# ---- uart_rx ----
==> uart_rx/floorplan.png <==
Pins as bars on the die edge. Tap cells in gray.
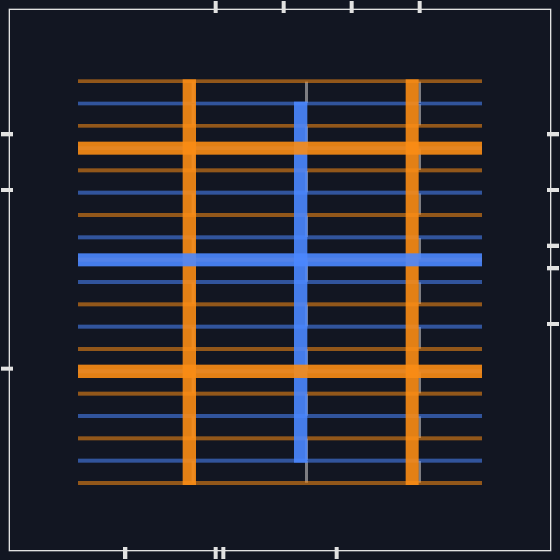
==> uart_rx/placed.png <==
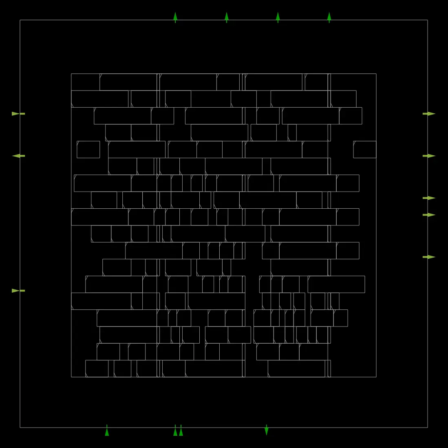
==> uart_rx/m2.png <==
The bar under the picture is 20 um long.
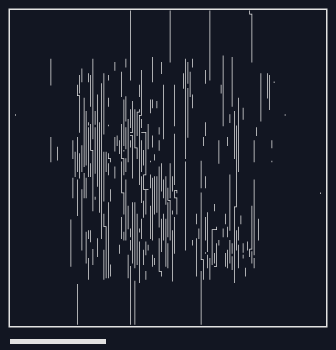
## config.mk

```make
export PLATFORM = sky130hd
export DESIGN_NAME = uart_rx
export DESIGN_NICKNAME = d
export VERILOG_FILES = /design/src/rtl/uart_pkg.sv /design/src/rtl/sync_ff.sv /design/src/rtl/uart_rx.sv
export SDC_FILE = /design/constraint.sdc
export NUM_CORES = 1
export LEC_CHECK = 0
export CAP_MARGIN = 20
export CORE_MARGIN = 8
export CORE_UTILIZATION = 59
export CTS_CLUSTER_SIZE = 14
export DETAILED_ROUTE_END_ITERATION = 8
export PLACE_DENSITY = 0.85
export SETUP_SLACK_MARGIN = 0.02
export SLEW_MARGIN = 20
export SYNTH_ARGS = -nofsm -noshare
export SYNTH_HDL_FRONTEND = slang
export SYNTH_HIERARCHICAL = 1
export SYNTH_SLANG_ARGS = --single-unit
```

## constraint.sdc

```tcl
create_clock -name clk -period 2.9 [get_ports clk]
set_clock_uncertainty 0.1 [all_clocks]
set_input_delay 0.725 -clock clk [delete_from_list [all_inputs] [get_ports clk]]
set_output_delay 0.725 -clock clk [all_outputs]
set_load 0.01 [all_outputs]
```

## src/rtl/uart_pkg.sv

```systemverilog
// uart_pkg: state encodings and framing constants shared by the UART transmitter and receiver.
package uart_pkg;
    typedef enum logic [2:0] {
        IDLE  = 3'd0,
        START = 3'd1,
        RECV  = 3'd2,
        STOP  = 3'd3,
        BREAK = 3'd4
    } state_t;
    localparam int OVERSAMPLE = 16;
    localparam int DATA_BITS  = 8;
    localparam int MID_SAMPLE = 7;
endpackage

```

## src/rtl/sync_ff.sv

```systemverilog
// sync_ff: multi-flop synchroniser for an asynchronous single-bit input, reset to RST_VAL.
module sync_ff #(
    parameter int   DEPTH   = 2,
    parameter logic RST_VAL = 1'b1
) (
    input  logic clk,
    input  logic rst_n,
    input  logic i_d,
    output logic o_q
);
    logic [DEPTH-1:0] r_q;
    always_ff @(posedge clk or negedge rst_n) begin
        if (!rst_n) r_q <= {DEPTH{RST_VAL}};
        else        r_q <= {r_q[DEPTH-2:0], i_d};
    end
    assign o_q = r_q[DEPTH-1];
endmodule

```

## src/rtl/uart_rx.sv

```systemverilog
// uart_rx: 8N1 receiver on a shared 16x tick; validates start at mid-bit, samples bits at centre,
// strobes data_ready on a good stop bit and frame_error on a low one.
module uart_rx import uart_pkg::*; #(
    parameter int SYNC_STAGES = 2
) (
    input  logic       clk,
    input  logic       rst_n,
    input  logic       RX_EN,
    input  logic       baud_x16_en,
    input  logic       Serial_in,
    output logic [7:0] Rx_output,
    output logic       RX_ACTIVE,
    output logic       data_ready,
    output logic       frame_error
);
    localparam logic [3:0] MID      = 4'(MID_SAMPLE);
    localparam logic [3:0] LAST     = 4'(OVERSAMPLE - 1);
    localparam logic [2:0] LAST_BIT = 3'(DATA_BITS - 1);

    logic       w_rx_s;
    state_t     r_state, w_state_nxt;
    logic [3:0] r_cnt, w_cnt_nxt;
    logic [2:0] r_idx, w_idx_nxt;
    logic [7:0] r_shift, w_shift_nxt;
    logic [7:0] r_out, w_out_nxt;
    logic       r_ready, w_ready_nxt;
    logic       r_ferr, w_ferr_nxt;

    sync_ff #(.DEPTH(SYNC_STAGES), .RST_VAL(1'b1)) u_sync (
        .clk   (clk),
        .rst_n (rst_n),
        .i_d   (Serial_in),
        .o_q   (w_rx_s)
    );

    always_ff @(posedge clk or negedge rst_n) begin
        if (!rst_n) begin
            r_state <= IDLE;
            r_cnt   <= '0;
            r_idx   <= '0;
            r_shift <= '0;
            r_out   <= '0;
            r_ready <= 1'b0;
            r_ferr  <= 1'b0;
        end else begin
            if (baud_x16_en) begin
                r_state <= w_state_nxt;
                r_cnt   <= w_cnt_nxt;
                r_idx   <= w_idx_nxt;
                r_shift <= w_shift_nxt;
                r_out   <= w_out_nxt;
            end
            // strobes self-clear on the very next clk, tick or not
            r_ready <= baud_x16_en & w_ready_nxt;
            r_ferr  <= baud_x16_en & w_ferr_nxt;
        end
    end

    always_comb begin
        w_state_nxt = r_state;
        w_cnt_nxt   = r_cnt + 4'd1;
        w_idx_nxt   = r_idx;
        w_shift_nxt = r_shift;
        w_out_nxt   = r_out;
        w_ready_nxt = 1'b0;
        w_ferr_nxt  = 1'b0;
        case (r_state)
            IDLE: begin
                w_cnt_nxt = '0;
                if (RX_EN && !w_rx_s) w_state_nxt = START;
            end
            START: begin
                if (r_cnt == MID) begin
                    w_state_nxt = w_rx_s ? IDLE : RECV;
                    w_cnt_nxt   = '0;
                    w_idx_nxt   = '0;
                end
            end
            RECV: begin
                if (r_cnt == LAST) begin
                    w_shift_nxt[r_idx] = w_rx_s;
                    w_cnt_nxt          = '0;
                    w_idx_nxt          = r_idx + 3'd1;
                    if (r_idx == LAST_BIT) w_state_nxt = STOP;
                end
            end
            STOP: begin
                if (r_cnt == LAST) begin
                    w_cnt_nxt   = '0;
                    w_state_nxt = w_rx_s ? IDLE : BREAK;
                    w_ready_nxt = w_rx_s;
                    w_ferr_nxt  = !w_rx_s;
                    w_out_nxt   = w_rx_s ? r_shift : r_out;
                end
            end
            BREAK: begin
                // hold off until the line recovers so a stuck-low line cannot retrigger
                w_cnt_nxt = '0;
                if (w_rx_s) w_state_nxt = IDLE;
            end
            default: begin
                w_cnt_nxt   = '0;
                w_state_nxt = IDLE;
            end
        endcase
    end

    assign Rx_output   = r_out;
    assign RX_ACTIVE   = (r_state == START) || (r_state == RECV) || (r_state == STOP);
    assign data_ready  = r_ready;
    assign frame_error = r_ferr;
endmodule
```

==> CHANGELOG.md <==
## Flow update

* XOR Share, Synth at 0.00599
* Clock buf count at 5
* Critical Path, Cell by Cell: o21bai_1 > inv_1 > clkdlybuf4s50_1
* Status: complete, no violations
* R2R cell count at 4
* CTS H-tree depth at 2
* Total Wirelength at 2670 um
* DRT iter0 DRCs at 43
* Final Power at 0.00111 W
* Switching Share at 0.359
* Hpwl dp at 1900 um
* ClkCell Share at 0.0283
* Postcts setup bufs at 0
* Achievable Freq at 380 MHz
* Mux share at 0.138
* Total nets after synthesis at 130
* RePlAce Congestion at 0.784
* Yosys warning total at 6
* Aoi share at 0.0864
* CTS buffer count at 5
* Final Max Slew Viols at 0
Notes on uart_rx/floorplan.png above:
- VSS: orange
- VDD: blue
- met4 straps: 3
- met5 straps: 3
- met1 rails: 19
- tap cells: 30
- signal pins: 16
VDD IR-drop max: 0.483 mV
die width: 65.8 um
DIE HEIGHT: 65.8 um

Notes on uart_rx/placed.png above:
filler instances: 171
Seq/total area: 0.448
Finished Layout Cells: 170
Rows: 18
registers: 30

Notes on uart_rx/m2.png above:
- wire length on this layer: 1,300 um
- main direction: vertical


# ---- coord_stack ----
==> coord_stack/floorplan.png <==
Pins as bars on the die edge. Tap cells in gray.
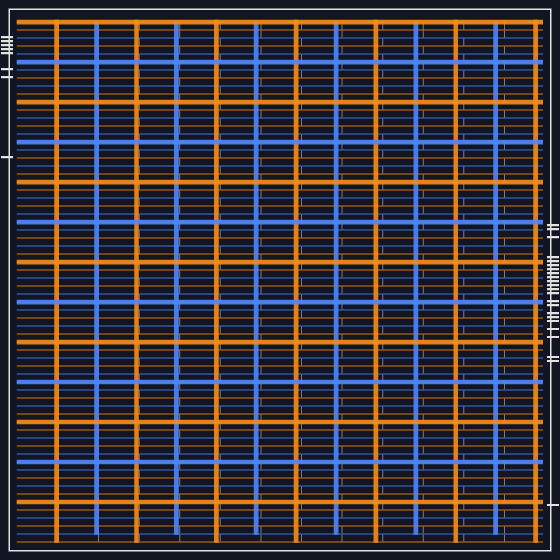
==> coord_stack/m2.png <==
The bar under the picture is 50 um long.
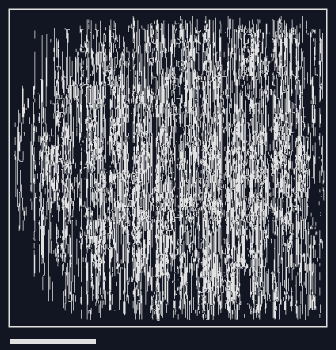
$ cat config.mk
export PLATFORM = sky130hd
export DESIGN_NAME = coord_stack
export DESIGN_NICKNAME = d
export VERILOG_FILES = /design/src/rtl/coord_stack_pkg.sv /design/src/rtl/coord_stack_mem.sv /design/src/rtl/coord_stack.sv
export SDC_FILE = /design/constraint.sdc
export NUM_CORES = 1
export LEC_CHECK = 0
export ABC_AREA = 1
export CAP_MARGIN = 20
export CORE_MARGIN = 2
export CORE_UTILIZATION = 68
export DETAILED_ROUTE_END_ITERATION = 10
export DONT_BUFFER_PORTS = 1
export GPL_TIMING_DRIVEN = 0
export PLACE_DENSITY = 0.84
export SLEW_MARGIN = 10
export SYNTH_ARGS = -nofsm -noshare
export SYNTH_HDL_FRONTEND = slang
export SYNTH_SLANG_ARGS = --single-unit
$ cat constraint.sdc
create_clock -name clk -period 7.3 [get_ports clk]
set_input_delay 1.46 -clock clk [delete_from_list [all_inputs] [get_ports clk]]
set_output_delay 1.46 -clock clk [all_outputs]
set_load 0.1 [all_outputs]
$ cat src/rtl/coord_stack_pkg.sv
// coord_stack shared types: stored entry layout and request-decode encoding.
// Entry is a packed {x,y} pair, 2*COORD_W bits wide.
package coord_stack_pkg;

  localparam int COORD_W_DEF = 4;

  typedef struct packed {
    logic [COORD_W_DEF-1:0] x;
    logic [COORD_W_DEF-1:0] y;
  } entry_t;

  typedef enum logic [2:0] {
    REQ_NONE    = 3'd0,
    REQ_PUSH    = 3'd1,
    REQ_POP     = 3'd2,
    REQ_PUSHPOP = 3'd3,
    REQ_PEEK    = 3'd4
  } req_e;

endpackage

$ cat src/rtl/coord_stack_mem.sv
// coord_stack storage: DEPTH x W array, synchronous write,
// asynchronous read. Contents are never reset.
module coord_stack_mem
  import coord_stack_pkg::*;
#(
  parameter int W     = 2 * COORD_W_DEF,
  parameter int DEPTH = 64,
  parameter int AW    = $clog2(DEPTH)
) (
  input  logic          clk,
  input  logic          i_we,
  input  logic [AW-1:0] i_waddr,
  input  logic [W-1:0]  i_wdata,
  input  logic [AW-1:0] i_raddr,
  output logic [W-1:0]  o_rdata
);

  logic [W-1:0] r_mem [DEPTH];

  always_ff @(posedge clk) begin
    if (i_we) r_mem[i_waddr] <= i_wdata;
  end

  assign o_rdata = r_mem[i_raddr];

endmodule

$ cat src/rtl/coord_stack.sv
// coord_stack: LIFO of (x,y) pairs with registered one-cycle results.
// Define COORD_STACK_PEEK_EN to add the peek request port.
module coord_stack
  import coord_stack_pkg::*;
#(
  parameter int COORD_W = COORD_W_DEF,
  parameter int DEPTH   = 64,
  parameter int CNT_W   = $clog2(DEPTH + 1)
) (
  input  logic               clk,
  input  logic               rst,
  input  logic               push,
  input  logic               pop,
`ifdef COORD_STACK_PEEK_EN
  input  logic               peek,
`endif
  input  logic [COORD_W-1:0] xIn,
  input  logic [COORD_W-1:0] yIn,
  output logic [COORD_W-1:0] xOut,
  output logic [COORD_W-1:0] yOut,
  output logic               outValid,
  output logic               fail,
  output logic               full,
  output logic               empty,
  output logic [CNT_W-1:0]   count
);

  localparam int AW = $clog2(DEPTH);
  localparam int EW = 2 * COORD_W;

  logic [CNT_W-1:0]   r_count;
  logic [COORD_W-1:0] r_x;
  logic [COORD_W-1:0] r_y;
  logic               r_valid;
  logic               r_fail;

  logic               w_peek;
  logic               w_full;
  logic               w_empty;
  req_e               w_req;
  logic [AW-1:0]      w_top;
  logic [AW-1:0]      w_waddr;
  logic               w_we;
  logic [EW-1:0]      w_rd;
  logic [COORD_W-1:0] w_rd_x;
  logic [COORD_W-1:0] w_rd_y;

`ifdef COORD_STACK_PEEK_EN
  assign w_peek = peek;
`else
  assign w_peek = 1'b0;
`endif

  assign w_full  = (r_count == CNT_W'(DEPTH));
  assign w_empty = (r_count == '0);
  assign w_top   = AW'(r_count - CNT_W'(1));
  assign w_rd_x  = w_rd[EW-1:COORD_W];
  assign w_rd_y  = w_rd[COORD_W-1:0];

  always_comb begin
    w_req = REQ_NONE;
    unique case (1'b1)
      (push && !pop):            w_req = REQ_PUSH;
      (!push && pop):            w_req = REQ_POP;
      (push && pop):             w_req = REQ_PUSHPOP;
      (!push && !pop && w_peek): w_req = REQ_PEEK;
      default:                   w_req = REQ_NONE;
    endcase
  end

  // push+pop replaces the top in place; a plain push appends
  always_comb begin
    w_we    = 1'b0;
    w_waddr = w_top;
    if (!rst) begin
      if (w_req == REQ_PUSH && !w_full) begin
        w_we    = 1'b1;
        w_waddr = AW'(r_count);
      end else if (w_req == REQ_PUSHPOP && !w_empty) begin
        w_we    = 1'b1;
      end
    end
  end

  coord_stack_mem #(
    .W     (EW),
    .DEPTH (DEPTH),
    .AW    (AW)
  ) u_mem (
    .clk     (clk),
    .i_we    (w_we),
    .i_waddr (w_waddr),
    .i_wdata ({xIn, yIn}),
    .i_raddr (w_top),
    .o_rdata (w_rd)
  );

  always_ff @(posedge clk) begin
    if (rst) begin
      r_count <= '0;
      r_x     <= '0;
      r_y     <= '0;
      r_valid <= 1'b0;
      r_fail  <= 1'b0;
    end else begin
      r_x     <= '0;
      r_y     <= '0;
      r_valid <= 1'b0;
      r_fail  <= 1'b0;
      unique case (w_req)
        REQ_PUSH: begin
          if (w_full) r_fail <= 1'b1;
          else r_count <= r_count + CNT_W'(1);
        end
        REQ_POP: begin
          if (w_empty) begin
            r_fail <= 1'b1;
          end else begin
            r_x     <= w_rd_x;
            r_y     <= w_rd_y;
            r_valid <= 1'b1;
            r_count <= r_count - CNT_W'(1);
          end
        end
        REQ_PUSHPOP: begin
          r_valid <= 1'b1;
          r_x     <= w_empty ? xIn : w_rd_x;
          r_y     <= w_empty ? yIn : w_rd_y;
        end
        REQ_PEEK: begin
          if (w_empty) begin
            r_fail <= 1'b1;
          end else begin
            r_x     <= w_rd_x;
            r_y     <= w_rd_y;
            r_valid <= 1'b1;
          end
        end
        default: ;
      endcase
    end
  end

  assign xOut     = r_x;
  assign yOut     = r_y;
  assign outValid = r_valid;
  assign fail     = r_fail;
  assign full     = w_full;
  assign empty    = w_empty;
  assign count    = r_count;

endmodule

==> CHANGELOG.md <==
## Flow update

* CP bufs+invs at 8
* Registers at 529
* PortBufs at 0
* Clk pwr share at 0.341
* CP peak stage delay at 1050 ps
* Yosys cell count at 1,940
* Critical Path RT at 7500 ps
* Largest net degree at the start of global routing at 66
* Largest cell class: flip-flops and latches
* Leak at 8.56 nW
* R2r endpoint: u_mem.r_mem[22][4]
* DR vias/cell at 6.63
* Status: complete, no violations
* Worst EP arrival at 6630 ps
* Sequential share of power at 0.473
* Yosys synthesis chip area at 21,900 um^2
* Yosys warning total at 0
* Switching Share at 0.303
* Critical-path maximum fanout at 11
* CTS buffer count at 51
* Leading area contributor after synthesis: edfxtp_1
* Unrepaired setup endpoints after global routing: no
* Hold Buf Count CTS at 0
* Top cells excl fill/tap: 569 x nand2_1, 512 x edfxtp_1, 491 x nand3_1, 78 x nor2_1, 77 x clkbuf_1
* Die area at 33,700 um^2
* ClkCell Share at 0.0645
* Post-synth top cells: 569 x nand2_1, 512 x edfxtp_1, 491 x nand3_1
* GRT Total Usage at 0.380
* Postcts setup bufs at 0
* Combinational share of power at 0.186
* Final setup fails at 0
* Max reg flops at 512
* Category of the most critical setup path: reg2reg
* Cell area leaders: edfxtp_1 70%, nand3_1 11%, nand2_1 9.7%
* M1 wire length at 21,200 um
* Critical Path, Cell by Cell: clkbuf_1 > inv_1 > buf_2 > buf_2 > buf_1 > ha_1 > clkbuf_1 > inv_2 > clkbuf_1 > nand2_1 > o21ai_2 > nand4_1 > nor2_1
* Final Max Slew Viols at 0
* Buffers from clock root to sink, at most at 3
About coord_stack/floorplan.png:
- VDD: blue
- VSS: orange
- met4 straps: 13
- signal pins: 31
- tap cells: 402

About coord_stack/m2.png:
- wire length on this layer: 28.0 mm
- share of all routed wire: 45%
- longest straight run: 92.6 um
- nets with wire on the layer: 1,605
- main direction: vertical


# ---- ram_arbiter_flat ----
===== src/rtl/ram_arbiter_if.sv =====
// Requester and RAM port-A signal bundle for ram_arbiter.
// slave = arbiter side, master = requesters plus RAM model side.
interface ram_arbiter_if;
    logic        vid_req;
    logic [15:0] vid_addr;
    logic        vid_ack;
    logic [7:0]  vid_data;

    logic        cpu_req;
    logic        cpu_we;
    logic [15:0] cpu_addr;
    logic [7:0]  cpu_wdata;
    logic        cpu_ack;
    logic [7:0]  cpu_rdata;

    logic        ld_req;
    logic [15:0] ld_addr;
    logic [7:0]  ld_wdata;
    logic        ld_ack;

    logic        mem_we;
    logic [15:0] mem_addr;
    logic [7:0]  mem_din;
    logic [7:0]  mem_dout;

    modport slave (
        input  vid_req, vid_addr,
        input  cpu_req, cpu_we, cpu_addr, cpu_wdata,
        input  ld_req, ld_addr, ld_wdata,
        input  mem_dout,
        output vid_ack, vid_data,
        output cpu_ack, cpu_rdata,
        output ld_ack,
        output mem_we, mem_addr, mem_din
    );

    modport master (
        output vid_req, vid_addr,
        output cpu_req, cpu_we, cpu_addr, cpu_wdata,
        output ld_req, ld_addr, ld_wdata,
        output mem_dout,
        input  vid_ack, vid_data,
        input  cpu_ack, cpu_rdata,
        input  ld_ack,
        input  mem_we, mem_addr, mem_din
    );
endinterface


===== src/rtl/ram_arbiter.sv =====
// Shares the 48K Spectrum RAM port between video, CPU and loader.
// Grant is registered; the ack pulses two cycles later with the read data.
module ram_arbiter #(
    parameter logic [15:0] RAM_BASE     = 16'h4000,
    parameter int unsigned RAM_SIZE     = 49152,
    parameter int unsigned CPU_MAX_WAIT = 4,
    parameter logic [7:0]  ROM_RD_VALUE = 8'hFF
) (
    input logic          clk,
    input logic          reset,
    ram_arbiter_if.slave bus
);
    localparam int unsigned WAIT_W = $clog2(CPU_MAX_WAIT + 1);
    localparam logic [WAIT_W-1:0] WAIT_MAX = WAIT_W'(CPU_MAX_WAIT);

    typedef enum logic [1:0] {SRC_NONE, SRC_VID, SRC_CPU, SRC_LD} src_t;
    typedef enum logic {LAST_CPU, LAST_LD} last_t;

    src_t              grant;
    src_t              issue_src;
    src_t              ack_src;
    logic              issue_oor, ack_oor;
    logic              issue_rd, ack_rd;
    last_t             last_served;
    logic [WAIT_W-1:0] cpu_wait;
    logic [7:0]        vid_data_q, cpu_rdata_q;
    logic              mem_we_q;
    logic [15:0]       mem_addr_q;
    logic [7:0]        mem_din_q;

    logic [15:0] cpu_off, ld_off;
    logic        cpu_in_range, ld_in_range;
    logic        vid_elig, cpu_elig, ld_elig;

    assign cpu_off      = bus.cpu_addr - RAM_BASE;
    assign ld_off       = bus.ld_addr - RAM_BASE;
    assign cpu_in_range = (bus.cpu_addr >= RAM_BASE) && (32'(cpu_off) < RAM_SIZE);
    assign ld_in_range  = (bus.ld_addr >= RAM_BASE) && (32'(ld_off) < RAM_SIZE);

    // A requester stays blocked from issue until its ack cycle has passed
    assign vid_elig = bus.vid_req && (issue_src != SRC_VID) && (ack_src != SRC_VID);
    assign cpu_elig = bus.cpu_req && (issue_src != SRC_CPU) && (ack_src != SRC_CPU);
    assign ld_elig  = bus.ld_req  && (issue_src != SRC_LD)  && (ack_src != SRC_LD);

    always_comb begin
        grant = SRC_NONE;
        if (cpu_elig && (cpu_wait == WAIT_MAX))
            grant = SRC_CPU;
        else if (vid_elig)
            grant = SRC_VID;
        else if (cpu_elig && ld_elig)
            grant = (last_served == LAST_CPU) ? SRC_LD : SRC_CPU;
        else if (cpu_elig)
            grant = SRC_CPU;
        else if (ld_elig)
            grant = SRC_LD;
    end

    always_ff @(posedge clk or posedge reset) begin
        if (reset) begin
            issue_src   <= SRC_NONE;
            ack_src     <= SRC_NONE;
            issue_oor   <= 1'b0;
            ack_oor     <= 1'b0;
            issue_rd    <= 1'b0;
            ack_rd      <= 1'b0;
            last_served <= LAST_LD;
            cpu_wait    <= '0;
            mem_we_q    <= 1'b0;
            mem_addr_q  <= '0;
            mem_din_q   <= '0;
        end else begin
            issue_src <= grant;
            ack_src   <= issue_src;
            issue_oor <= (grant == SRC_CPU) && !cpu_in_range;
            ack_oor   <= issue_oor;
            issue_rd  <= (grant == SRC_CPU) && !bus.cpu_we;
            ack_rd    <= issue_rd;
            mem_we_q  <= 1'b0;

            // Out-of-range accesses leave mem_addr/mem_din untouched
            unique case (grant)
                SRC_VID: mem_addr_q <= bus.vid_addr;
                SRC_CPU: begin
                    last_served <= LAST_CPU;
                    if (cpu_in_range) begin
                        mem_addr_q <= cpu_off;
                        mem_we_q   <= bus.cpu_we;
                        if (bus.cpu_we)
                            mem_din_q <= bus.cpu_wdata;
                    end
                end
                SRC_LD: begin
                    last_served <= LAST_LD;
                    if (ld_in_range) begin
                        mem_addr_q <= ld_off;
                        mem_we_q   <= 1'b1;
                        mem_din_q  <= bus.ld_wdata;
                    end
                end
                default: ;
            endcase

            if (grant == SRC_CPU)
                cpu_wait <= '0;
            else if (cpu_elig && (cpu_wait != WAIT_MAX))
                cpu_wait <= cpu_wait + 1'b1;
        end
    end

    always_ff @(posedge clk or posedge reset) begin
        if (reset) begin
            vid_data_q  <= '0;
            cpu_rdata_q <= '0;
        end else begin
            if (bus.vid_ack)
                vid_data_q <= bus.mem_dout;
            if (bus.cpu_ack && ack_rd)
                cpu_rdata_q <= ack_oor ? ROM_RD_VALUE : bus.mem_dout;
        end
    end

    assign bus.vid_ack   = (ack_src == SRC_VID);
    assign bus.cpu_ack   = (ack_src == SRC_CPU);
    assign bus.ld_ack    = (ack_src == SRC_LD);
    assign bus.mem_we    = mem_we_q;
    assign bus.mem_addr  = mem_addr_q;
    assign bus.mem_din   = mem_din_q;
    // Read data is passed straight through in the ack cycle, held afterwards
    assign bus.vid_data  = bus.vid_ack ? bus.mem_dout : vid_data_q;
    assign bus.cpu_rdata = (bus.cpu_ack && ack_rd) ? (ack_oor ? ROM_RD_VALUE : bus.mem_dout)
                                                   : cpu_rdata_q;
endmodule


===== src/flat_wrapper.sv =====
// flat-port wrapper written by rule: the top's interface ports become plain ports
module ram_arbiter_flat 
#(
    parameter logic [15:0] RAM_BASE     = 16'h4000,
    parameter int unsigned RAM_SIZE     = 49152,
    parameter int unsigned CPU_MAX_WAIT = 4,
    parameter logic [7:0]  ROM_RD_VALUE = 8'hFF
)
  (clk, reset, bus_vid_req, bus_vid_addr, bus_cpu_req, bus_cpu_we, bus_cpu_addr, bus_cpu_wdata, bus_ld_req, bus_ld_addr, bus_ld_wdata, bus_mem_dout, bus_vid_ack, bus_vid_data, bus_cpu_ack, bus_cpu_rdata, bus_ld_ack, bus_mem_we, bus_mem_addr, bus_mem_din);
  ram_arbiter_if bus_i ();
  input logic clk;
  input logic reset;
  input wire logic [$bits(bus_i.vid_req)-1:0] bus_vid_req;
  input wire logic [$bits(bus_i.vid_addr)-1:0] bus_vid_addr;
  input wire logic [$bits(bus_i.cpu_req)-1:0] bus_cpu_req;
  input wire logic [$bits(bus_i.cpu_we)-1:0] bus_cpu_we;
  input wire logic [$bits(bus_i.cpu_addr)-1:0] bus_cpu_addr;
  input wire logic [$bits(bus_i.cpu_wdata)-1:0] bus_cpu_wdata;
  input wire logic [$bits(bus_i.ld_req)-1:0] bus_ld_req;
  input wire logic [$bits(bus_i.ld_addr)-1:0] bus_ld_addr;
  input wire logic [$bits(bus_i.ld_wdata)-1:0] bus_ld_wdata;
  input wire logic [$bits(bus_i.mem_dout)-1:0] bus_mem_dout;
  output wire logic [$bits(bus_i.vid_ack)-1:0] bus_vid_ack;
  output wire logic [$bits(bus_i.vid_data)-1:0] bus_vid_data;
  output wire logic [$bits(bus_i.cpu_ack)-1:0] bus_cpu_ack;
  output wire logic [$bits(bus_i.cpu_rdata)-1:0] bus_cpu_rdata;
  output wire logic [$bits(bus_i.ld_ack)-1:0] bus_ld_ack;
  output wire logic [$bits(bus_i.mem_we)-1:0] bus_mem_we;
  output wire logic [$bits(bus_i.mem_addr)-1:0] bus_mem_addr;
  output wire logic [$bits(bus_i.mem_din)-1:0] bus_mem_din;
  assign bus_i.vid_req = bus_vid_req;
  assign bus_i.vid_addr = bus_vid_addr;
  assign bus_i.cpu_req = bus_cpu_req;
  assign bus_i.cpu_we = bus_cpu_we;
  assign bus_i.cpu_addr = bus_cpu_addr;
  assign bus_i.cpu_wdata = bus_cpu_wdata;
  assign bus_i.ld_req = bus_ld_req;
  assign bus_i.ld_addr = bus_ld_addr;
  assign bus_i.ld_wdata = bus_ld_wdata;
  assign bus_i.mem_dout = bus_mem_dout;
  assign bus_vid_ack = bus_i.vid_ack;
  assign bus_vid_data = bus_i.vid_data;
  assign bus_cpu_ack = bus_i.cpu_ack;
  assign bus_cpu_rdata = bus_i.cpu_rdata;
  assign bus_ld_ack = bus_i.ld_ack;
  assign bus_mem_we = bus_i.mem_we;
  assign bus_mem_addr = bus_i.mem_addr;
  assign bus_mem_din = bus_i.mem_din;
  ram_arbiter #(.RAM_BASE(RAM_BASE), .RAM_SIZE(RAM_SIZE), .CPU_MAX_WAIT(CPU_MAX_WAIT), .ROM_RD_VALUE(ROM_RD_VALUE)) u_core (.clk(clk), .reset(reset), .bus(bus_i));
endmodule

===== config.mk =====
export PLATFORM = sky130hd
export DESIGN_NAME = ram_arbiter_flat
export DESIGN_NICKNAME = d
export VERILOG_FILES = /design/src/rtl/ram_arbiter_if.sv /design/src/rtl/ram_arbiter.sv /design/src/flat_wrapper.sv
export SDC_FILE = /design/constraint.sdc
export NUM_CORES = 1
export LEC_CHECK = 0
export ABC_AREA = 1
export CORE_MARGIN = 3
export CORE_UTILIZATION = 42
export DETAILED_ROUTE_END_ITERATION = 8
export PLACE_DENSITY = 0.8
export SLEW_MARGIN = 15
export SYNTH_ARGS = -nofsm -noshare
export SYNTH_HDL_FRONTEND = slang
export SYNTH_SLANG_ARGS = --single-unit

===== constraint.sdc =====
create_clock -name clk -period 2.3 [get_ports clk]
set_input_delay 0.575 -clock clk [delete_from_list [all_inputs] [get_ports clk]]
set_output_delay 0.575 -clock clk [all_outputs]
set_load 0.02 [all_outputs]

==> ram_arbiter_flat/clock_wires.png <==
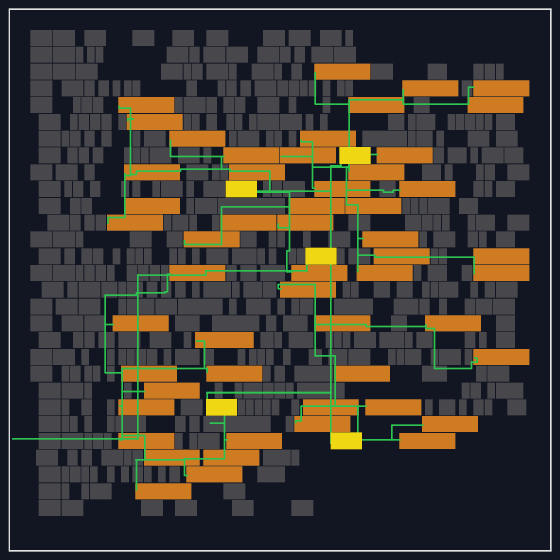
- flip-flops: orange (count 53)
- clock-net drivers: yellow (count 5)
- clock wires: green (length 615 um)
- routed clock nets: 6
clk_skew: 4.78 ps
clk pwr: 0.000751 W
Clk pwr share: 0.124

==> CHANGELOG.md <==
## Flow update

* GRT overflow at 0
* Buffers excl. clock at 141
* Comb area share at 0.297
* DR vias/cell at 4.94
* Count of library flops with an enable pin at 0
* Worst Setup End Kind: primary output
* Clock buf count at 5
* RePlAce Congestion at 0.805
* Hpwl dp at 6120 um
* Initial DRT Pass Iterations at 4
* Switching Power at 0.00271 W
* Hold WS at 358 ps
* Synth Area per Inst at 7.99 um^2
* ANT nets after route at 0
* Inst Count DP at 556
* R2r endpoint: u_core.bus.mem_addr[2]
* Top cells excl fill/tap: 140 x nand2_1, 104 x clkdlybuf4s50_1, 65 x nand3_1, 52 x dfrtp_1, 21 x inv_1
* CP bufs+invs at 2
* Status: complete, no violations
* Comb_multi_in at 257
* Crit path depth at 4
* CTS tree: built
* Met2 routed WL at 3620 um
* Yosys cell count at 349
* Setup Slack @ Placement at -147 ps
* Antenna cells at 0
* Layout cells sized above 1 at 0.117
* Wire length per cell at 13.7 um
* Delay-heaviest family, CP: buffers and inverters
* Category of the most critical setup path: in2out
* Post-DP Area at 4190 um^2
* Slowest-stage cell, CP: clkdlybuf4s50_1
* Post-layout min period at 2230 ps
==> ram_arbiter_flat/placed.png <==
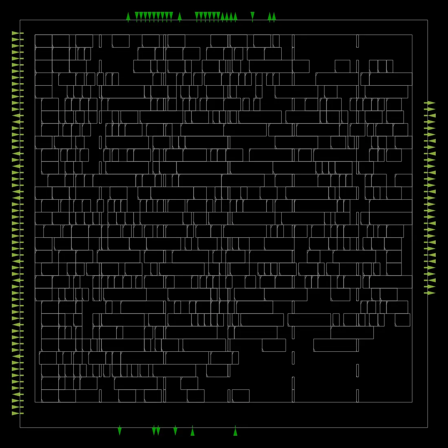
Finished Core Util: 0.677
Seq/total area: 0.307
registers: 53


# ---- if_stage_flat ----
==> if_stage_flat/placed.png <==
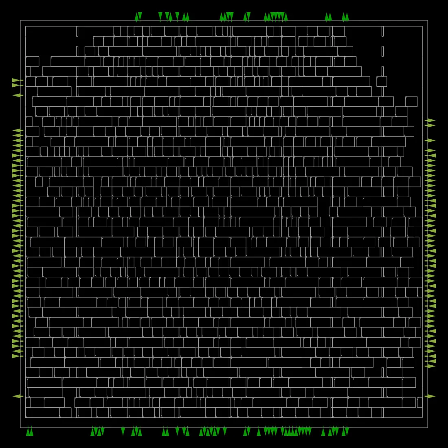
==> if_stage_flat/clock_wires.png <==
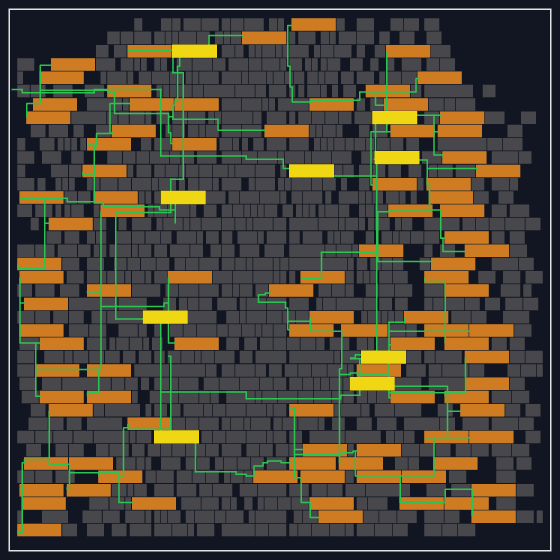
==> if_stage_flat/floorplan.png <==
Pins as bars on the die edge. Tap cells in gray.
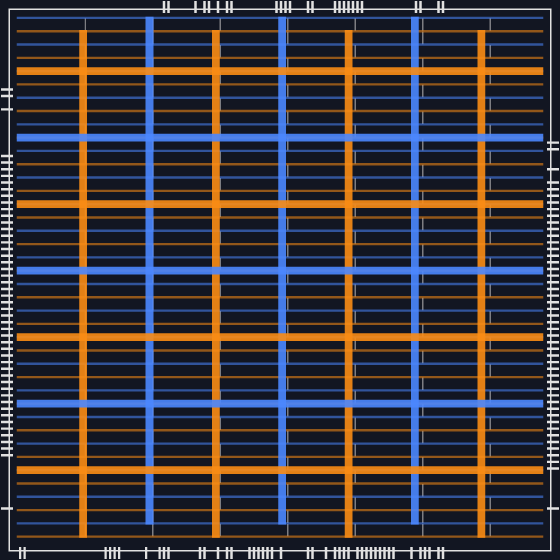
$ cat src/rtl/if_stage_pkg.sv
// Shared definitions for the instruction fetch stage: FSM state encoding,
// default reset fetch address and instruction word width.
package if_stage_pkg;

    localparam logic [31:0] RESET_PC_DEFAULT = 32'h0000_0000;
    localparam int          INST_W           = 32;

    typedef enum logic [1:0] {
        ST_IDLE = 2'd0,
        ST_REQ  = 2'd1,
        ST_WAIT = 2'd2,
        ST_HOLD = 2'd3
    } fetch_state_e;

endpackage

$ cat src/rtl/if_stage_if.sv
// Instruction memory bus between the fetch stage (master) and the memory
// (slave). Signal suffixes are named from the fetch stage's point of view.
interface if_stage_if;
    import if_stage_pkg::*;

    logic              imem_req_o;
    logic [31:0]       imem_addr_o;
    logic              imem_rvalid_i;
    logic [INST_W-1:0] imem_rdata_i;

    modport master (
        output imem_req_o,
        output imem_addr_o,
        input  imem_rvalid_i,
        input  imem_rdata_i
    );

    modport slave (
        input  imem_req_o,
        input  imem_addr_o,
        output imem_rvalid_i,
        output imem_rdata_i
    );

endinterface

$ cat src/rtl/if_stage.sv
// Instruction fetch stage: issues one memory request at a time, buffers the
// returned word for the decode register and handles downstream redirects.
// A redirect seen while a request is outstanding arms 'kill' so the stale
// response is dropped when it eventually arrives.
module if_stage
    import if_stage_pkg::*;
#(
    parameter logic [31:0] RESET_PC = RESET_PC_DEFAULT
) (
    input  logic              clk_i,
    input  logic              rst_n_i,
    input  logic              keep_if_id_i,
    input  logic              redirect_i,
    input  logic [31:0]       redirect_pc_i,
    if_stage_if.master        imem,
    output logic [INST_W-1:0] inst_o,
    output logic [31:0]       pc_o,
    output logic              null_o
);

    fetch_state_e      state;
    logic [31:0]       fetch_pc;
    logic [31:0]       pc_plus4;
    logic [31:0]       redirect_aligned;
    logic              kill;
    logic [INST_W-1:0] inst_q;
    logic [31:0]       pc_q;
    logic              valid_q;
    logic              release_hold;

    // Sequential PC and word-aligned redirect target (32-bit modulo add).
    assign pc_plus4         = fetch_pc + 32'd4;
    assign redirect_aligned = redirect_pc_i & ~32'h0000_0003;

    // The held instruction leaves the buffer this cycle.
    assign release_hold = (state == ST_HOLD) && !keep_if_id_i;

    assign inst_o = inst_q;
    assign pc_o   = pc_q;
    assign null_o = ~valid_q;

    // Request strobe: in REQ, or in HOLD as the instruction transfers so the
    // next fetch overlaps the handoff; a redirect suppresses any request.
    always_comb begin
        imem.imem_req_o  = 1'b0;
        imem.imem_addr_o = fetch_pc;
        if (!redirect_i) begin
            if (state == ST_REQ) begin
                imem.imem_req_o = 1'b1;
            end else if (release_hold) begin
                imem.imem_req_o  = 1'b1;
                imem.imem_addr_o = pc_plus4;
            end
        end
    end

    // Fetch FSM, fetch PC, kill flag and output buffer; redirect wins over
    // every other event.
    always_ff @(posedge clk_i or negedge rst_n_i) begin
        if (!rst_n_i) begin
            state    <= ST_IDLE;
            fetch_pc <= RESET_PC;
            kill     <= 1'b0;
            valid_q  <= 1'b0;
            inst_q   <= '0;
            pc_q     <= '0;
        end else if (redirect_i) begin
            fetch_pc <= redirect_aligned;
            valid_q  <= 1'b0;
            if ((state == ST_WAIT) && !imem.imem_rvalid_i) begin
                // Response still pending: drop it when it shows up.
                kill <= 1'b1;
            end else begin
                kill  <= 1'b0;
                state <= ST_REQ;
            end
        end else begin
            case (state)
                ST_IDLE: state <= ST_REQ;
                ST_REQ:  state <= ST_WAIT;
                ST_WAIT: begin
                    if (imem.imem_rvalid_i) begin
                        if (kill) begin
                            kill  <= 1'b0;
                            state <= ST_REQ;
                        end else begin
                            inst_q  <= imem.imem_rdata_i;
                            pc_q    <= fetch_pc;
                            valid_q <= 1'b1;
                            state   <= ST_HOLD;
                        end
                    end
                end
                ST_HOLD: begin
                    if (!keep_if_id_i) begin
                        fetch_pc <= pc_plus4;
                        valid_q  <= 1'b0;
                        state    <= ST_WAIT;
                    end
                end
                default: state <= ST_IDLE;
            endcase
        end
    end

endmodule

$ cat src/flat_wrapper.sv
// flat-port wrapper written by rule: the top's interface ports become plain ports
module if_stage_flat import if_stage_pkg::*;
#(
    parameter logic [31:0] RESET_PC = RESET_PC_DEFAULT
)
  (clk_i, rst_n_i, keep_if_id_i, redirect_i, redirect_pc_i, inst_o, pc_o, null_o, imem_imem_req_o, imem_imem_addr_o, imem_imem_rvalid_i, imem_imem_rdata_i);
  if_stage_if imem_i ();
  input  logic clk_i;
  input  logic rst_n_i;
  input  logic keep_if_id_i;
  input  logic redirect_i;
  input  logic [31:0] redirect_pc_i;
  output logic [INST_W-1:0] inst_o;
  output logic [31:0] pc_o;
  output logic null_o;
  output wire logic [$bits(imem_i.imem_req_o)-1:0] imem_imem_req_o;
  output wire logic [$bits(imem_i.imem_addr_o)-1:0] imem_imem_addr_o;
  input wire logic [$bits(imem_i.imem_rvalid_i)-1:0] imem_imem_rvalid_i;
  input wire logic [$bits(imem_i.imem_rdata_i)-1:0] imem_imem_rdata_i;
  assign imem_imem_req_o = imem_i.imem_req_o;
  assign imem_imem_addr_o = imem_i.imem_addr_o;
  assign imem_i.imem_rvalid_i = imem_imem_rvalid_i;
  assign imem_i.imem_rdata_i = imem_imem_rdata_i;
  if_stage #(.RESET_PC(RESET_PC)) u_core (.clk_i(clk_i), .rst_n_i(rst_n_i), .keep_if_id_i(keep_if_id_i), .redirect_i(redirect_i), .redirect_pc_i(redirect_pc_i), .imem(imem_i), .inst_o(inst_o), .pc_o(pc_o), .null_o(null_o));
endmodule
$ cat config.mk
export PLATFORM = sky130hd
export DESIGN_NAME = if_stage_flat
export DESIGN_NICKNAME = d
export VERILOG_FILES = /design/src/rtl/if_stage_pkg.sv /design/src/rtl/if_stage_if.sv /design/src/rtl/if_stage.sv /design/src/flat_wrapper.sv
export SDC_FILE = /design/constraint.sdc
export NUM_CORES = 1
export LEC_CHECK = 0
export ABC_AREA = 1
export CORE_UTILIZATION = 41
export CTS_CLUSTER_DIAMETER = 50
export DETAILED_ROUTE_END_ITERATION = 10
export GPL_TIMING_DRIVEN = 1
export PLACE_DENSITY = 0.79
export SYNTH_ARGS = -nofsm -noshare
export SYNTH_HDL_FRONTEND = slang
export SYNTH_SLANG_ARGS = --single-unit
$ cat constraint.sdc
create_clock -name clk_i -period 1.45 [get_ports clk_i]
set_input_delay 0.29 -clock clk_i [delete_from_list [all_inputs] [get_ports clk_i]]
set_output_delay 0.29 -clock clk_i [all_outputs]
set_load 0.005 [all_outputs]
==> CHANGELOG.md <==
## Flow update

* GRT Total Usage at 0.339
* Final Power at 0.0123 W
* Finished Core Util at 0.841
* Achievable Freq at 401 MHz
* Inst Count DP at 951
* Post-synthesis cell count at 568
* Total Wirelength at 23,700 um
* Post-synth top cells: 190 x nand2_1, 96 x dfrtp_1, 47 x o21ai_0
* Adder Share, Synth at 0.00260
* Die area at 12,200 um^2
* Wire length per cell at 21.8 um
* Final setup fails at 124
* Aoi share at 0.106
* Clock buf count at 10
* Status: complete, but fails checks
* Violated checks: setup timing
* Setup WS post-layout at -1040 ps
* Tapcells at 143
About if_stage_flat/placed.png:
Rows: 39
core area: 11,400 um^2

About if_stage_flat/clock_wires.png:
- clock-net drivers: yellow (count 9)
- flip-flops: orange (count 96)
- clock wires: green (length 1,250 um)
- routed clock nets: 10

About if_stage_flat/floorplan.png:
- VDD: blue
- VSS: orange
- rows: 39
- met1 rails: 40
- tap cells: 143
- met5 straps: 7
- met4 straps: 7
die width: 110 um
VDD IR-drop max: 0.888 mV
DIE HEIGHT: 110 um


# ---- board_mmio_hub ----
==> board_mmio_hub/class_map.png <==
The bar under the picture is 50 um long. Fill, decap, tap and diode cells in gray.
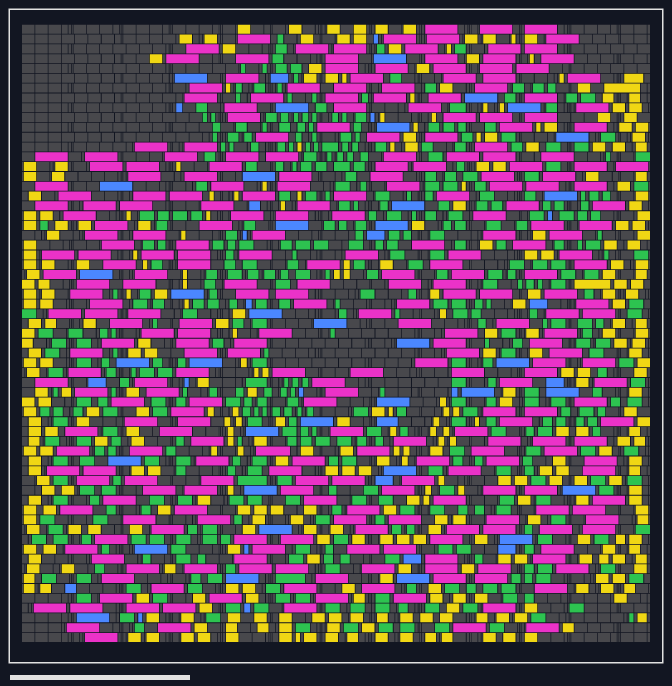
==> src/rtl/board_mmio_hub.sv <==
// board_mmio_hub: dmem address decode into a RAM pass-through window and an MMIO
// window with board registers, a debounced sensor snapshot, a sticky event
// register and a turn handshake.
// Optional feature macro: BOARD_HUB_IRQ_EN (registered event interrupt on irq).
module board_mmio_hub #(
    parameter int unsigned     DATA_W          = 32,
    parameter int unsigned     ADDR_W          = 12,
    parameter logic [ADDR_W-1:0] MMIO_BASE     = 12'hF00,
    parameter int unsigned     NUM_BOARDS      = 4,
    parameter int unsigned     SENSOR_W        = 32,
    parameter int unsigned     DEBOUNCE_CYCLES = 20000
) (
    input  logic                         clock,
    input  logic                         reset,
    input  logic                         wren,
    input  logic [ADDR_W-1:0]            address_dmem,
    input  logic [DATA_W-1:0]            data,
    output logic [DATA_W-1:0]            q_dmem,
    output logic                         ram_wren,
    input  logic [DATA_W-1:0]            ram_q,
    input  logic [SENSOR_W-1:0]          sensor_in,
    input  logic                         turn_req,
    output logic [NUM_BOARDS*DATA_W-1:0] board_out,
    output logic [SENSOR_W-1:0]          sensor_stable,
    output logic                         turn_done,
    output logic                         irq
);

    localparam int unsigned       CNT_W      = $clog2(DEBOUNCE_CYCLES + 1);
    localparam logic [CNT_W-1:0]  CNT_MAX    = CNT_W'(DEBOUNCE_CYCLES);
    localparam logic [CNT_W-1:0]  CNT_FIRE   = CNT_W'(DEBOUNCE_CYCLES - 1);
    localparam logic [ADDR_W-1:0] OFF_SENSOR = ADDR_W'(NUM_BOARDS);
    localparam logic [ADDR_W-1:0] OFF_EVENT  = ADDR_W'(NUM_BOARDS + 1);
    localparam logic [ADDR_W-1:0] OFF_TURN   = ADDR_W'(NUM_BOARDS + 2);

    logic                    is_mmio_c;
    logic [ADDR_W-1:0]       off_c;
    logic                    mmio_wr_c;
    logic                    mmio_rd_c;
    logic                    event_rd_c;
    logic                    turn_wr_c;
    logic                    stable_upd_c;
    logic [DATA_W-1:0]       rd_c;

    logic [DATA_W-1:0]       board_q [NUM_BOARDS];
    logic                    sel_mmio_q;
    logic [DATA_W-1:0]       rd_q;
    logic [SENSOR_W-1:0]     sync1_q;
    logic [SENSOR_W-1:0]     sync2_q;
    logic [SENSOR_W-1:0]     cand_q;
    logic [CNT_W-1:0]        cnt_q;
    logic                    sensor_changed_q;
    logic                    turn_pending_q;

    // Address decode; the RAM only sees writes that fall below the MMIO window.
    assign is_mmio_c    = (address_dmem >= MMIO_BASE);
    assign off_c        = address_dmem - MMIO_BASE;
    assign mmio_wr_c    = wren & is_mmio_c;
    assign mmio_rd_c    = ~wren & is_mmio_c;
    assign event_rd_c   = mmio_rd_c && (off_c == OFF_EVENT);
    assign turn_wr_c    = mmio_wr_c && (off_c == OFF_TURN) && data[0];
    assign ram_wren     = wren & ~is_mmio_c;

    // Accept the candidate only if it has been stable for the full window.
    assign stable_upd_c = (sync2_q == cand_q) && (cnt_q == CNT_FIRE) &&
                          (cand_q != sensor_stable);

    // MMIO read-data mux.
    always_comb begin
        rd_c = '0;
        for (int k = 0; k < int'(NUM_BOARDS); k++) begin
            if (off_c == ADDR_W'(k)) begin
                rd_c = board_q[k];
            end
        end
        if (off_c == OFF_SENSOR) begin
            rd_c[SENSOR_W-1:0] = sensor_stable;
        end else if (off_c == OFF_EVENT) begin
            rd_c[1:0] = {turn_pending_q, sensor_changed_q};
        end else if (off_c == OFF_TURN) begin
            rd_c[0] = turn_pending_q;
        end
    end

    // Board registers.
    always_ff @(posedge clock or negedge reset) begin
        if (!reset) begin
            for (int k = 0; k < int'(NUM_BOARDS); k++) begin
                board_q[k] <= '0;
            end
        end else begin
            for (int k = 0; k < int'(NUM_BOARDS); k++) begin
                if (mmio_wr_c && (off_c == ADDR_W'(k))) begin
                    board_q[k] <= data;
                end
            end
        end
    end

    for (genvar g = 0; g < int'(NUM_BOARDS); g++) begin : g_board_out
        assign board_out[g*DATA_W +: DATA_W] = board_q[g];
    end

    // Read pipeline; select resets to MMIO so q_dmem is 0 during reset.
    always_ff @(posedge clock or negedge reset) begin
        if (!reset) begin
            sel_mmio_q <= 1'b1;
            rd_q       <= '0;
        end else begin
            sel_mmio_q <= is_mmio_c;
            rd_q       <= rd_c;
        end
    end

    assign q_dmem = sel_mmio_q ? rd_q : ram_q;

    // Sensor synchroniser and debounce.
    always_ff @(posedge clock or negedge reset) begin
        if (!reset) begin
            sync1_q       <= '0;
            sync2_q       <= '0;
            cand_q        <= '0;
            cnt_q         <= '0;
            sensor_stable <= '0;
        end else begin
            sync1_q <= sensor_in;
            sync2_q <= sync1_q;
            if (sync2_q != cand_q) begin
                cand_q <= sync2_q;
                cnt_q  <= '0;
            end else if (cnt_q != CNT_MAX) begin
                cnt_q <= cnt_q + CNT_W'(1);
            end
            if (stable_upd_c) begin
                sensor_stable <= cand_q;
            end
        end
    end

    // Sticky flags (set beats clear) and the turn_done pulse.
    always_ff @(posedge clock or negedge reset) begin
        if (!reset) begin
            sensor_changed_q <= 1'b0;
            turn_pending_q   <= 1'b0;
            turn_done        <= 1'b0;
        end else begin
            sensor_changed_q <= stable_upd_c | (sensor_changed_q & ~event_rd_c);
            turn_pending_q   <= turn_req | (turn_pending_q & ~(event_rd_c | turn_wr_c));
            turn_done        <= turn_wr_c;
        end
    end

`ifdef BOARD_HUB_IRQ_EN
    // Interrupt follows the pending flags one cycle later.
    always_ff @(posedge clock or negedge reset) begin
        if (!reset) begin
            irq <= 1'b0;
        end else begin
            irq <= sensor_changed_q | turn_pending_q;
        end
    end
`else
    assign irq = 1'b0;
`endif

endmodule

==> config.mk <==
export PLATFORM = sky130hd
export DESIGN_NAME = board_mmio_hub
export DESIGN_NICKNAME = d
export VERILOG_FILES = /design/src/rtl/board_mmio_hub.sv
export SDC_FILE = /design/constraint.sdc
export NUM_CORES = 1
export LEC_CHECK = 0
export ABC_CLOCK_PERIOD_IN_PS = 3200
export CAP_MARGIN = 5
export CELL_PAD_IN_SITES_DETAIL_PLACEMENT = 1
export CELL_PAD_IN_SITES_GLOBAL_PLACEMENT = 1
export CORE_MARGIN = 3
export CORE_UTILIZATION = 40
export CTS_CLUSTER_DIAMETER = 100
export DETAILED_ROUTE_END_ITERATION = 7
export GPL_ROUTABILITY_DRIVEN = 1
export GPL_TIMING_DRIVEN = 0
export PLACE_DENSITY = 0.8
export SETUP_SLACK_MARGIN = 0.02
export SYNTH_ARGS = -nofsm -noshare
export SYNTH_HDL_FRONTEND = slang
export SYNTH_SLANG_ARGS = --single-unit
==> constraint.sdc <==
create_clock -name clock -period 3.2 [get_ports clock]
set_clock_uncertainty 0.2 [all_clocks]
set_input_delay 0.64 -clock clock [delete_from_list [all_inputs] [get_ports clock]]
set_output_delay 0.64 -clock clock [all_outputs]
set_load 0.05 [all_outputs]
==> CHANGELOG.md <==
## Flow update

* Count of library flops with an enable pin at 0
* Layout cells sized above 1 at 0.221
* Signal buf overhead at 0.201
* Clock slew at reported path FFs at 60 ps
* Violated checks: hold timing
* Antenna cells at 0
* Global Route met1 Usage at 0.294
* Total nets after synthesis at 995
* Worst Setup End Kind: flip-flop
* Status: complete, but fails checks
* Clk pwr share at 0.456
* Total Wirelength at 39,900 um
* Hold WS at -34.3 ps
* Logic family by area: multiplexers
* Final Hold Violation Tally at 20
* Post-synthesis instance area at 12,200 um^2
* WL met3 at 2590 um
* Largest net degree at the start of global routing at 109
* CTS H-tree depth at 2
* Final Max Slew Viols at 0
* Worst setup path endpoint: rd_q[11]
* Setup TNS at 0 ps
* Yosys warning total at 0
* Slack of the worst reg-to-reg path at 320 ps
* Filler instances at 2,964
* Inst Count DP at 1,577
* VDD IR-drop max at 0.287 mV
* Initial DRT Pass Iterations at 6
* XOR Share, Synth at 0.0552
* Die width at 181 um
* Critical Path, Cell by Cell: clkdlybuf4s50_1 > or4_1 > or4_4 > or3_1 > buf_1 > clkbuf_1 > a31oi_1
* Adder Share, Synth at 0.00205
* Post-synth top cells: 306 x dfrtp_1, 162 x mux2_2, 60 x a22oi_1
* GRT Total Usage at 0.241
* R2R cell count at 6
* Buffers from clock root to sink, at most at 3
* Setup WS post-layout at 100 ps
* Critical-path maximum fanout at 10
* Comb_multi_in at 492
* Cell area leaders: dfrtp_1 63%, mux2_2 15%, a22oi_1 3.7%
About board_mmio_hub/class_map.png:
- remaining logic cells: green (cells 500; share of their area 26%)
- remaining buffers and delay cells: yellow (cells 381; share of their area 21%)
- registers: magenta (cells 307; share of their area 47%)
- clock drivers and dummy loads: blue (cells 59; share of their area 6.6%)
Seq/total area: 0.453
core area: 29,900 um^2


# ---- hilo_accumulate_unit_flat ----
<file path="config.mk">
export PLATFORM = sky130hd
export DESIGN_NAME = hilo_accumulate_unit_flat
export DESIGN_NICKNAME = d
export VERILOG_FILES = /design/src/rtl/hilo_accumulate_unit_pkg.sv /design/src/rtl/hilo_accumulate_unit_if.sv /design/src/rtl/hilo_accumulate_unit_add64.sv /design/src/rtl/hilo_accumulate_unit.sv /design/src/flat_wrapper.sv
export SDC_FILE = /design/constraint.sdc
export NUM_CORES = 1
export LEC_CHECK = 0
export CAP_MARGIN = 20
export CORE_ASPECT_RATIO = 1.75
export CORE_MARGIN = 8
export CORE_UTILIZATION = 58
export CTS_BUF_LIST = sky130_fd_sc_hd__clkbuf_16
export DETAILED_ROUTE_END_ITERATION = 10
export GPL_ROUTABILITY_DRIVEN = 0
export PLACE_DENSITY = 0.89
export SYNTH_ARGS = -nofsm -noshare
export SYNTH_HDL_FRONTEND = slang
export SYNTH_SLANG_ARGS = --single-unit
</file>
<file path="constraint.sdc">
create_clock -name Clk -period 5.9 [get_ports Clk]
set_input_delay 1.18 -clock Clk [delete_from_list [all_inputs] [get_ports Clk]]
set_output_delay 1.18 -clock Clk [all_outputs]
set_load 0.005 [all_outputs]
</file>
<file path="src/rtl/hilo_accumulate_unit_pkg.sv">
// Shared definitions for the HI/LO accumulate unit: widths, op encoding and
// the helper that decides which ops occupy the commit pipeline.
package hilo_accumulate_unit_pkg;

    localparam int unsigned DW   = 32;
    localparam int unsigned PW   = 2 * DW;
    localparam int unsigned OP_W = 3;

    typedef enum logic [OP_W-1:0] {
        OP_NOP  = 3'd0,
        OP_MULT = 3'd1,
        OP_MADD = 3'd2,
        OP_MSUB = 3'd3,
        OP_MTHI = 3'd4,
        OP_MTLO = 3'd5
    } hilo_op_e;

    // Encodings 6 and 7 are treated as NOP and never enter stage 1.
    function automatic logic is_cmd(input logic [OP_W-1:0] op);
        return (op != 3'd0) && (op <= 3'd5);
    endfunction

endpackage

</file>
<file path="src/rtl/hilo_accumulate_unit_if.sv">
// Command/read bundle between the EX stage and the HI/LO accumulate unit.
interface hilo_accumulate_unit_if;
    import hilo_accumulate_unit_pkg::*;

    logic            Valid;
    logic [OP_W-1:0] Op;
    logic [PW-1:0]   ProductIn;
    logic [DW-1:0]   RsIn;
    logic            Flush;
    logic            ReadSel;
    logic [DW-1:0]   ReadData;
    logic            Busy;
    logic            AccOvf;

    modport master (
        output Valid, Op, ProductIn, RsIn, Flush, ReadSel,
        input  ReadData, Busy, AccOvf
    );

    modport slave (
        input  Valid, Op, ProductIn, RsIn, Flush, ReadSel,
        output ReadData, Busy, AccOvf
    );

endinterface

</file>
<file path="src/rtl/hilo_accumulate_unit_add64.sv">
// 64-bit add/subtract with signed overflow, used by the MADD/MSUB commit path.
module hilo_add64
    import hilo_accumulate_unit_pkg::*;
(
    input  logic [PW-1:0] a,
    input  logic [PW-1:0] b,
    input  logic          sub,
    output logic [PW-1:0] sum,
    output logic          ovf
);

    logic [PW-1:0] b_eff;

    // Overflow is judged against the negated operand for subtraction.
    always_comb begin
        b_eff = sub ? (~b + PW'(1)) : b;
        sum   = a + b_eff;
        ovf   = (a[PW-1] == b_eff[PW-1]) && (sum[PW-1] != a[PW-1]);
    end

endmodule

</file>
<file path="src/rtl/hilo_accumulate_unit.sv">
// HI/LO register pair with a one-entry capture stage feeding the commit stage;
// Busy flags the cycle in which a captured command has not yet committed.
module hilo_accumulate_unit
    import hilo_accumulate_unit_pkg::*;
(
    input  logic                   Clk,
    input  logic                   Reset,
    hilo_accumulate_unit_if.slave  bus
);

    logic          s1_valid;
    hilo_op_e      s1_op;
    logic [PW-1:0] s1_prod;
    logic [DW-1:0] s1_rs;

    logic [DW-1:0] hi;
    logic [DW-1:0] lo;
    logic          acc_ovf;

    logic          capture;
    logic [PW-1:0] add_sum;
    logic          add_ovf;

    assign capture = bus.Valid && !bus.Flush && is_cmd(bus.Op);

    always_ff @(posedge Clk or negedge Reset) begin
        if (!Reset) begin
            s1_valid <= 1'b0;
            s1_op    <= OP_NOP;
            s1_prod  <= '0;
            s1_rs    <= '0;
        end else begin
            s1_valid <= capture;
            if (capture) begin
                s1_op   <= hilo_op_e'(bus.Op);
                s1_prod <= bus.ProductIn;
                s1_rs   <= bus.RsIn;
            end
        end
    end

    hilo_add64 u_add (
        .a   ({hi, lo}),
        .b   (s1_prod),
        .sub (s1_op == OP_MSUB),
        .sum (add_sum),
        .ovf (add_ovf)
    );

    // A Flush only gates capture; whatever already sits in stage 1 commits.
    always_ff @(posedge Clk or negedge Reset) begin
        if (!Reset) begin
            hi      <= '0;
            lo      <= '0;
            acc_ovf <= 1'b0;
        end else if (s1_valid) begin
            case (s1_op)
                OP_MULT: begin
                    {hi, lo} <= s1_prod;
                    acc_ovf  <= 1'b0;
                end
                OP_MADD, OP_MSUB: begin
                    {hi, lo} <= add_sum;
                    acc_ovf  <= acc_ovf | add_ovf;
                end
                OP_MTHI: begin
                    hi      <= s1_rs;
                    acc_ovf <= 1'b0;
                end
                OP_MTLO: begin
                    lo      <= s1_rs;
                    acc_ovf <= 1'b0;
                end
                default: ;
            endcase
        end
    end

    assign bus.ReadData = bus.ReadSel ? hi : lo;
    assign bus.Busy     = s1_valid;
    assign bus.AccOvf   = acc_ovf;

endmodule

</file>
<file path="src/flat_wrapper.sv">
// flat-port wrapper written by rule: the top's interface ports become plain ports
module hilo_accumulate_unit_flat import hilo_accumulate_unit_pkg::*;
  (Clk, Reset, bus_Valid, bus_Op, bus_ProductIn, bus_RsIn, bus_Flush, bus_ReadSel, bus_ReadData, bus_Busy, bus_AccOvf);
  hilo_accumulate_unit_if bus_i ();
  input  logic Clk;
  input  logic Reset;
  input wire logic [$bits(bus_i.Valid)-1:0] bus_Valid;
  input wire logic [$bits(bus_i.Op)-1:0] bus_Op;
  input wire logic [$bits(bus_i.ProductIn)-1:0] bus_ProductIn;
  input wire logic [$bits(bus_i.RsIn)-1:0] bus_RsIn;
  input wire logic [$bits(bus_i.Flush)-1:0] bus_Flush;
  input wire logic [$bits(bus_i.ReadSel)-1:0] bus_ReadSel;
  output wire logic [$bits(bus_i.ReadData)-1:0] bus_ReadData;
  output wire logic [$bits(bus_i.Busy)-1:0] bus_Busy;
  output wire logic [$bits(bus_i.AccOvf)-1:0] bus_AccOvf;
  assign bus_i.Valid = bus_Valid;
  assign bus_i.Op = bus_Op;
  assign bus_i.ProductIn = bus_ProductIn;
  assign bus_i.RsIn = bus_RsIn;
  assign bus_i.Flush = bus_Flush;
  assign bus_i.ReadSel = bus_ReadSel;
  assign bus_ReadData = bus_i.ReadData;
  assign bus_Busy = bus_i.Busy;
  assign bus_AccOvf = bus_i.AccOvf;
  hilo_accumulate_unit u_core (.Clk(Clk), .Reset(Reset), .bus(bus_i));
endmodule
</file>
==> CHANGELOG.md <==
## Flow update

* Clock buf count at 17
* Finished Layout Cells at 2,022
* Top Consumer: combinational logic
* Setup WS post-layout at 237 ps
* Met2 Resource Use GR at 0.607
* Pwr Density at 479 nW/um^2
* GRT Total Usage at 0.365
* Final Hold Violation Tally at 0
* Clock Sink Count at 165
* DR vias/cell at 6.70
* Comb_multi_in at 1,336
* Mux share at 0.0292
* Worst EP arrival at 6050 ps
* Slack of the worst reg-to-reg path at 240 ps
* Final Power at 0.00712 W
* Nets at 1,888
* Crit path depth at 16
* Top cells excl fill/tap: 412 x nand2_1, 165 x dfrtp_1, 136 x clkdlybuf4s50_1, 129 x a21oi_1, 111 x o21ai_0
* CTS tree: built
* Aoi share at 0.226
* Hold Path Depth at 2
* Setup Slack @ Placement at 282 ps
* Critical Path, Cell by Cell: or4_1 > nor2_1 > nand2_1 > nor3_2 > nand3_1 > o21ai_0 > xnor2_1 > ha_1 > nand2_1 > nor2_1 > nand2_1 > or3_1 > nor4_1 > a31oi_1 > or4b_1 > nand3_1
* Buffers from clock root to sink, at most at 2
* Yosys synthesis chip area at 12,600 um^2
* PortBufs at 137
* End of the worst hold path: u_core.lo[5]
* ClkCell Share at 0.0405
* Buffers excl. clock at 163
* Max reg flops at 64
* Total Wirelength at 48,600 um
* Worst Setup End Kind: flip-flop
* Late-Pin Clk Latency at 450 ps
* Layout cells sized above 1 at 0.0682
* GRT busiest layer: met2
* Global Route met1 Usage at 0.371
* Status: complete, no violations
* Tapcells at 292
* Leading area contributor after synthesis: dfrtp_1
* R2r endpoint: u_core.bus.AccOvf
==> hilo_accumulate_unit_flat/placed.png <==
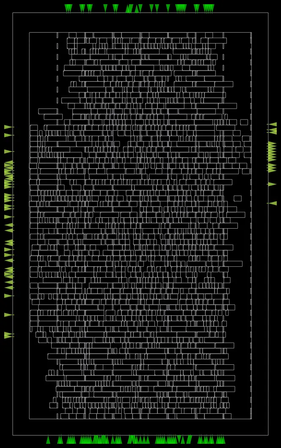
Finished Core Util: 0.695
core area: 21,400 um^2

==> hilo_accumulate_unit_flat/class_map.png <==
The bar under the picture is 50 um long. Fill, decap, tap and diode cells in gray.
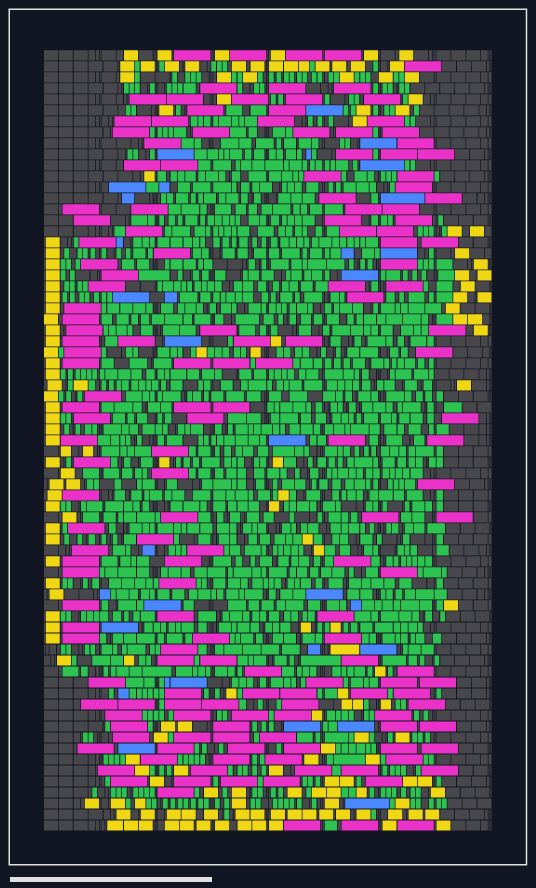
- registers: magenta (cells 165; share of their area 28%)
- remaining buffers and delay cells: yellow (cells 163; share of their area 11%)
- clock drivers and dummy loads: blue (cells 32; share of their area 4.1%)
- remaining logic cells: green (cells 1,369; share of their area 56%)
fin area: 14,900 um^2
Rows: 71
Seq/total area: 0.278

==> hilo_accumulate_unit_flat/floorplan.png <==
Pins as bars on the die edge. Tap cells in gray.
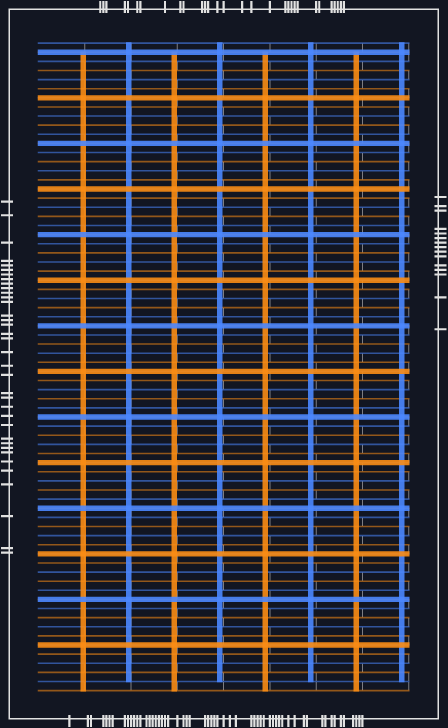
- VDD: blue
- VSS: orange
- signal pins: 138
- met4 straps: 8


# ---- sched_scoreboard_flat ----
==> config.mk <==
export PLATFORM = sky130hd
export DESIGN_NAME = sched_scoreboard_flat
export DESIGN_NICKNAME = d
export VERILOG_FILES = /design/src/rtl/sched_scoreboard_pkg.sv /design/src/rtl/sched_scoreboard_if.sv /design/src/rtl/sched_scoreboard_pend_ctr.sv /design/src/rtl/sched_scoreboard.sv /design/src/flat_wrapper.sv
export SDC_FILE = /design/constraint.sdc
export NUM_CORES = 1
export LEC_CHECK = 0
export CORE_MARGIN = 1.5
export CORE_UTILIZATION = 45
export CTS_CLUSTER_DIAMETER = 100
export DETAILED_ROUTE_END_ITERATION = 7
export DONT_BUFFER_PORTS = 1
export PLACE_DENSITY = 0.58
export SKIP_CTS_REPAIR_TIMING = 1
export SLEW_MARGIN = 20
export SYNTH_ARGS = -nofsm -noshare
export SYNTH_HDL_FRONTEND = slang
export SYNTH_SLANG_ARGS = --single-unit
==> constraint.sdc <==
create_clock -name i_clk -period 16.2 [get_ports i_clk]
set_clock_uncertainty 0.1 [all_clocks]
set_input_delay 3.24 -clock i_clk [delete_from_list [all_inputs] [get_ports i_clk]]
set_output_delay 3.24 -clock i_clk [all_outputs]
set_load 0.005 [all_outputs]
==> src/rtl/sched_scoreboard_pkg.sv <==
// Shared instruction types and helpers for the ID -> RF issue scoreboard.
package sched_scoreboard_pkg;

  localparam int DEF_NUM_ARCH_REGS = 32;
  localparam int ARCH_REG_IDX_W    = $clog2(DEF_NUM_ARCH_REGS);
  localparam int PC_W              = 32;

  typedef struct packed {
    logic                      valid;
    logic [ARCH_REG_IDX_W-1:0] idx;
  } reg_ref_t;

  typedef struct packed {
    reg_ref_t rs1;
    reg_ref_t rs2;
    reg_ref_t rd;
  } decode_t;

  typedef struct packed {
    logic       valid;
    logic [3:0] cause;
  } except_t;

  typedef struct packed {
    logic            valid;
    logic [PC_W-1:0] pc;
    decode_t         decode;
    except_t         except;
  } decoded_instr_t;

  typedef struct packed {
    logic            valid;
    logic [PC_W-1:0] pc;
    decode_t         decode;
    except_t         except;
  } issued_instr_t;

  typedef struct packed {
    logic                      valid;
    logic [ARCH_REG_IDX_W-1:0] idx;
  } int_arch_reg_wb_t;

  function automatic issued_instr_t compose_issued_instr(
    input logic [PC_W-1:0] pc,
    input decode_t         decode,
    input except_t         except,
    input logic            valid
  );
    issued_instr_t r;
    r.valid  = valid;
    r.pc     = pc;
    r.decode = decode;
    r.except = except;
    return r;
  endfunction

endpackage

==> src/rtl/sched_scoreboard_if.sv <==
// ID/RF/writeback bundle seen by the issue scoreboard; slave = scoreboard side.
interface sched_scoreboard_if
  import sched_scoreboard_pkg::*;
#(
  parameter int NUM_WB = 2
);
  logic                                i_flush;
  logic                                i_stall;
  decoded_instr_t                      i_instr;
  logic                                o_stall;
  issued_instr_t                       o_instr;
  int_arch_reg_wb_t [NUM_WB-1:0]       i_int_reg_wb;
  logic                                o_busy;

  modport master (
    output i_flush, i_stall, i_instr, i_int_reg_wb,
    input  o_stall, o_instr, o_busy
  );

  modport slave (
    input  i_flush, i_stall, i_instr, i_int_reg_wb,
    output o_stall, o_instr, o_busy
  );
endinterface

==> src/rtl/sched_scoreboard_pend_ctr.sv <==
// Per-register pending-write counter: clamp-subtract writebacks, then add the new issue.
module sched_pend_ctr #(
  parameter int PEND_W = 2,
  parameter int HIT_W  = 2
) (
  input  logic              i_clk,
  input  logic              i_rst_n,
  input  logic              i_clear,
  input  logic              i_inc,
  input  logic [HIT_W-1:0]  i_wbhit,
  output logic [PEND_W-1:0] o_cnt,
  output logic [PEND_W-1:0] o_eff
);
  localparam int W = (PEND_W > HIT_W) ? PEND_W : HIT_W;

  logic [PEND_W-1:0] cnt_q, cnt_d;
  logic [W-1:0]      cnt_x, hit_x;

  assign cnt_x = W'(cnt_q);
  assign hit_x = W'(i_wbhit);
  // Writebacks to an idle register are spurious and must not wrap the count.
  assign o_eff = (cnt_x > hit_x) ? PEND_W'(cnt_x - hit_x) : '0;
  assign cnt_d = o_eff + PEND_W'(i_inc);
  assign o_cnt = cnt_q;

  always_ff @(posedge i_clk) begin
    if (!i_rst_n || i_clear) begin
      cnt_q <= '0;
    end else begin
      cnt_q <= cnt_d;
    end
  end

  always_ff @(posedge i_clk) begin
    if (i_rst_n && !i_clear) begin
      assert (!(i_inc && (&o_eff)));
    end
  end
endmodule

==> src/rtl/sched_scoreboard.sv <==
// In-order issue stage with per-register saturating pending-write counters and WB bypass.
// Optional SCHED_STATS_EN adds free-running issue/hazard counters.
module sched_scoreboard
  import sched_scoreboard_pkg::*;
#(
  parameter int NUM_ARCH_REGS = DEF_NUM_ARCH_REGS,
  parameter int NUM_WB        = 2,
  parameter int PEND_W        = 2
) (
  input  logic        i_clk,
  input  logic        i_rst_n,
  sched_scoreboard_if.slave sb_if
`ifdef SCHED_STATS_EN
  ,
  output logic [31:0] o_stat_issue,
  output logic [31:0] o_stat_hazard
`endif
);
  localparam int HIT_W = $clog2(NUM_WB + 1);

  logic [PEND_W-1:0] cnt [NUM_ARCH_REGS];
  logic [PEND_W-1:0] eff [NUM_ARCH_REGS];
  logic              rs1_ready, rs2_ready, rd_ready, can_issue;
  issued_instr_t     instr_q;
  decode_t           dec;

  assign dec    = sb_if.i_instr.decode;
  assign cnt[0] = '0;
  assign eff[0] = '0;

  assign rs1_ready = !dec.rs1.valid || (dec.rs1.idx == '0) || (eff[dec.rs1.idx] == '0);
  assign rs2_ready = !dec.rs2.valid || (dec.rs2.idx == '0) || (eff[dec.rs2.idx] == '0);
  assign rd_ready  = !dec.rd.valid  || (dec.rd.idx  == '0) || (eff[dec.rd.idx]  != '1);
  assign can_issue = !sb_if.i_stall && sb_if.i_instr.valid && rs1_ready && rs2_ready && rd_ready;

  assign sb_if.o_stall = sb_if.i_stall ||
                         (sb_if.i_instr.valid && !(rs1_ready && rs2_ready && rd_ready));

  for (genvar r = 1; r < NUM_ARCH_REGS; r++) begin : g_reg
    logic [HIT_W-1:0] hit;
    logic             inc;

    // Ports hitting the same register in one cycle each retire one pending write.
    always_comb begin
      hit = '0;
      for (int p = 0; p < NUM_WB; p++) begin
        if (sb_if.i_int_reg_wb[p].valid &&
            sb_if.i_int_reg_wb[p].idx == ARCH_REG_IDX_W'(r)) begin
          hit = hit + HIT_W'(1);
        end
      end
    end

    assign inc = can_issue && dec.rd.valid && (dec.rd.idx == ARCH_REG_IDX_W'(r));

    sched_pend_ctr #(.PEND_W(PEND_W), .HIT_W(HIT_W)) u_ctr (
      .i_clk   (i_clk),
      .i_rst_n (i_rst_n),
      .i_clear (sb_if.i_flush),
      .i_inc   (inc),
      .i_wbhit (hit),
      .o_cnt   (cnt[r]),
      .o_eff   (eff[r])
    );
  end

  always_comb begin
    sb_if.o_busy = 1'b0;
    for (int r = 1; r < NUM_ARCH_REGS; r++) begin
      sb_if.o_busy = sb_if.o_busy | (cnt[r] != '0);
    end
  end

  always_ff @(posedge i_clk) begin
    if (!i_rst_n || sb_if.i_flush) begin
      instr_q <= '0;
    end else if (!sb_if.i_stall) begin
      instr_q <= compose_issued_instr(sb_if.i_instr.pc, dec, sb_if.i_instr.except, can_issue);
    end
  end

  assign sb_if.o_instr = instr_q;

`ifdef SCHED_STATS_EN
  logic [31:0] stat_issue_q, stat_hazard_q;

  // Statistics survive flushes so they cover the whole run since reset.
  always_ff @(posedge i_clk) begin
    if (!i_rst_n) begin
      stat_issue_q  <= '0;
      stat_hazard_q <= '0;
    end else begin
      if (can_issue) begin
        stat_issue_q <= stat_issue_q + 32'd1;
      end
      if (sb_if.i_instr.valid && !sb_if.i_stall && !can_issue) begin
        stat_hazard_q <= stat_hazard_q + 32'd1;
      end
    end
  end

  assign o_stat_issue  = stat_issue_q;
  assign o_stat_hazard = stat_hazard_q;
`endif
endmodule
==> src/flat_wrapper.sv <==
// flat-port wrapper written by rule: the top's interface ports become plain ports
module sched_scoreboard_flat import sched_scoreboard_pkg::*;
#(
  parameter int NUM_ARCH_REGS = DEF_NUM_ARCH_REGS,
  parameter int NUM_WB        = 2,
  parameter int PEND_W        = 2
)
  (i_clk, i_rst_n, sb_if_i_flush, sb_if_i_stall, sb_if_i_instr, sb_if_i_int_reg_wb, sb_if_o_stall, sb_if_o_instr, sb_if_o_busy);
  sched_scoreboard_if #(.NUM_WB(NUM_WB)) sb_if_i ();
  input  logic i_clk;
  input  logic i_rst_n;
  input wire logic [$bits(sb_if_i.i_flush)-1:0] sb_if_i_flush;
  input wire logic [$bits(sb_if_i.i_stall)-1:0] sb_if_i_stall;
  input wire logic [$bits(sb_if_i.i_instr)-1:0] sb_if_i_instr;
  input wire logic [$bits(sb_if_i.i_int_reg_wb)-1:0] sb_if_i_int_reg_wb;
  output wire logic [$bits(sb_if_i.o_stall)-1:0] sb_if_o_stall;
  output wire logic [$bits(sb_if_i.o_instr)-1:0] sb_if_o_instr;
  output wire logic [$bits(sb_if_i.o_busy)-1:0] sb_if_o_busy;
  assign sb_if_i.i_flush = sb_if_i_flush;
  assign sb_if_i.i_stall = sb_if_i_stall;
  assign sb_if_i.i_instr = sb_if_i_instr;
  assign sb_if_i.i_int_reg_wb = sb_if_i_int_reg_wb;
  assign sb_if_o_stall = sb_if_i.o_stall;
  assign sb_if_o_instr = sb_if_i.o_instr;
  assign sb_if_o_busy = sb_if_i.o_busy;
  sched_scoreboard #(.NUM_ARCH_REGS(NUM_ARCH_REGS), .NUM_WB(NUM_WB), .PEND_W(PEND_W)) u_core (.i_clk(i_clk), .i_rst_n(i_rst_n), .sb_if(sb_if_i));
endmodule
==> sched_scoreboard_flat/m2.png <==
The bar under the picture is 50 um long.
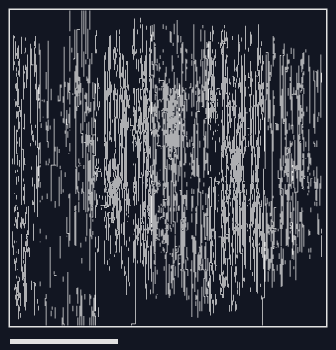
- nets with wire on the layer: 1,042
- share of all routed wire: 43%
- longest straight run: 56.4 um
- main direction: vertical

==> sched_scoreboard_flat/clock_wires.png <==
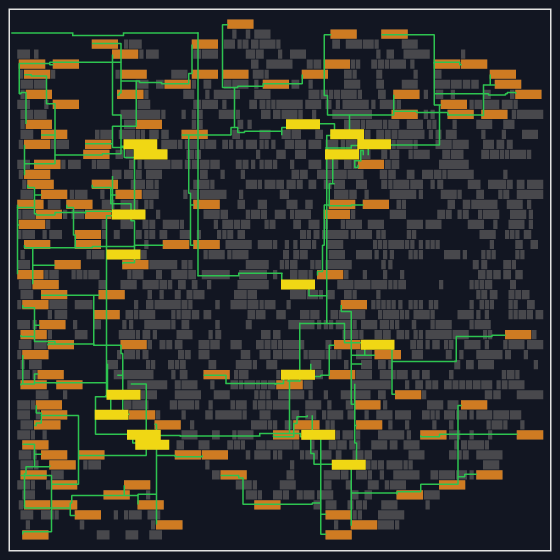
- clock-net drivers: yellow (count 17)
- flip-flops: orange (count 118)
- clock wires: green (length 2,050 um)
- flops lie: spread over the die
- routed clock nets: 18
clk pwr: 0.000432 W
Clk pwr share: 0.538
Late-Pin Clk Latency: 430 ps

==> sched_scoreboard_flat/placed.png <==
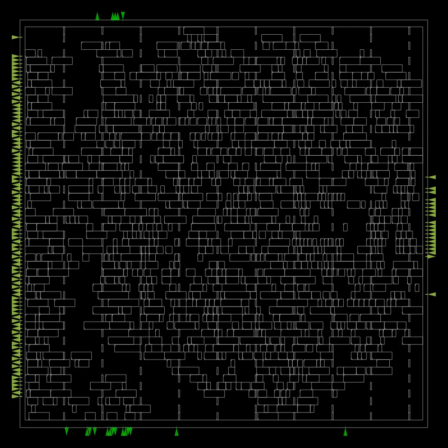
Finished Core Util: 0.499
Rows: 52

==> CHANGELOG.md <==
## Flow update

* CTS buffer count at 17
* M3 GR Usage at 0.0747
* Setup WS post-layout at 6050 ps
* GRT Total Usage at 0.269
* Tightest Pin Transition at 1060 ps
* Cell area leaders: dfxtp_1 25%, ha_1 17%, nor2_1 8.0%
* Worst Setup SP: sb_if_i_int_reg_wb[11]
* GRT busiest layer: met2
* GRT overflow at 0
* DRT iter0 DRCs at 646
* Met2 Resource Use GR at 0.414
* Hold Crit Class: reg2reg
* Core area at 20,200 um^2
* Largest net degree at the start of global routing at 88
* RePlAce Congestion at 0.902
* Switching Share at 0.251
* Worst hold start: u_core.sb_if.o_instr[55]
* Adder Share, Synth at 0.234
* End of the worst hold path: u_core.sb_if.o_instr[55]
* Wire length per cell at 20.7 um
* Yosys synthesis chip area at 9290 um^2
* Die area at 21,500 um^2
* Post-layout min period at 10,150 ps
* Comb power at 0.0000721 W
* Max-Cap Viols at 0
* DR vias/cell at 5.62
* Comb_multi_in at 845
* Simple-Gate Area Share at 0.247
* Final Max Slew Viols at 0
* Reg area at 2360 um^2
* Delay-heaviest family, CP: simple AND/OR/NAND/NOR gates
* Status: complete, no violations
* Worst EP arrival at 6810 ps
* Largest type area fraction at 0.254
* Seq/total area at 0.234
* Critical Path, Cell by Cell: nor2b_1 > nand3_1 > nor2_1 > ha_1 > ha_1 > inv_1 > fa_1 > nand2_1 > nor3_1 > o311ai_1 > o211ai_1 > and4_1 > nor4b_4 > nand2_1 > a21o_1
* Io pins at 130
* R2r endpoint: u_core.g_reg[9].u_ctr.o_cnt[1]
* Tapcells at 270
* VDD IR-drop max at 0.0565 mV
* Antenna violations before repair at 0

# ---- keypad_scan ----
==> keypad_scan/placed.png <==
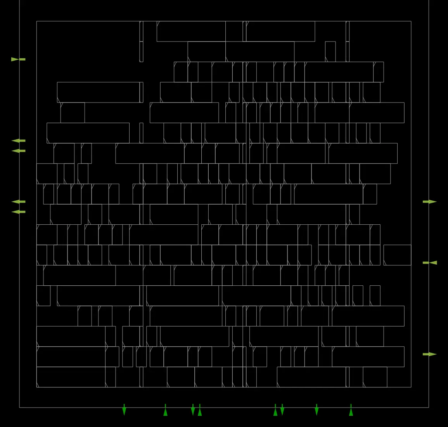
==> keypad_scan/class_map.png <==
The bar under the picture is 20 um long. Fill, decap, tap and diode cells in gray.
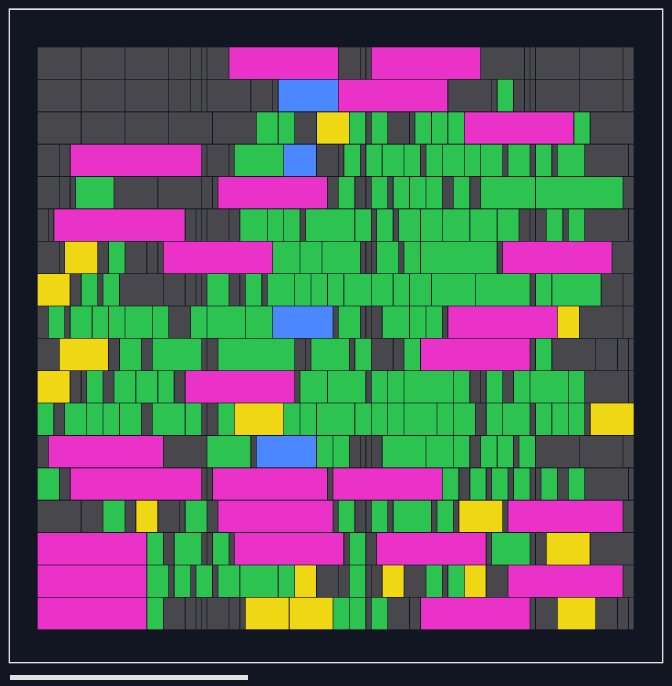
File: src/rtl/keypad_pkg.sv
// Shared types and constants for the scanned 4x4 keypad reader.
package keypad_pkg;
   localparam int         KEY_W     = 4;
   localparam logic [3:0] NO_KEY    = 4'b1111;
   localparam logic [3:0] COL_RESET = 4'b1110;

   typedef enum logic [1:0] {
      ST_SCAN,
      ST_DEBOUNCE,
      ST_HELD,
      ST_RELEASE
   } state_t;

   function automatic logic [3:0] rotl(input logic [3:0] c);
      return {c[2:0], c[3]};
   endfunction
endpackage

File: src/rtl/keypad_onehot_index.sv
// Decodes an active-low 4-bit vector into {exactly-one-low flag, position of the low bit}.
module keypad_onehot_index
   import keypad_pkg::*;
(
   input  logic [3:0] vec_n,
   output logic       single,
   output logic [1:0] index
);
   always_comb begin
      single = 1'b1;
      index  = 2'd0;
      case (vec_n)
         4'b1110: index = 2'd0;
         4'b1101: index = 2'd1;
         4'b1011: index = 2'd2;
         4'b0111: index = 2'd3;
         default: single = 1'b0;
      endcase
   end
endmodule

File: src/rtl/keypad_scan.sv
// Scans a 4x4 active-low keypad, debounces one key, emits a registered code with a 1-cycle valid.
// Press accepted DEBOUNCE-1 edges after the detecting scan sample; all outputs registered.
module keypad_scan
   import keypad_pkg::*;
#(
   parameter int DWELL    = 2,
   parameter int DEBOUNCE = 4
) (
   input  logic       clk,
   input  logic       clr,
   input  logic [3:0] row,
   output logic [3:0] col,
   output logic [3:0] key,
   output logic       key_valid,
   output logic       key_held
);
   localparam int             DW         = $clog2(DWELL);
   localparam logic [DW-1:0]  DWELL_LAST = DW'(DWELL - 1);
   localparam logic [3:0]     DEB_N      = 4'(DEBOUNCE);

   state_t           state_q, state_d;
   logic [DW-1:0]    dwell_q, dwell_d;
   logic [3:0]       cnt_q, cnt_d;
   logic [3:0]       pat_q, pat_d;
   logic [KEY_W-1:0] code_q, code_d;
   logic [3:0]       col_q, col_d;
   logic [KEY_W-1:0] key_q, key_d;
   logic             key_valid_q, key_valid_d;
   logic             key_held_q, key_held_d;

   logic       row_single, col_single;
   logic [1:0] row_idx, col_idx;
   logic       dwell_end, row_match, cnt_last;

   keypad_onehot_index u_row_idx (.vec_n(row),   .single(row_single), .index(row_idx));
   keypad_onehot_index u_col_idx (.vec_n(col_q), .single(col_single), .index(col_idx));

   assign dwell_end = (dwell_q == DWELL_LAST);
   assign row_match = (row == pat_q);
   assign cnt_last  = ((cnt_q + 4'd1) == DEB_N);

   always_ff @(posedge clk or posedge clr) begin
      if (clr) begin
         state_q     <= ST_SCAN;
         dwell_q     <= '0;
         cnt_q       <= 4'd0;
         pat_q       <= NO_KEY;
         code_q      <= '0;
         col_q       <= COL_RESET;
         key_q       <= '0;
         key_valid_q <= 1'b0;
         key_held_q  <= 1'b0;
      end else begin
         state_q     <= state_d;
         dwell_q     <= dwell_d;
         cnt_q       <= cnt_d;
         pat_q       <= pat_d;
         code_q      <= code_d;
         col_q       <= col_d;
         key_q       <= key_d;
         key_valid_q <= key_valid_d;
         key_held_q  <= key_held_d;
      end
   end

   always_comb begin
      state_d = state_q;
      case (state_q)
         ST_SCAN:     if (dwell_end && row_single && col_single) state_d = ST_DEBOUNCE;
         ST_DEBOUNCE: if (!row_match) state_d = ST_SCAN;
                      else if (cnt_last) state_d = ST_HELD;
         ST_HELD:     if (!row_match) state_d = ST_RELEASE;
         ST_RELEASE:  if (row_match) state_d = ST_HELD;
                      else if (row == NO_KEY && cnt_last) state_d = ST_SCAN;
         default:     state_d = ST_SCAN;
      endcase
   end

   always_comb begin
      dwell_d     = dwell_q;
      cnt_d       = cnt_q;
      pat_d       = pat_q;
      code_d      = code_q;
      col_d       = col_q;
      key_d       = key_q;
      key_valid_d = 1'b0;
      key_held_d  = key_held_q;
      case (state_q)
         ST_SCAN: begin
            if (dwell_end) begin
               dwell_d = '0;
               if (row_single && col_single) begin
                  pat_d  = row;
                  code_d = {row_idx, col_idx};
                  cnt_d  = 4'd1;
               end else begin
                  col_d = rotl(col_q);
               end
            end else begin
               dwell_d = dwell_q + DW'(1);
            end
         end
         ST_DEBOUNCE: begin
            if (!row_match) begin
               col_d   = rotl(col_q);
               dwell_d = '0;
               cnt_d   = 4'd0;
            end else if (cnt_last) begin
               key_d       = code_q;
               key_valid_d = 1'b1;
               key_held_d  = 1'b1;
               cnt_d       = 4'd0;
            end else begin
               cnt_d = cnt_q + 4'd1;
            end
         end
         ST_HELD: begin
            if (!row_match) cnt_d = 4'd1;
         end
         ST_RELEASE: begin
            // Only an unbroken run of idle samples completes a release.
            if (row_match) begin
               cnt_d = 4'd0;
            end else if (row == NO_KEY) begin
               if (cnt_last) begin
                  key_held_d = 1'b0;
                  col_d      = rotl(col_q);
                  dwell_d    = '0;
                  cnt_d      = 4'd0;
               end else begin
                  cnt_d = cnt_q + 4'd1;
               end
            end else begin
               cnt_d = 4'd0;
            end
         end
         default: ;
      endcase
   end

   assign col       = col_q;
   assign key       = key_q;
   assign key_valid = key_valid_q;
   assign key_held  = key_held_q;
endmodule

File: config.mk
export PLATFORM = sky130hd
export DESIGN_NAME = keypad_scan
export DESIGN_NICKNAME = d
export VERILOG_FILES = /design/src/rtl/keypad_pkg.sv /design/src/rtl/keypad_onehot_index.sv /design/src/rtl/keypad_scan.sv
export SDC_FILE = /design/constraint.sdc
export NUM_CORES = 1
export LEC_CHECK = 0
export ABC_AREA = 1
export CAP_MARGIN = 0
export CORE_MARGIN = 2
export CORE_UTILIZATION = 58
export CTS_BUF_LIST = sky130_fd_sc_hd__clkbuf_8
export DETAILED_ROUTE_END_ITERATION = 16
export GPL_TIMING_DRIVEN = 0
export PLACE_DENSITY = 0.89
export SETUP_SLACK_MARGIN = 0.2
export SKIP_LAST_GASP = 1
export SLEW_MARGIN = 10
export SYNTH_ARGS = -nofsm -noshare
export SYNTH_HDL_FRONTEND = slang
export SYNTH_SLANG_ARGS = --single-unit
export TNS_END_PERCENT = 20
File: constraint.sdc
create_clock -name clk -period 1.9 [get_ports clk]
set_clock_uncertainty 0.05 [all_clocks]
set_input_delay 0.38 -clock clk [delete_from_list [all_inputs] [get_ports clk]]
set_output_delay 0.38 -clock clk [all_outputs]
set_load 0.1 [all_outputs]
==> CHANGELOG.md <==
## Flow update

* Status: complete, no violations
* Critical-path maximum fanout at 1
* Leading area contributor after synthesis: dfrtp_1
* Aoi share at 0.103
* ANT nets after route at 0
* Met2 Resource Use GR at 0.468
* Final Power at 0.000905 W
* Largest net degree at the start of global routing at 26
* Ys flop type: dfrtp_1
* Count of library flops with an enable pin at 0
* Post-synthesis cell count at 189
* M1 wire length at 1200 um
* Cell area leaders: dfrtp_1 30%, nand2_1 15%, dfstp_2 12%
* Largest type area fraction at 0.301
* Startpoint Class: flip-flop
* Top cell excl fill/tap: nand2_1
* Reg area at 647 um^2
* Highest routed layer: met4
* Achievable Freq at 535 MHz
* Clk pwr at 0.000323 W
* Pwr Density at 526 nW/um^2
* Worst hold start: key_held
* R2R cell count at 11
* Final setup fails at 0
* Post-layout min period at 1870 ps
* Slowest-stage cell, CP: dlygate4sd2_1
* Nets at 217
* Worst setup path endpoint: key_valid
* Top cells excl fill/tap: 58 x nand2_1, 26 x inv_1, 17 x dfrtp_1, 10 x nand2_2, 10 x nand3_1
* Buffers excl. clock at 17
* Clk pwr share at 0.357
* Wire length per cell at 12.9 um
* Seq cells post-synth at 25
* Pint at 0.000698 W
* Comb area share at 0.420
* Met2 routed WL at 1640 um
* Hold Crit Class: reg2reg
## Picture notes: keypad_scan/placed.png
filler instances: 199
core area: 2450 um^2
Tapcells: 30
Finished Layout Cells: 238
Rows: 18

## Picture notes: keypad_scan/class_map.png
- remaining buffers and delay cells: yellow (cells 17; share of their area 8.1%)
- registers: magenta (cells 25; share of their area 38%)
- clock drivers and dummy loads: blue (cells 4; share of their area 2.9%)
- remaining logic cells: green (cells 162; share of their area 51%)
Seq/total area: 0.376
fin area: 1720 um^2
Finished Core Util: 0.701


# ---- mem_arbiter2_32_flat ----
File: config.mk
export PLATFORM = sky130hd
export DESIGN_NAME = mem_arbiter2_32_flat
export DESIGN_NICKNAME = d
export VERILOG_FILES = /design/src/rtl/mem_arbiter2_32_if.sv /design/src/rtl/mem_arbiter2_32.sv /design/src/flat_wrapper.sv
export SDC_FILE = /design/constraint.sdc
export NUM_CORES = 1
export LEC_CHECK = 0
export CORE_AREA = 2 2 113 115
export DETAILED_ROUTE_END_ITERATION = 16
export DIE_AREA = 0 0 115 117
export HOLD_SLACK_MARGIN = 0.12
export PLACE_DENSITY = 0.8
export SLEW_MARGIN = 20
export SYNTH_ARGS = -nofsm -noshare
export SYNTH_HDL_FRONTEND = slang
export SYNTH_SLANG_ARGS = --single-unit
File: constraint.sdc
create_clock -name clk -period 1.8 [get_ports clk]
set_clock_uncertainty 0.15 [all_clocks]
set_input_delay 0.18 -clock clk [delete_from_list [all_inputs] [get_ports clk]]
set_output_delay 0.18 -clock clk [all_outputs]
set_load 0.01 [all_outputs]
File: src/rtl/mem_arbiter2_32_if.sv
// ============================================================================
// Module      : mem_arbiter2_32_if
// Description : Requester/memory bundle for the two-port 32-bit memory arbiter.
// Revision    : 1.0  initial release
// ============================================================================
`default_nettype none

interface mem_arbiter2_32_if;
  logic        req0;
  logic        we0;
  logic [31:0] addr0;
  logic [31:0] wdata0;
  logic        ack0;
  logic        req1;
  logic        we1;
  logic [31:0] addr1;
  logic [31:0] wdata1;
  logic        ack1;
  logic [31:0] rdata;
  logic        sel;
  logic        busy;
  logic        mem_req;
  logic        mem_we;
  logic [31:0] mem_addr;
  logic [31:0] mem_wdata;
  logic        mem_ack;
  logic [31:0] mem_rdata;

  // Arbiter side
  modport slave (
    input  req0, we0, addr0, wdata0, req1, we1, addr1, wdata1, mem_ack, mem_rdata,
    output ack0, ack1, rdata, sel, busy, mem_req, mem_we, mem_addr, mem_wdata
  );

  // Requesters plus memory model side
  modport master (
    output req0, we0, addr0, wdata0, req1, we1, addr1, wdata1, mem_ack, mem_rdata,
    input  ack0, ack1, rdata, sel, busy, mem_req, mem_we, mem_addr, mem_wdata
  );
endinterface

`default_nettype wire

File: src/rtl/mem_arbiter2_32.sv
// ============================================================================
// Module      : mem_arbiter2_32
// Description : Two-port arbiter sharing one 32-bit memory port (IDLE/BUSY/RESP).
//               Define ARB_ROUND_ROBIN_EN for round-robin ties; else port 0 wins.
// Revision    : 1.0  initial release
// ============================================================================
`default_nettype none

module mem_arbiter2_32 (
  input  wire logic           clk,
  input  wire logic           rst,
  mem_arbiter2_32_if.slave    io_bus
);

  typedef enum logic [1:0] {
    S_IDLE = 2'd0,
    S_BUSY = 2'd1,
    S_RESP = 2'd2
  } state_t;

  state_t      r_state;
  logic        r_sel;
  logic        r_busy;
  logic        r_mem_req;
  logic        r_mem_we;
  logic [31:0] r_mem_addr;
  logic [31:0] r_mem_wdata;
  logic [31:0] r_rdata;
  logic        r_ack0;
  logic        r_ack1;
  logic        w_any_req;
  logic        w_grant;

  assign w_any_req = io_bus.req0 | io_bus.req1;

`ifdef ARB_ROUND_ROBIN_EN
  logic r_last;
  // On a tie the port not served most recently wins.
  assign w_grant = (io_bus.req0 && io_bus.req1) ? ~r_last : io_bus.req1;
`else
  assign w_grant = ~io_bus.req0;
`endif

  always_ff @(posedge clk) begin
    if (rst) begin
      r_state     <= S_IDLE;
      r_sel       <= 1'b0;
      r_busy      <= 1'b0;
      r_mem_req   <= 1'b0;
      r_mem_we    <= 1'b0;
      r_mem_addr  <= 32'd0;
      r_mem_wdata <= 32'd0;
      r_rdata     <= 32'd0;
      r_ack0      <= 1'b0;
      r_ack1      <= 1'b0;
`ifdef ARB_ROUND_ROBIN_EN
      r_last      <= 1'b1;
`endif
    end else begin
      r_ack0 <= 1'b0;
      r_ack1 <= 1'b0;
      case (r_state)
        S_IDLE: begin
          if (w_any_req) begin
            r_sel       <= w_grant;
            r_mem_we    <= w_grant ? io_bus.we1    : io_bus.we0;
            r_mem_addr  <= w_grant ? io_bus.addr1  : io_bus.addr0;
            r_mem_wdata <= w_grant ? io_bus.wdata1 : io_bus.wdata0;
            r_mem_req   <= 1'b1;
            r_busy      <= 1'b1;
            r_state     <= S_BUSY;
          end
        end
        S_BUSY: begin
          // Read data is captured on writes too; the requester just ignores it.
          if (io_bus.mem_ack) begin
            r_rdata   <= io_bus.mem_rdata;
            r_mem_req <= 1'b0;
            r_ack0    <= ~r_sel;
            r_ack1    <= r_sel;
`ifdef ARB_ROUND_ROBIN_EN
            r_last    <= r_sel;
`endif
            r_state   <= S_RESP;
          end
        end
        S_RESP: begin
          r_busy  <= 1'b0;
          r_state <= S_IDLE;
        end
        default: begin
          r_mem_req <= 1'b0;
          r_busy    <= 1'b0;
          r_state   <= S_IDLE;
        end
      endcase
    end
  end

  assign io_bus.sel       = r_sel;
  assign io_bus.busy      = r_busy;
  assign io_bus.mem_req   = r_mem_req;
  assign io_bus.mem_we    = r_mem_we;
  assign io_bus.mem_addr  = r_mem_addr;
  assign io_bus.mem_wdata = r_mem_wdata;
  assign io_bus.rdata     = r_rdata;
  assign io_bus.ack0      = r_ack0;
  assign io_bus.ack1      = r_ack1;

endmodule

`default_nettype wire

File: src/flat_wrapper.sv
// flat-port wrapper written by rule: the top's interface ports become plain ports
module mem_arbiter2_32_flat 
  (clk, rst, io_bus_req0, io_bus_we0, io_bus_addr0, io_bus_wdata0, io_bus_req1, io_bus_we1, io_bus_addr1, io_bus_wdata1, io_bus_mem_ack, io_bus_mem_rdata, io_bus_ack0, io_bus_ack1, io_bus_rdata, io_bus_sel, io_bus_busy, io_bus_mem_req, io_bus_mem_we, io_bus_mem_addr, io_bus_mem_wdata);
  mem_arbiter2_32_if io_bus_i ();
  input  wire logic clk;
  input  wire logic rst;
  input wire logic [$bits(io_bus_i.req0)-1:0] io_bus_req0;
  input wire logic [$bits(io_bus_i.we0)-1:0] io_bus_we0;
  input wire logic [$bits(io_bus_i.addr0)-1:0] io_bus_addr0;
  input wire logic [$bits(io_bus_i.wdata0)-1:0] io_bus_wdata0;
  input wire logic [$bits(io_bus_i.req1)-1:0] io_bus_req1;
  input wire logic [$bits(io_bus_i.we1)-1:0] io_bus_we1;
  input wire logic [$bits(io_bus_i.addr1)-1:0] io_bus_addr1;
  input wire logic [$bits(io_bus_i.wdata1)-1:0] io_bus_wdata1;
  input wire logic [$bits(io_bus_i.mem_ack)-1:0] io_bus_mem_ack;
  input wire logic [$bits(io_bus_i.mem_rdata)-1:0] io_bus_mem_rdata;
  output wire logic [$bits(io_bus_i.ack0)-1:0] io_bus_ack0;
  output wire logic [$bits(io_bus_i.ack1)-1:0] io_bus_ack1;
  output wire logic [$bits(io_bus_i.rdata)-1:0] io_bus_rdata;
  output wire logic [$bits(io_bus_i.sel)-1:0] io_bus_sel;
  output wire logic [$bits(io_bus_i.busy)-1:0] io_bus_busy;
  output wire logic [$bits(io_bus_i.mem_req)-1:0] io_bus_mem_req;
  output wire logic [$bits(io_bus_i.mem_we)-1:0] io_bus_mem_we;
  output wire logic [$bits(io_bus_i.mem_addr)-1:0] io_bus_mem_addr;
  output wire logic [$bits(io_bus_i.mem_wdata)-1:0] io_bus_mem_wdata;
  assign io_bus_i.req0 = io_bus_req0;
  assign io_bus_i.we0 = io_bus_we0;
  assign io_bus_i.addr0 = io_bus_addr0;
  assign io_bus_i.wdata0 = io_bus_wdata0;
  assign io_bus_i.req1 = io_bus_req1;
  assign io_bus_i.we1 = io_bus_we1;
  assign io_bus_i.addr1 = io_bus_addr1;
  assign io_bus_i.wdata1 = io_bus_wdata1;
  assign io_bus_i.mem_ack = io_bus_mem_ack;
  assign io_bus_i.mem_rdata = io_bus_mem_rdata;
  assign io_bus_ack0 = io_bus_i.ack0;
  assign io_bus_ack1 = io_bus_i.ack1;
  assign io_bus_rdata = io_bus_i.rdata;
  assign io_bus_sel = io_bus_i.sel;
  assign io_bus_busy = io_bus_i.busy;
  assign io_bus_mem_req = io_bus_i.mem_req;
  assign io_bus_mem_we = io_bus_i.mem_we;
  assign io_bus_mem_addr = io_bus_i.mem_addr;
  assign io_bus_mem_wdata = io_bus_i.mem_wdata;
  mem_arbiter2_32 u_core (.clk(clk), .rst(rst), .io_bus(io_bus_i));
endmodule
==> CHANGELOG.md <==
## Flow update

* FFs w/ async S/R, synth at 0
* Status: complete, no violations
* Final Hold Violation Tally at 0
* Inst Count DP at 851
* Comb_multi_in at 309
* Top cell excl fill/tap: clkdlybuf4s50_1
* Nets at 880
* CP bufs+invs at 1
* Signal buf overhead at 0.379
* Io pins at 269
* Seq cells post-synth at 104
* Tightest Pin Transition at 440 ps
* Worst EP arrival at 1300 ps
* Period Utilization, post-route at 0.906
* Top cells excl fill/tap: 266 x clkdlybuf4s50_1, 104 x dfxtp_1, 101 x a21oi_1, 66 x nand2_1, 65 x mux2i_1
* Leak at 2.90 nW
==> mem_arbiter2_32_flat/class_map.png <==
The bar under the picture is 20 um long. Fill, decap, tap and diode cells in gray.
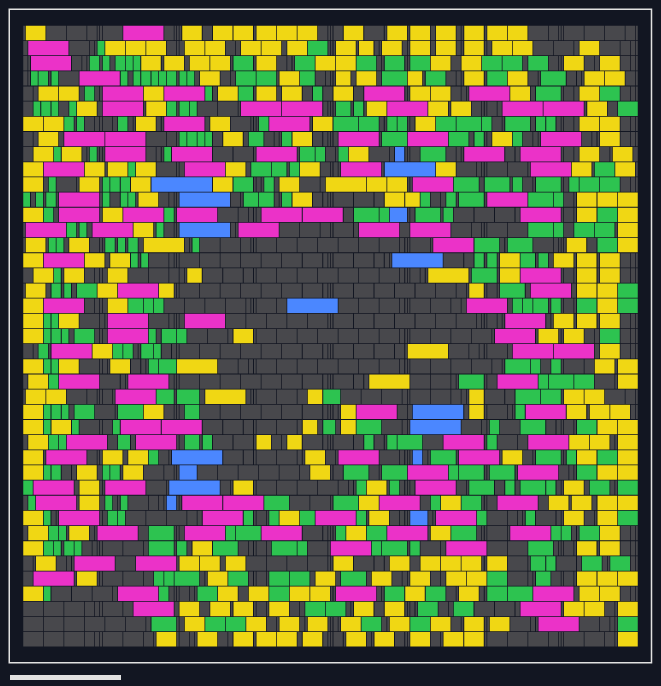
- clock drivers and dummy loads: blue (cells 16; share of their area 3.9%)
- remaining buffers and delay cells: yellow (cells 289; share of their area 39%)
- registers: magenta (cells 104; share of their area 28%)
- remaining logic cells: green (cells 309; share of their area 30%)

==> mem_arbiter2_32_flat/m2.png <==
The bar under the picture is 20 um long.
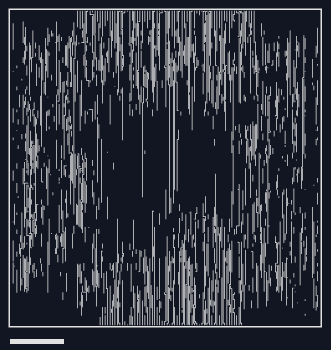
- share of all routed wire: 51%
- main direction: vertical
- wire length on this layer: 7,310 um
vias post-DR: 4,416
Total Wirelength: 14,300 um
met2 Resource Use GR: 0.375

==> mem_arbiter2_32_flat/placed.png <==
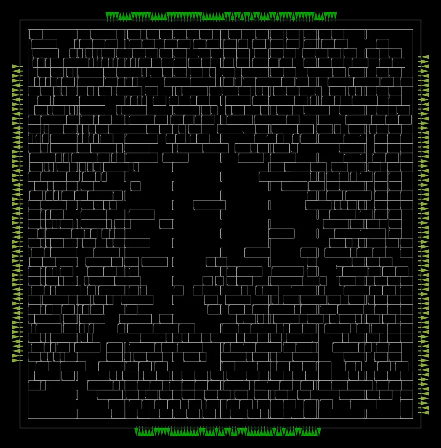
Finished Layout Cells: 868
core area: 12,300 um^2
Rows: 41
Finished Core Util: 0.627
registers: 104


# ---- seg7_scan_driver ----
==> seg7_scan_driver/placed.png <==
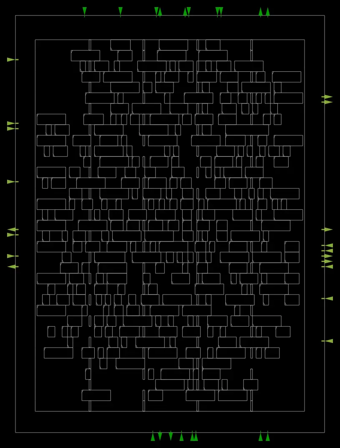
==> seg7_scan_driver/m2.png <==
The bar under the picture is 20 um long.
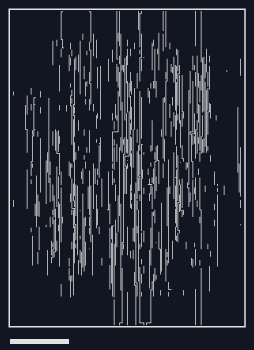
==> seg7_scan_driver/floorplan.png <==
Pins as bars on the die edge. Tap cells in gray.
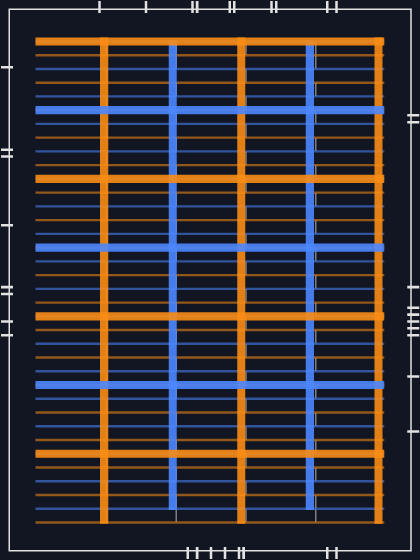
**src/rtl/seg7_scan_driver.sv**
```systemverilog
// seg7_scan_driver: time-multiplexed hex seven-segment driver with
// double-buffered value/blank mask that only swaps at frame boundaries.
// Optional feature: define SEG7_LEADING_ZERO_BLANK_EN to dark leading-zero digits.
module seg7_scan_driver #(
    parameter int unsigned DIGITS      = 4,
    parameter int unsigned REFRESH_DIV = 1000
) (
    input  logic                  clk,
    input  logic                  rst,
    input  logic                  load,
    input  logic [4*DIGITS-1:0]   value,
    input  logic [DIGITS-1:0]     blank_mask,
    output logic [6:0]            seg,
    output logic [DIGITS-1:0]     an,
    output logic                  pending,
    output logic                  frame_tick
);

    localparam int unsigned PCNT_W = (REFRESH_DIV > 1) ? $clog2(REFRESH_DIV) : 1;
    localparam int unsigned IDX_W  = (DIGITS > 1) ? $clog2(DIGITS) : 1;
    localparam int unsigned VAL_W  = 4 * DIGITS;

    localparam logic [PCNT_W-1:0] PCNT_LAST = PCNT_W'(REFRESH_DIV - 1);
    localparam logic [IDX_W-1:0]  IDX_LAST  = IDX_W'(DIGITS - 1);

    logic [PCNT_W-1:0] pcnt_q, pcnt_d;
    logic [IDX_W-1:0]  idx_q, idx_d;
    logic [VAL_W-1:0]  stg_val_q, stg_val_d;
    logic [DIGITS-1:0] stg_mask_q, stg_mask_d;
    logic [VAL_W-1:0]  shd_val_q, shd_val_d;
    logic [DIGITS-1:0] shd_mask_q, shd_mask_d;
    logic              pending_q, pending_d;
    logic [6:0]        seg_q, seg_d;
    logic [DIGITS-1:0] an_q, an_d;
    logic              tick_q, tick_d;

    logic              tc;
    logic              frame_bnd;
    logic [3:0]        cur_nib;
    logic              cur_mask;
    logic              lz_blank;

    // Hex nibble to {a,b,c,d,e,f,g}, active-high
    function automatic logic [6:0] hex_to_seg(input logic [3:0] nib);
        logic [6:0] s;
        case (nib)
            4'h0:    s = 7'h7E;
            4'h1:    s = 7'h30;
            4'h2:    s = 7'h6D;
            4'h3:    s = 7'h79;
            4'h4:    s = 7'h33;
            4'h5:    s = 7'h5B;
            4'h6:    s = 7'h5F;
            4'h7:    s = 7'h70;
            4'h8:    s = 7'h7F;
            4'h9:    s = 7'h7B;
            4'hA:    s = 7'h77;
            4'hB:    s = 7'h1F;
            4'hC:    s = 7'h4E;
            4'hD:    s = 7'h3D;
            4'hE:    s = 7'h4F;
            default: s = 7'h47;
        endcase
        return s;
    endfunction

    // Prescaler and digit index advance; frame boundary detection
    always_comb begin
        tc        = (pcnt_q == PCNT_LAST);
        frame_bnd = tc && (idx_q == IDX_LAST);
        pcnt_d    = tc ? '0 : pcnt_q + PCNT_W'(1);
        idx_d     = idx_q;
        if (tc) begin
            idx_d = (idx_q == IDX_LAST) ? '0 : idx_q + IDX_W'(1);
        end
        // Registered pulse lands in the cycle that will be the boundary
        tick_d = (pcnt_d == PCNT_LAST) && (idx_d == IDX_LAST);
    end

    // Staging/shadow double buffer; a load coinciding with the boundary bypasses staging
    always_comb begin
        stg_val_d  = stg_val_q;
        stg_mask_d = stg_mask_q;
        shd_val_d  = shd_val_q;
        shd_mask_d = shd_mask_q;
        pending_d  = pending_q;
        if (load) begin
            stg_val_d  = value;
            stg_mask_d = blank_mask;
        end
        if (frame_bnd) begin
            pending_d = 1'b0;
            if (load) begin
                shd_val_d  = value;
                shd_mask_d = blank_mask;
            end else if (pending_q) begin
                shd_val_d  = stg_val_q;
                shd_mask_d = stg_mask_q;
            end
        end else if (load) begin
            pending_d = 1'b1;
        end
    end

    // Select current digit from shadow, apply blanking and decode
    always_comb begin
        cur_nib  = 4'h0;
        cur_mask = 1'b0;
        an_d     = '0;
        lz_blank = 1'b0;
        for (int i = 0; i < int'(DIGITS); i++) begin
            if (idx_q == IDX_W'(i)) begin
                cur_nib  = shd_val_q[4*i +: 4];
                cur_mask = shd_mask_q[i];
                an_d[i]  = 1'b1;
            end
        end
`ifdef SEG7_LEADING_ZERO_BLANK_EN
        begin : g_lz
            logic zero_above;
            zero_above = 1'b1;
            // Walk down from the top digit; digit 0 is never zero-blanked
            for (int i = int'(DIGITS) - 1; i >= 1; i--) begin
                zero_above = zero_above && (shd_val_q[4*i +: 4] == 4'h0);
                if ((idx_q == IDX_W'(i)) && zero_above) begin
                    lz_blank = 1'b1;
                end
            end
        end
`else
        lz_blank = 1'b0;
`endif
        seg_d = (cur_mask || lz_blank) ? 7'h00 : hex_to_seg(cur_nib);
    end

    // State and output registers with synchronous reset
    always_ff @(posedge clk) begin
        if (rst) begin
            pcnt_q     <= '0;
            idx_q      <= '0;
            stg_val_q  <= '0;
            stg_mask_q <= '0;
            shd_val_q  <= '0;
            shd_mask_q <= '0;
            pending_q  <= 1'b0;
            seg_q      <= '0;
            an_q       <= '0;
            tick_q     <= 1'b0;
        end else begin
            pcnt_q     <= pcnt_d;
            idx_q      <= idx_d;
            stg_val_q  <= stg_val_d;
            stg_mask_q <= stg_mask_d;
            shd_val_q  <= shd_val_d;
            shd_mask_q <= shd_mask_d;
            pending_q  <= pending_d;
            seg_q      <= seg_d;
            an_q       <= an_d;
            tick_q     <= tick_d;
        end
    end

    assign seg        = seg_q;
    assign an         = an_q;
    assign pending    = pending_q;
    assign frame_tick = tick_q;

endmodule

```
**config.mk**
```make
export PLATFORM = sky130hd
export DESIGN_NAME = seg7_scan_driver
export DESIGN_NICKNAME = d
export VERILOG_FILES = /design/src/rtl/seg7_scan_driver.sv
export SDC_FILE = /design/constraint.sdc
export NUM_CORES = 1
export LEC_CHECK = 0
export CELL_PAD_IN_SITES_DETAIL_PLACEMENT = 1
export CELL_PAD_IN_SITES_GLOBAL_PLACEMENT = 1
export CORE_ASPECT_RATIO = 1.4
export CORE_MARGIN = 5
export CORE_UTILIZATION = 43
export CTS_CLUSTER_DIAMETER = 120
export DETAILED_ROUTE_END_ITERATION = 10
export DONT_BUFFER_PORTS = 1
export PLACE_DENSITY = 0.71
export SLEW_MARGIN = 20
export SYNTH_ARGS = -nofsm -noshare
export SYNTH_HDL_FRONTEND = slang
export SYNTH_SLANG_ARGS = --single-unit
```
**constraint.sdc**
```tcl
create_clock -name clk -period 2.5 [get_ports clk]
set_input_delay 0.375 -clock clk [delete_from_list [all_inputs] [get_ports clk]]
set_output_delay 0.375 -clock clk [all_outputs]
set_load 0.01 [all_outputs]
```
==> CHANGELOG.md <==
## Flow update

* Clk_skew at 9.51 ps
* DRC Markers at 0
* Finished Core Util at 0.478
* Inst Count DP at 363
* Pwr Density at 643 nW/um^2
* Wire length per cell at 16.7 um
* Final setup fails at 0
* CP peak stage delay at 410 ps
* Hold Path Depth at 1
* Hold WS at 88.2 ps
* Seq cells post-synth at 65
* Hold Buf Count CTS at 0
* Category of the most critical setup path: reg2reg
* Top Consumer: sequential cells
* Critical-path maximum fanout at 6
* Top cells excl fill/tap: 65 x dfxtp_1, 57 x nor2_1, 24 x mux2i_1, 20 x a211oi_2, 18 x nand2_1
* Comb area share at 0.465
* Largest type area fraction at 0.452
* Synth Area per Inst at 9.64 um^2
* Final Max Slew Viols at 0
* Clock Sink Count at 65
* Post-CTS resize count at 0
* CP bufs+invs at 2
* FP Util at 0.439
* Hpwl dp at 4450 um
* Logic family by area: simple AND/OR/NAND/NOR gates
* Tool warning count at 36
* RePlAce Congestion at 0.863
* Total nets after synthesis at 335
* Clk pwr share at 0.435
* Status: complete, no violations
* R2R cell count at 10
* R2r endpoint: seg[3]
* Yosys cell count at 299
* M1 wire length at 2690 um
* Signal inverters at 7
* DRT iter0 DRCs at 76
## Picture notes: seg7_scan_driver/placed.png
filler instances: 744
core area: 6570 um^2
Finished Layout Cells: 379

## Picture notes: seg7_scan_driver/m2.png
- longest straight run: 35.0 um
- nets with wire on the layer: 300
vias post-DR: 2,075
met2 Resource Use GR: 0.286

## Picture notes: seg7_scan_driver/floorplan.png
- VSS: orange
- VDD: blue
- tap cells: 74
- signal pins: 36
- met4 straps: 5
- met5 straps: 7
- rows: 35
DIE HEIGHT: 107 um
VDD IR-drop max: 0.360 mV
die width: 79.2 um


# ---- pipelined_shifter_flat ----
### config.mk
export PLATFORM = sky130hd
export DESIGN_NAME = pipelined_shifter_flat
export DESIGN_NICKNAME = d
export VERILOG_FILES = /design/src/rtl/alu_pkg.sv /design/src/rtl/pipelined_shifter_if.sv /design/src/rtl/shifter_stage.sv /design/src/rtl/pipelined_shifter.sv /design/src/flat_wrapper.sv
export SDC_FILE = /design/constraint.sdc
export NUM_CORES = 1
export LEC_CHECK = 0
export CAP_MARGIN = 0
export CORE_MARGIN = 4
export CORE_UTILIZATION = 35
export DETAILED_ROUTE_END_ITERATION = 6
export HOLD_SLACK_MARGIN = 0.05
export SYNTH_ARGS = -nofsm -noshare
export SYNTH_HDL_FRONTEND = slang
export SYNTH_SLANG_ARGS = --single-unit
### constraint.sdc
create_clock -name clk -period 6.9 [get_ports clk]
set_clock_uncertainty 0.2 [all_clocks]
set_input_delay 1.38 -clock clk [delete_from_list [all_inputs] [get_ports clk]]
set_output_delay 1.38 -clock clk [all_outputs]
set_load 0.005 [all_outputs]
### src/rtl/alu_pkg.sv
// Shared ALU definitions: shift operation encoding used by the operand
// path, the pipelined shifter and its handshake interface.
package alu_pkg;

    // Encoding chosen so bit 0 selects "rightward" and bit 1 with bit 0
    // selects arithmetic fill; PASS sits in the otherwise unused slot.
    typedef enum logic [1:0] {
        SHIFT_SLL  = 2'b00,
        SHIFT_SRL  = 2'b01,
        SHIFT_PASS = 2'b10,
        SHIFT_SRA  = 2'b11
    } shift_op_t;

    // Number of shifter stages (and shamt width) for an operand width.
    function automatic int shift_stages(int width);
        return $clog2(width);
    endfunction

endpackage

### src/rtl/pipelined_shifter_if.sv
// Valid/ready handshake bundle for the pipelined shifter.
// Upstream side: i_valid/i_ready with operand, amount and op.
// Downstream side: o_valid/o_ready with the shifted result.
interface pipelined_shifter_if #(
    parameter int N = 32
);
    import alu_pkg::*;

    localparam int S = shift_stages(N);

    logic          i_valid;
    logic          i_ready;
    logic [N-1:0]  in;
    logic [S-1:0]  shamt;
    shift_op_t     op;
    logic          o_valid;
    logic          o_ready;
    logic [N-1:0]  out;

    // Environment view: produces operations and consumes results.
    modport master (
        output i_valid, in, shamt, op, o_ready,
        input  i_ready, o_valid, out
    );

    // Shifter view.
    modport slave (
        input  i_valid, in, shamt, op, o_ready,
        output i_ready, o_valid, out
    );

endinterface

### src/rtl/shifter_stage.sv
// One combinational barrel-shifter stage: shifts by the fixed amount 2^K
// when enabled, in the direction and fill selected by op. SRA fills with
// the original operand sign bit carried alongside the data, since
// after earlier right shifts the current MSB may already be fill.
module shifter_stage
    import alu_pkg::*;
#(
    parameter int N = 32,
    parameter int K = 0
) (
    input  logic [N-1:0] d,
    input  logic         en,
    input  shift_op_t    op,
    input  logic         sign,
    output logic [N-1:0] q
);

    localparam int AMT = 2 ** K;

    // Fixed-distance shift; disabled stage or PASS leaves data untouched.
    always_comb begin
        q = d;
        if (en) begin
            case (op)
                SHIFT_SLL:  q = {d[N-1-AMT:0], {AMT{1'b0}}};
                SHIFT_SRL:  q = {{AMT{1'b0}}, d[N-1:AMT]};
                SHIFT_SRA:  q = {{AMT{sign}}, d[N-1:AMT]};
                SHIFT_PASS: q = d;
                default:    q = d;
            endcase
        end
    end

endmodule

### src/rtl/pipelined_shifter.sv
// Pipelined barrel shifter: log2(N) registered stages, stage k applying a
// conditional shift by 2^k. Each stage has an elastic valid/ready slot so
// a stalled consumer lets bubbles collapse until the pipe holds S ops.
// The last stage register drives the outputs directly (registered out).
module pipelined_shifter
    import alu_pkg::*;
#(
    parameter int N = 32
) (
    input  logic                clk,
    input  logic                rst,
    pipelined_shifter_if.slave  bus
);

    localparam int S = shift_stages(N);

    // Everything a stage slot carries: the partially shifted data plus the
    // control needed by the stages still ahead of it.
    typedef struct packed {
        logic         vld;
        logic         sign;
        shift_op_t    op;
        logic [S-1:0] shamt;
        logic [N-1:0] data;
    } stage_t;

    stage_t       src      [S];  // input presented to stage k
    stage_t       nxt      [S];  // value stage k would capture
    stage_t       pipe     [S];  // stage registers
    logic [N-1:0] nxt_data [S];
    logic         rdy      [S];  // stage k may load this cycle

    // ---- stage 0 input: upstream port, sign taken from the raw operand
    assign src[0] = '{
        vld:   bus.i_valid,
        sign:  bus.in[N-1],
        op:    bus.op,
        shamt: bus.shamt,
        data:  bus.in
    };

    // ---- stages 1..S-1 take their input from the previous register
    for (genvar k = 1; k < S; k++) begin : g_link
        assign src[k] = pipe[k-1];
    end

    // ---- shift datapath for every stage
    for (genvar k = 0; k < S; k++) begin : g_stage
        shifter_stage #(
            .N (N),
            .K (k)
        ) u_stage (
            .d    (src[k].data),
            .en   (src[k].shamt[k]),
            .op   (src[k].op),
            .sign (src[k].sign),
            .q    (nxt_data[k])
        );

        assign nxt[k] = '{
            vld:   src[k].vld,
            sign:  src[k].sign,
            op:    src[k].op,
            shamt: src[k].shamt,
            data:  nxt_data[k]
        };
    end

    // Backward ready chain: a slot may load if it is empty or its occupant
    // moves on this cycle. Computed top-down in one pass so the chain
    // from o_ready to i_ready is a plain combinational ripple.
    always_comb begin
        rdy[S-1] = !pipe[S-1].vld || bus.o_ready;
        for (int k = S - 2; k >= 0; k--) begin
            rdy[k] = !pipe[k].vld || rdy[k+1];
        end
    end

    // Stage registers: reset discards all in-flight work; a loading stage
    // takes the upstream valid, and data only moves when that is valid.
    always_ff @(posedge clk or posedge rst) begin
        if (rst) begin
            for (int k = 0; k < S; k++) begin
                pipe[k] <= '0;
            end
        end else begin
            for (int k = 0; k < S; k++) begin
                if (rdy[k]) begin
                    if (src[k].vld) begin
                        pipe[k] <= nxt[k];
                    end else begin
                        pipe[k].vld <= 1'b0;
                    end
                end
            end
        end
    end

    // ---- output boundary: last stage register is the result port
    assign bus.i_ready = rdy[0];
    assign bus.o_valid = pipe[S-1].vld;
    assign bus.out     = pipe[S-1].data;

endmodule
### src/flat_wrapper.sv
// flat-port wrapper written by rule: the top's interface ports become plain ports
module pipelined_shifter_flat import alu_pkg::*;
#(
    parameter int N = 32
)
  (clk, rst, bus_i_valid, bus_in, bus_shamt, bus_op, bus_o_ready, bus_i_ready, bus_o_valid, bus_out);
  pipelined_shifter_if #(.N(N)) bus_i ();
  input  logic clk;
  input  logic rst;
  input wire logic [$bits(bus_i.i_valid)-1:0] bus_i_valid;
  input wire logic [$bits(bus_i.in)-1:0] bus_in;
  input wire logic [$bits(bus_i.shamt)-1:0] bus_shamt;
  input wire logic [$bits(bus_i.op)-1:0] bus_op;
  input wire logic [$bits(bus_i.o_ready)-1:0] bus_o_ready;
  output wire logic [$bits(bus_i.i_ready)-1:0] bus_i_ready;
  output wire logic [$bits(bus_i.o_valid)-1:0] bus_o_valid;
  output wire logic [$bits(bus_i.out)-1:0] bus_out;
  assign bus_i.i_valid = bus_i_valid;
  assign bus_i.in = bus_in;
  assign bus_i.shamt = bus_shamt;
  assign bus_i.op = bus_op;
  assign bus_i.o_ready = bus_o_ready;
  assign bus_i_ready = bus_i.i_ready;
  assign bus_o_valid = bus_i.o_valid;
  assign bus_out = bus_i.out;
  pipelined_shifter #(.N(N)) u_core (.clk(clk), .rst(rst), .bus(bus_i));
endmodule
==> pipelined_shifter_flat/m2.png <==
The bar under the picture is 50 um long.
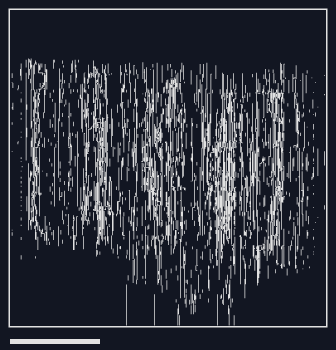
- main direction: vertical
- longest straight run: 67.3 um
Total Wirelength: 23,500 um
met2 Resource Use GR: 0.237
vias post-DR: 7,977

==> CHANGELOG.md <==
## Flow update

* Status: complete, no violations
* Core area at 27,700 um^2
* Reg area at 4680 um^2
* Worst hold start: u_core.bus.out[18]
* ANT nets after route at 0
* Pwr Density at 403 nW/um^2
* Tightest Pin Transition at 1280 ps
* Biggest register: u_core.pipe
* R2r endpoint: u_core.pipe[70]
* Antenna violations before repair at 0
* CTS H-tree depth at 4
* Filler instances at 2,821
* Aoi share at 0.302
* Met2 routed WL at 10,500 um
* Period Utilization, post-route at 0.630
* Achievable Freq at 230 MHz
* Seq cells post-synth at 187
* Seq/total area at 0.416
* M1 wire length at 11,800 um
* Fin area at 11,300 um^2
* Root buffer cell: clkbuf_16
* Registers at 187
* Top cell excl fill/tap: dfrtp_1


==> gallery <==
Placement by cell class.
image #1
The bar under the picture is 50 um long. Fill, decap, tap and diode cells in gray.
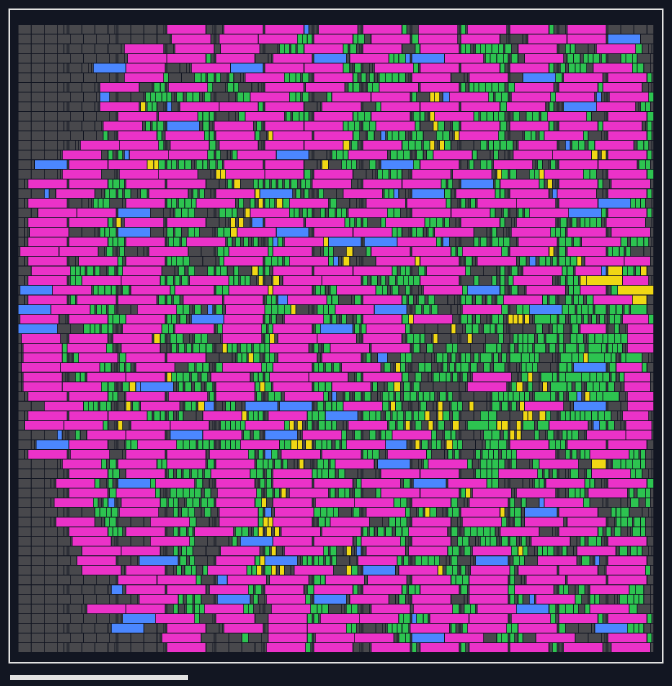
image #2
The bar under the picture is 50 um long. Fill, decap, tap and diode cells in gray.
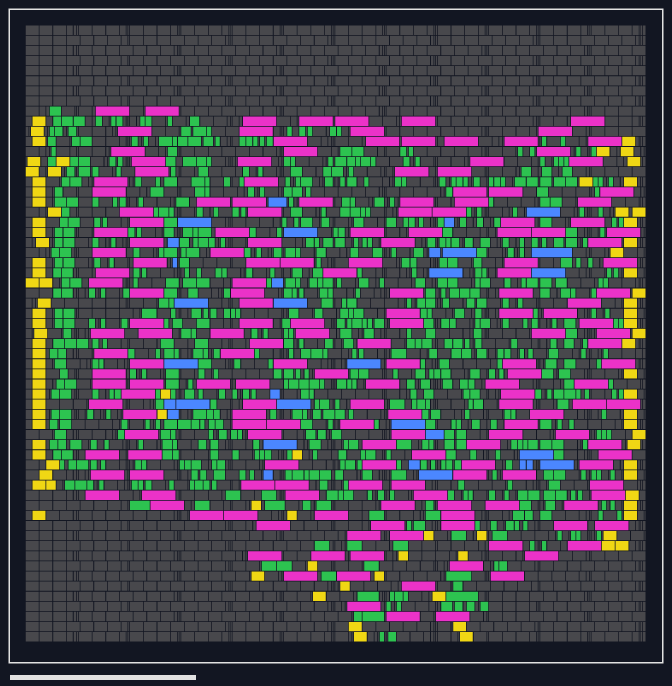
image #3
The bar under the picture is 50 um long. Fill, decap, tap and diode cells in gray.
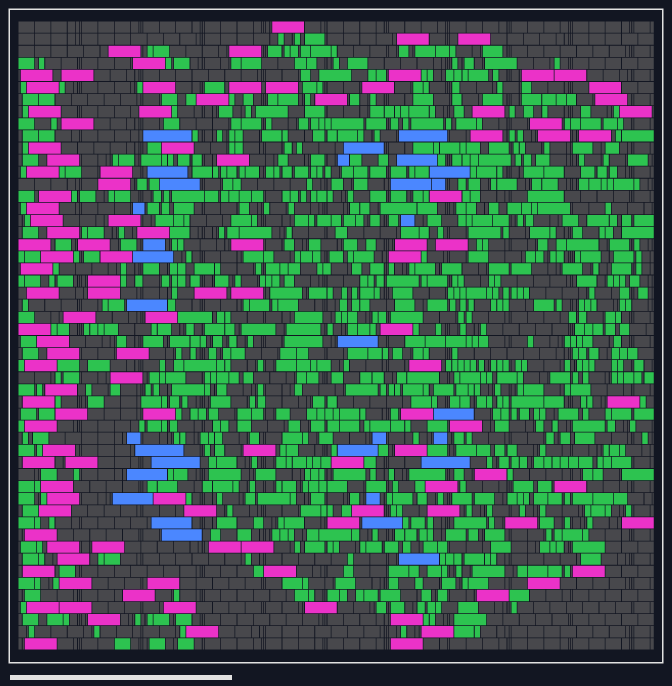
image #4
The bar under the picture is 20 um long. Fill, decap, tap and diode cells in gray.
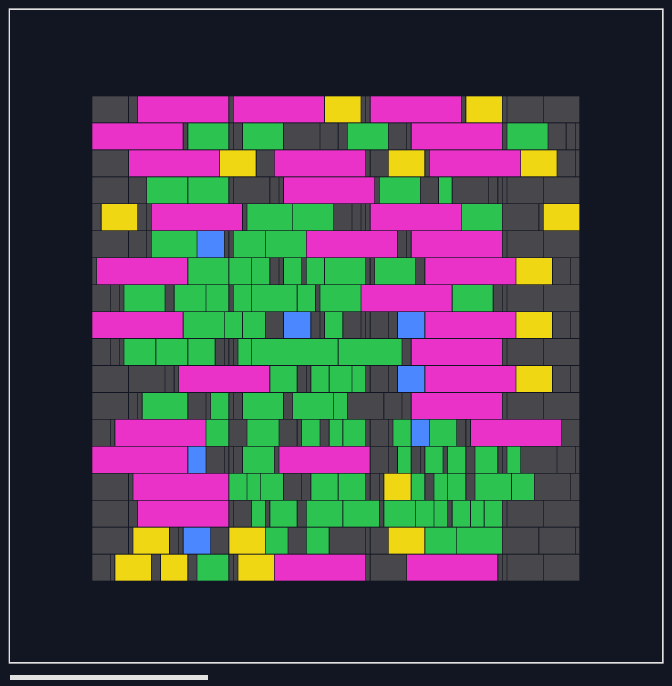
image #5
The bar under the picture is 20 um long. Fill, decap, tap and diode cells in gray.
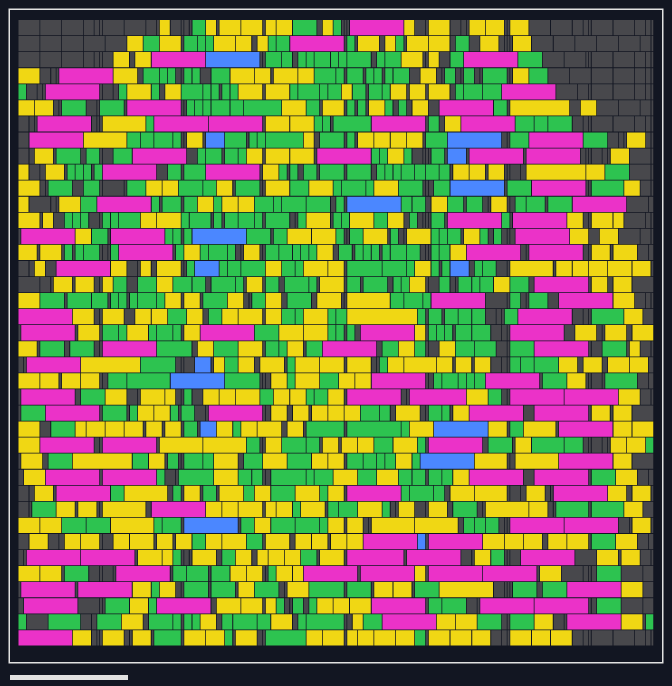
image #6
The bar under the picture is 20 um long. Fill, decap, tap and diode cells in gray.
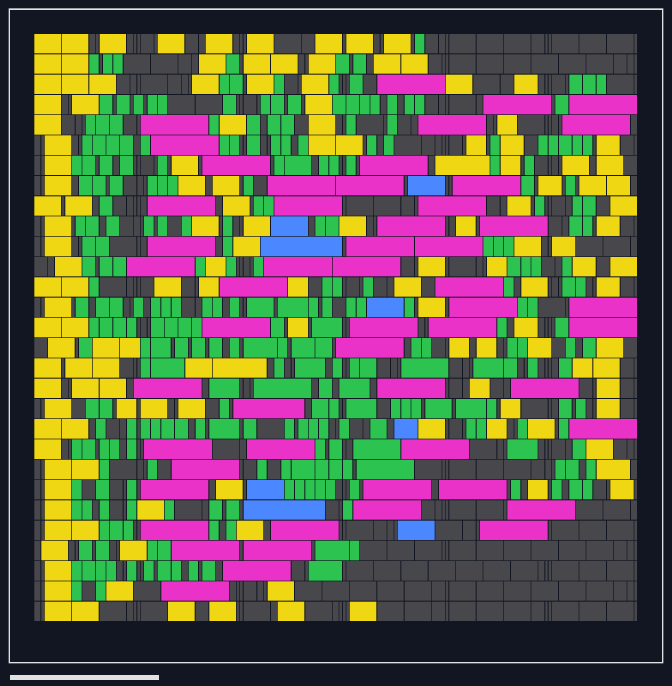
image #1 -> coord_stack
image #6 -> ram_arbiter_flat
image #4 -> uart_rx
image #3 -> sched_scoreboard_flat
image #2 -> pipelined_shifter_flat
image #5 -> if_stage_flat
Of these, most cells: image #1
Of these, most sequential cells: image #1


## Gallery

Clock network drawn from the DEF.
picture 1
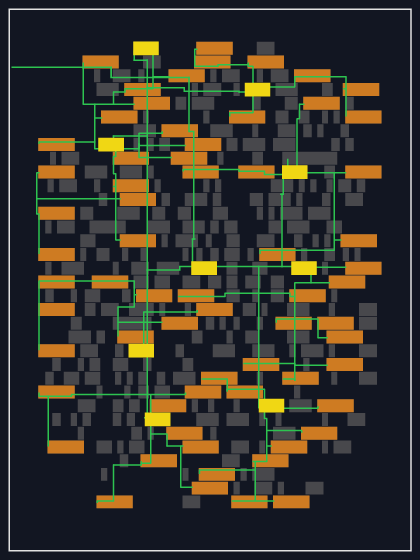
picture 2
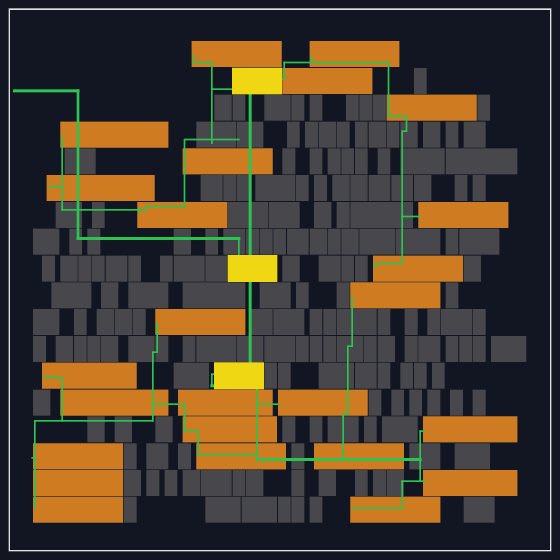
picture 3
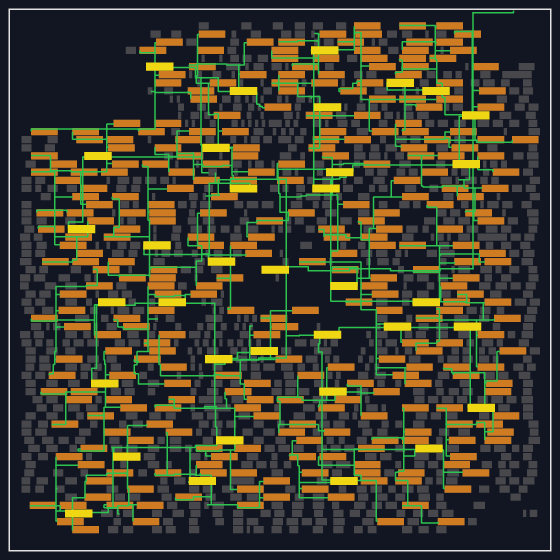
picture 4
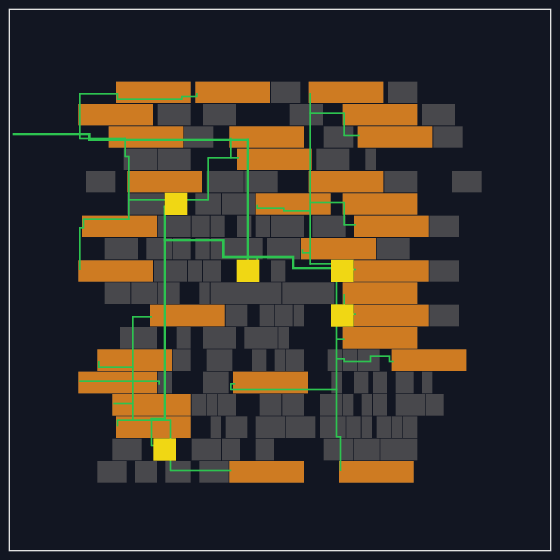
picture 5
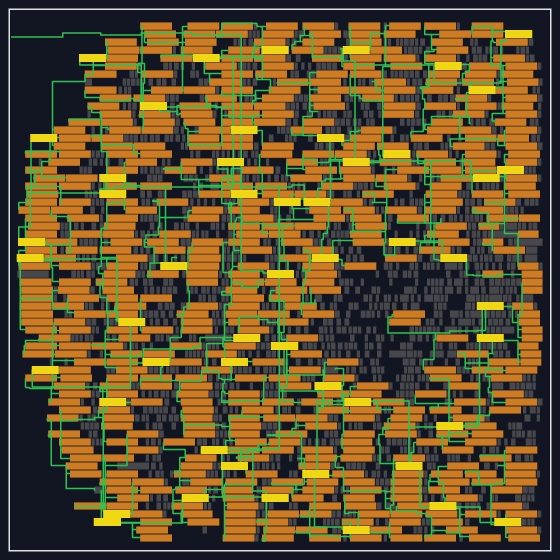
picture 6
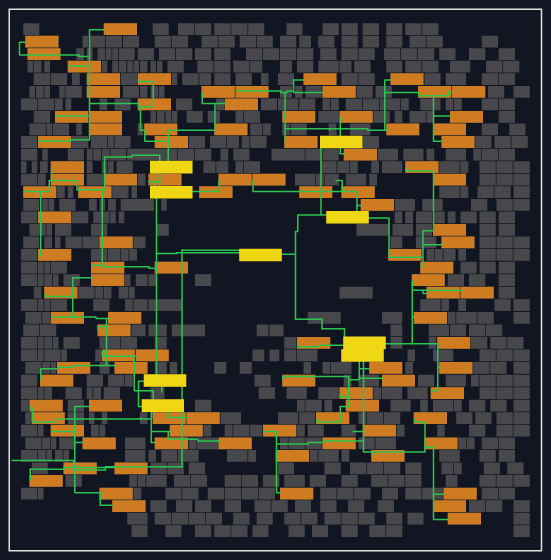
The one with the most sequential cells is picture 5.
For coord_stack, see picture 5.
For keypad_scan, see picture 2.
For seg7_scan_driver, see picture 1.
For mem_arbiter2_32_flat, see picture 6.
For board_mmio_hub, see picture 3.
For uart_rx, see picture 4.

No activity file was given, so power comes from the tool's default toggle rates.
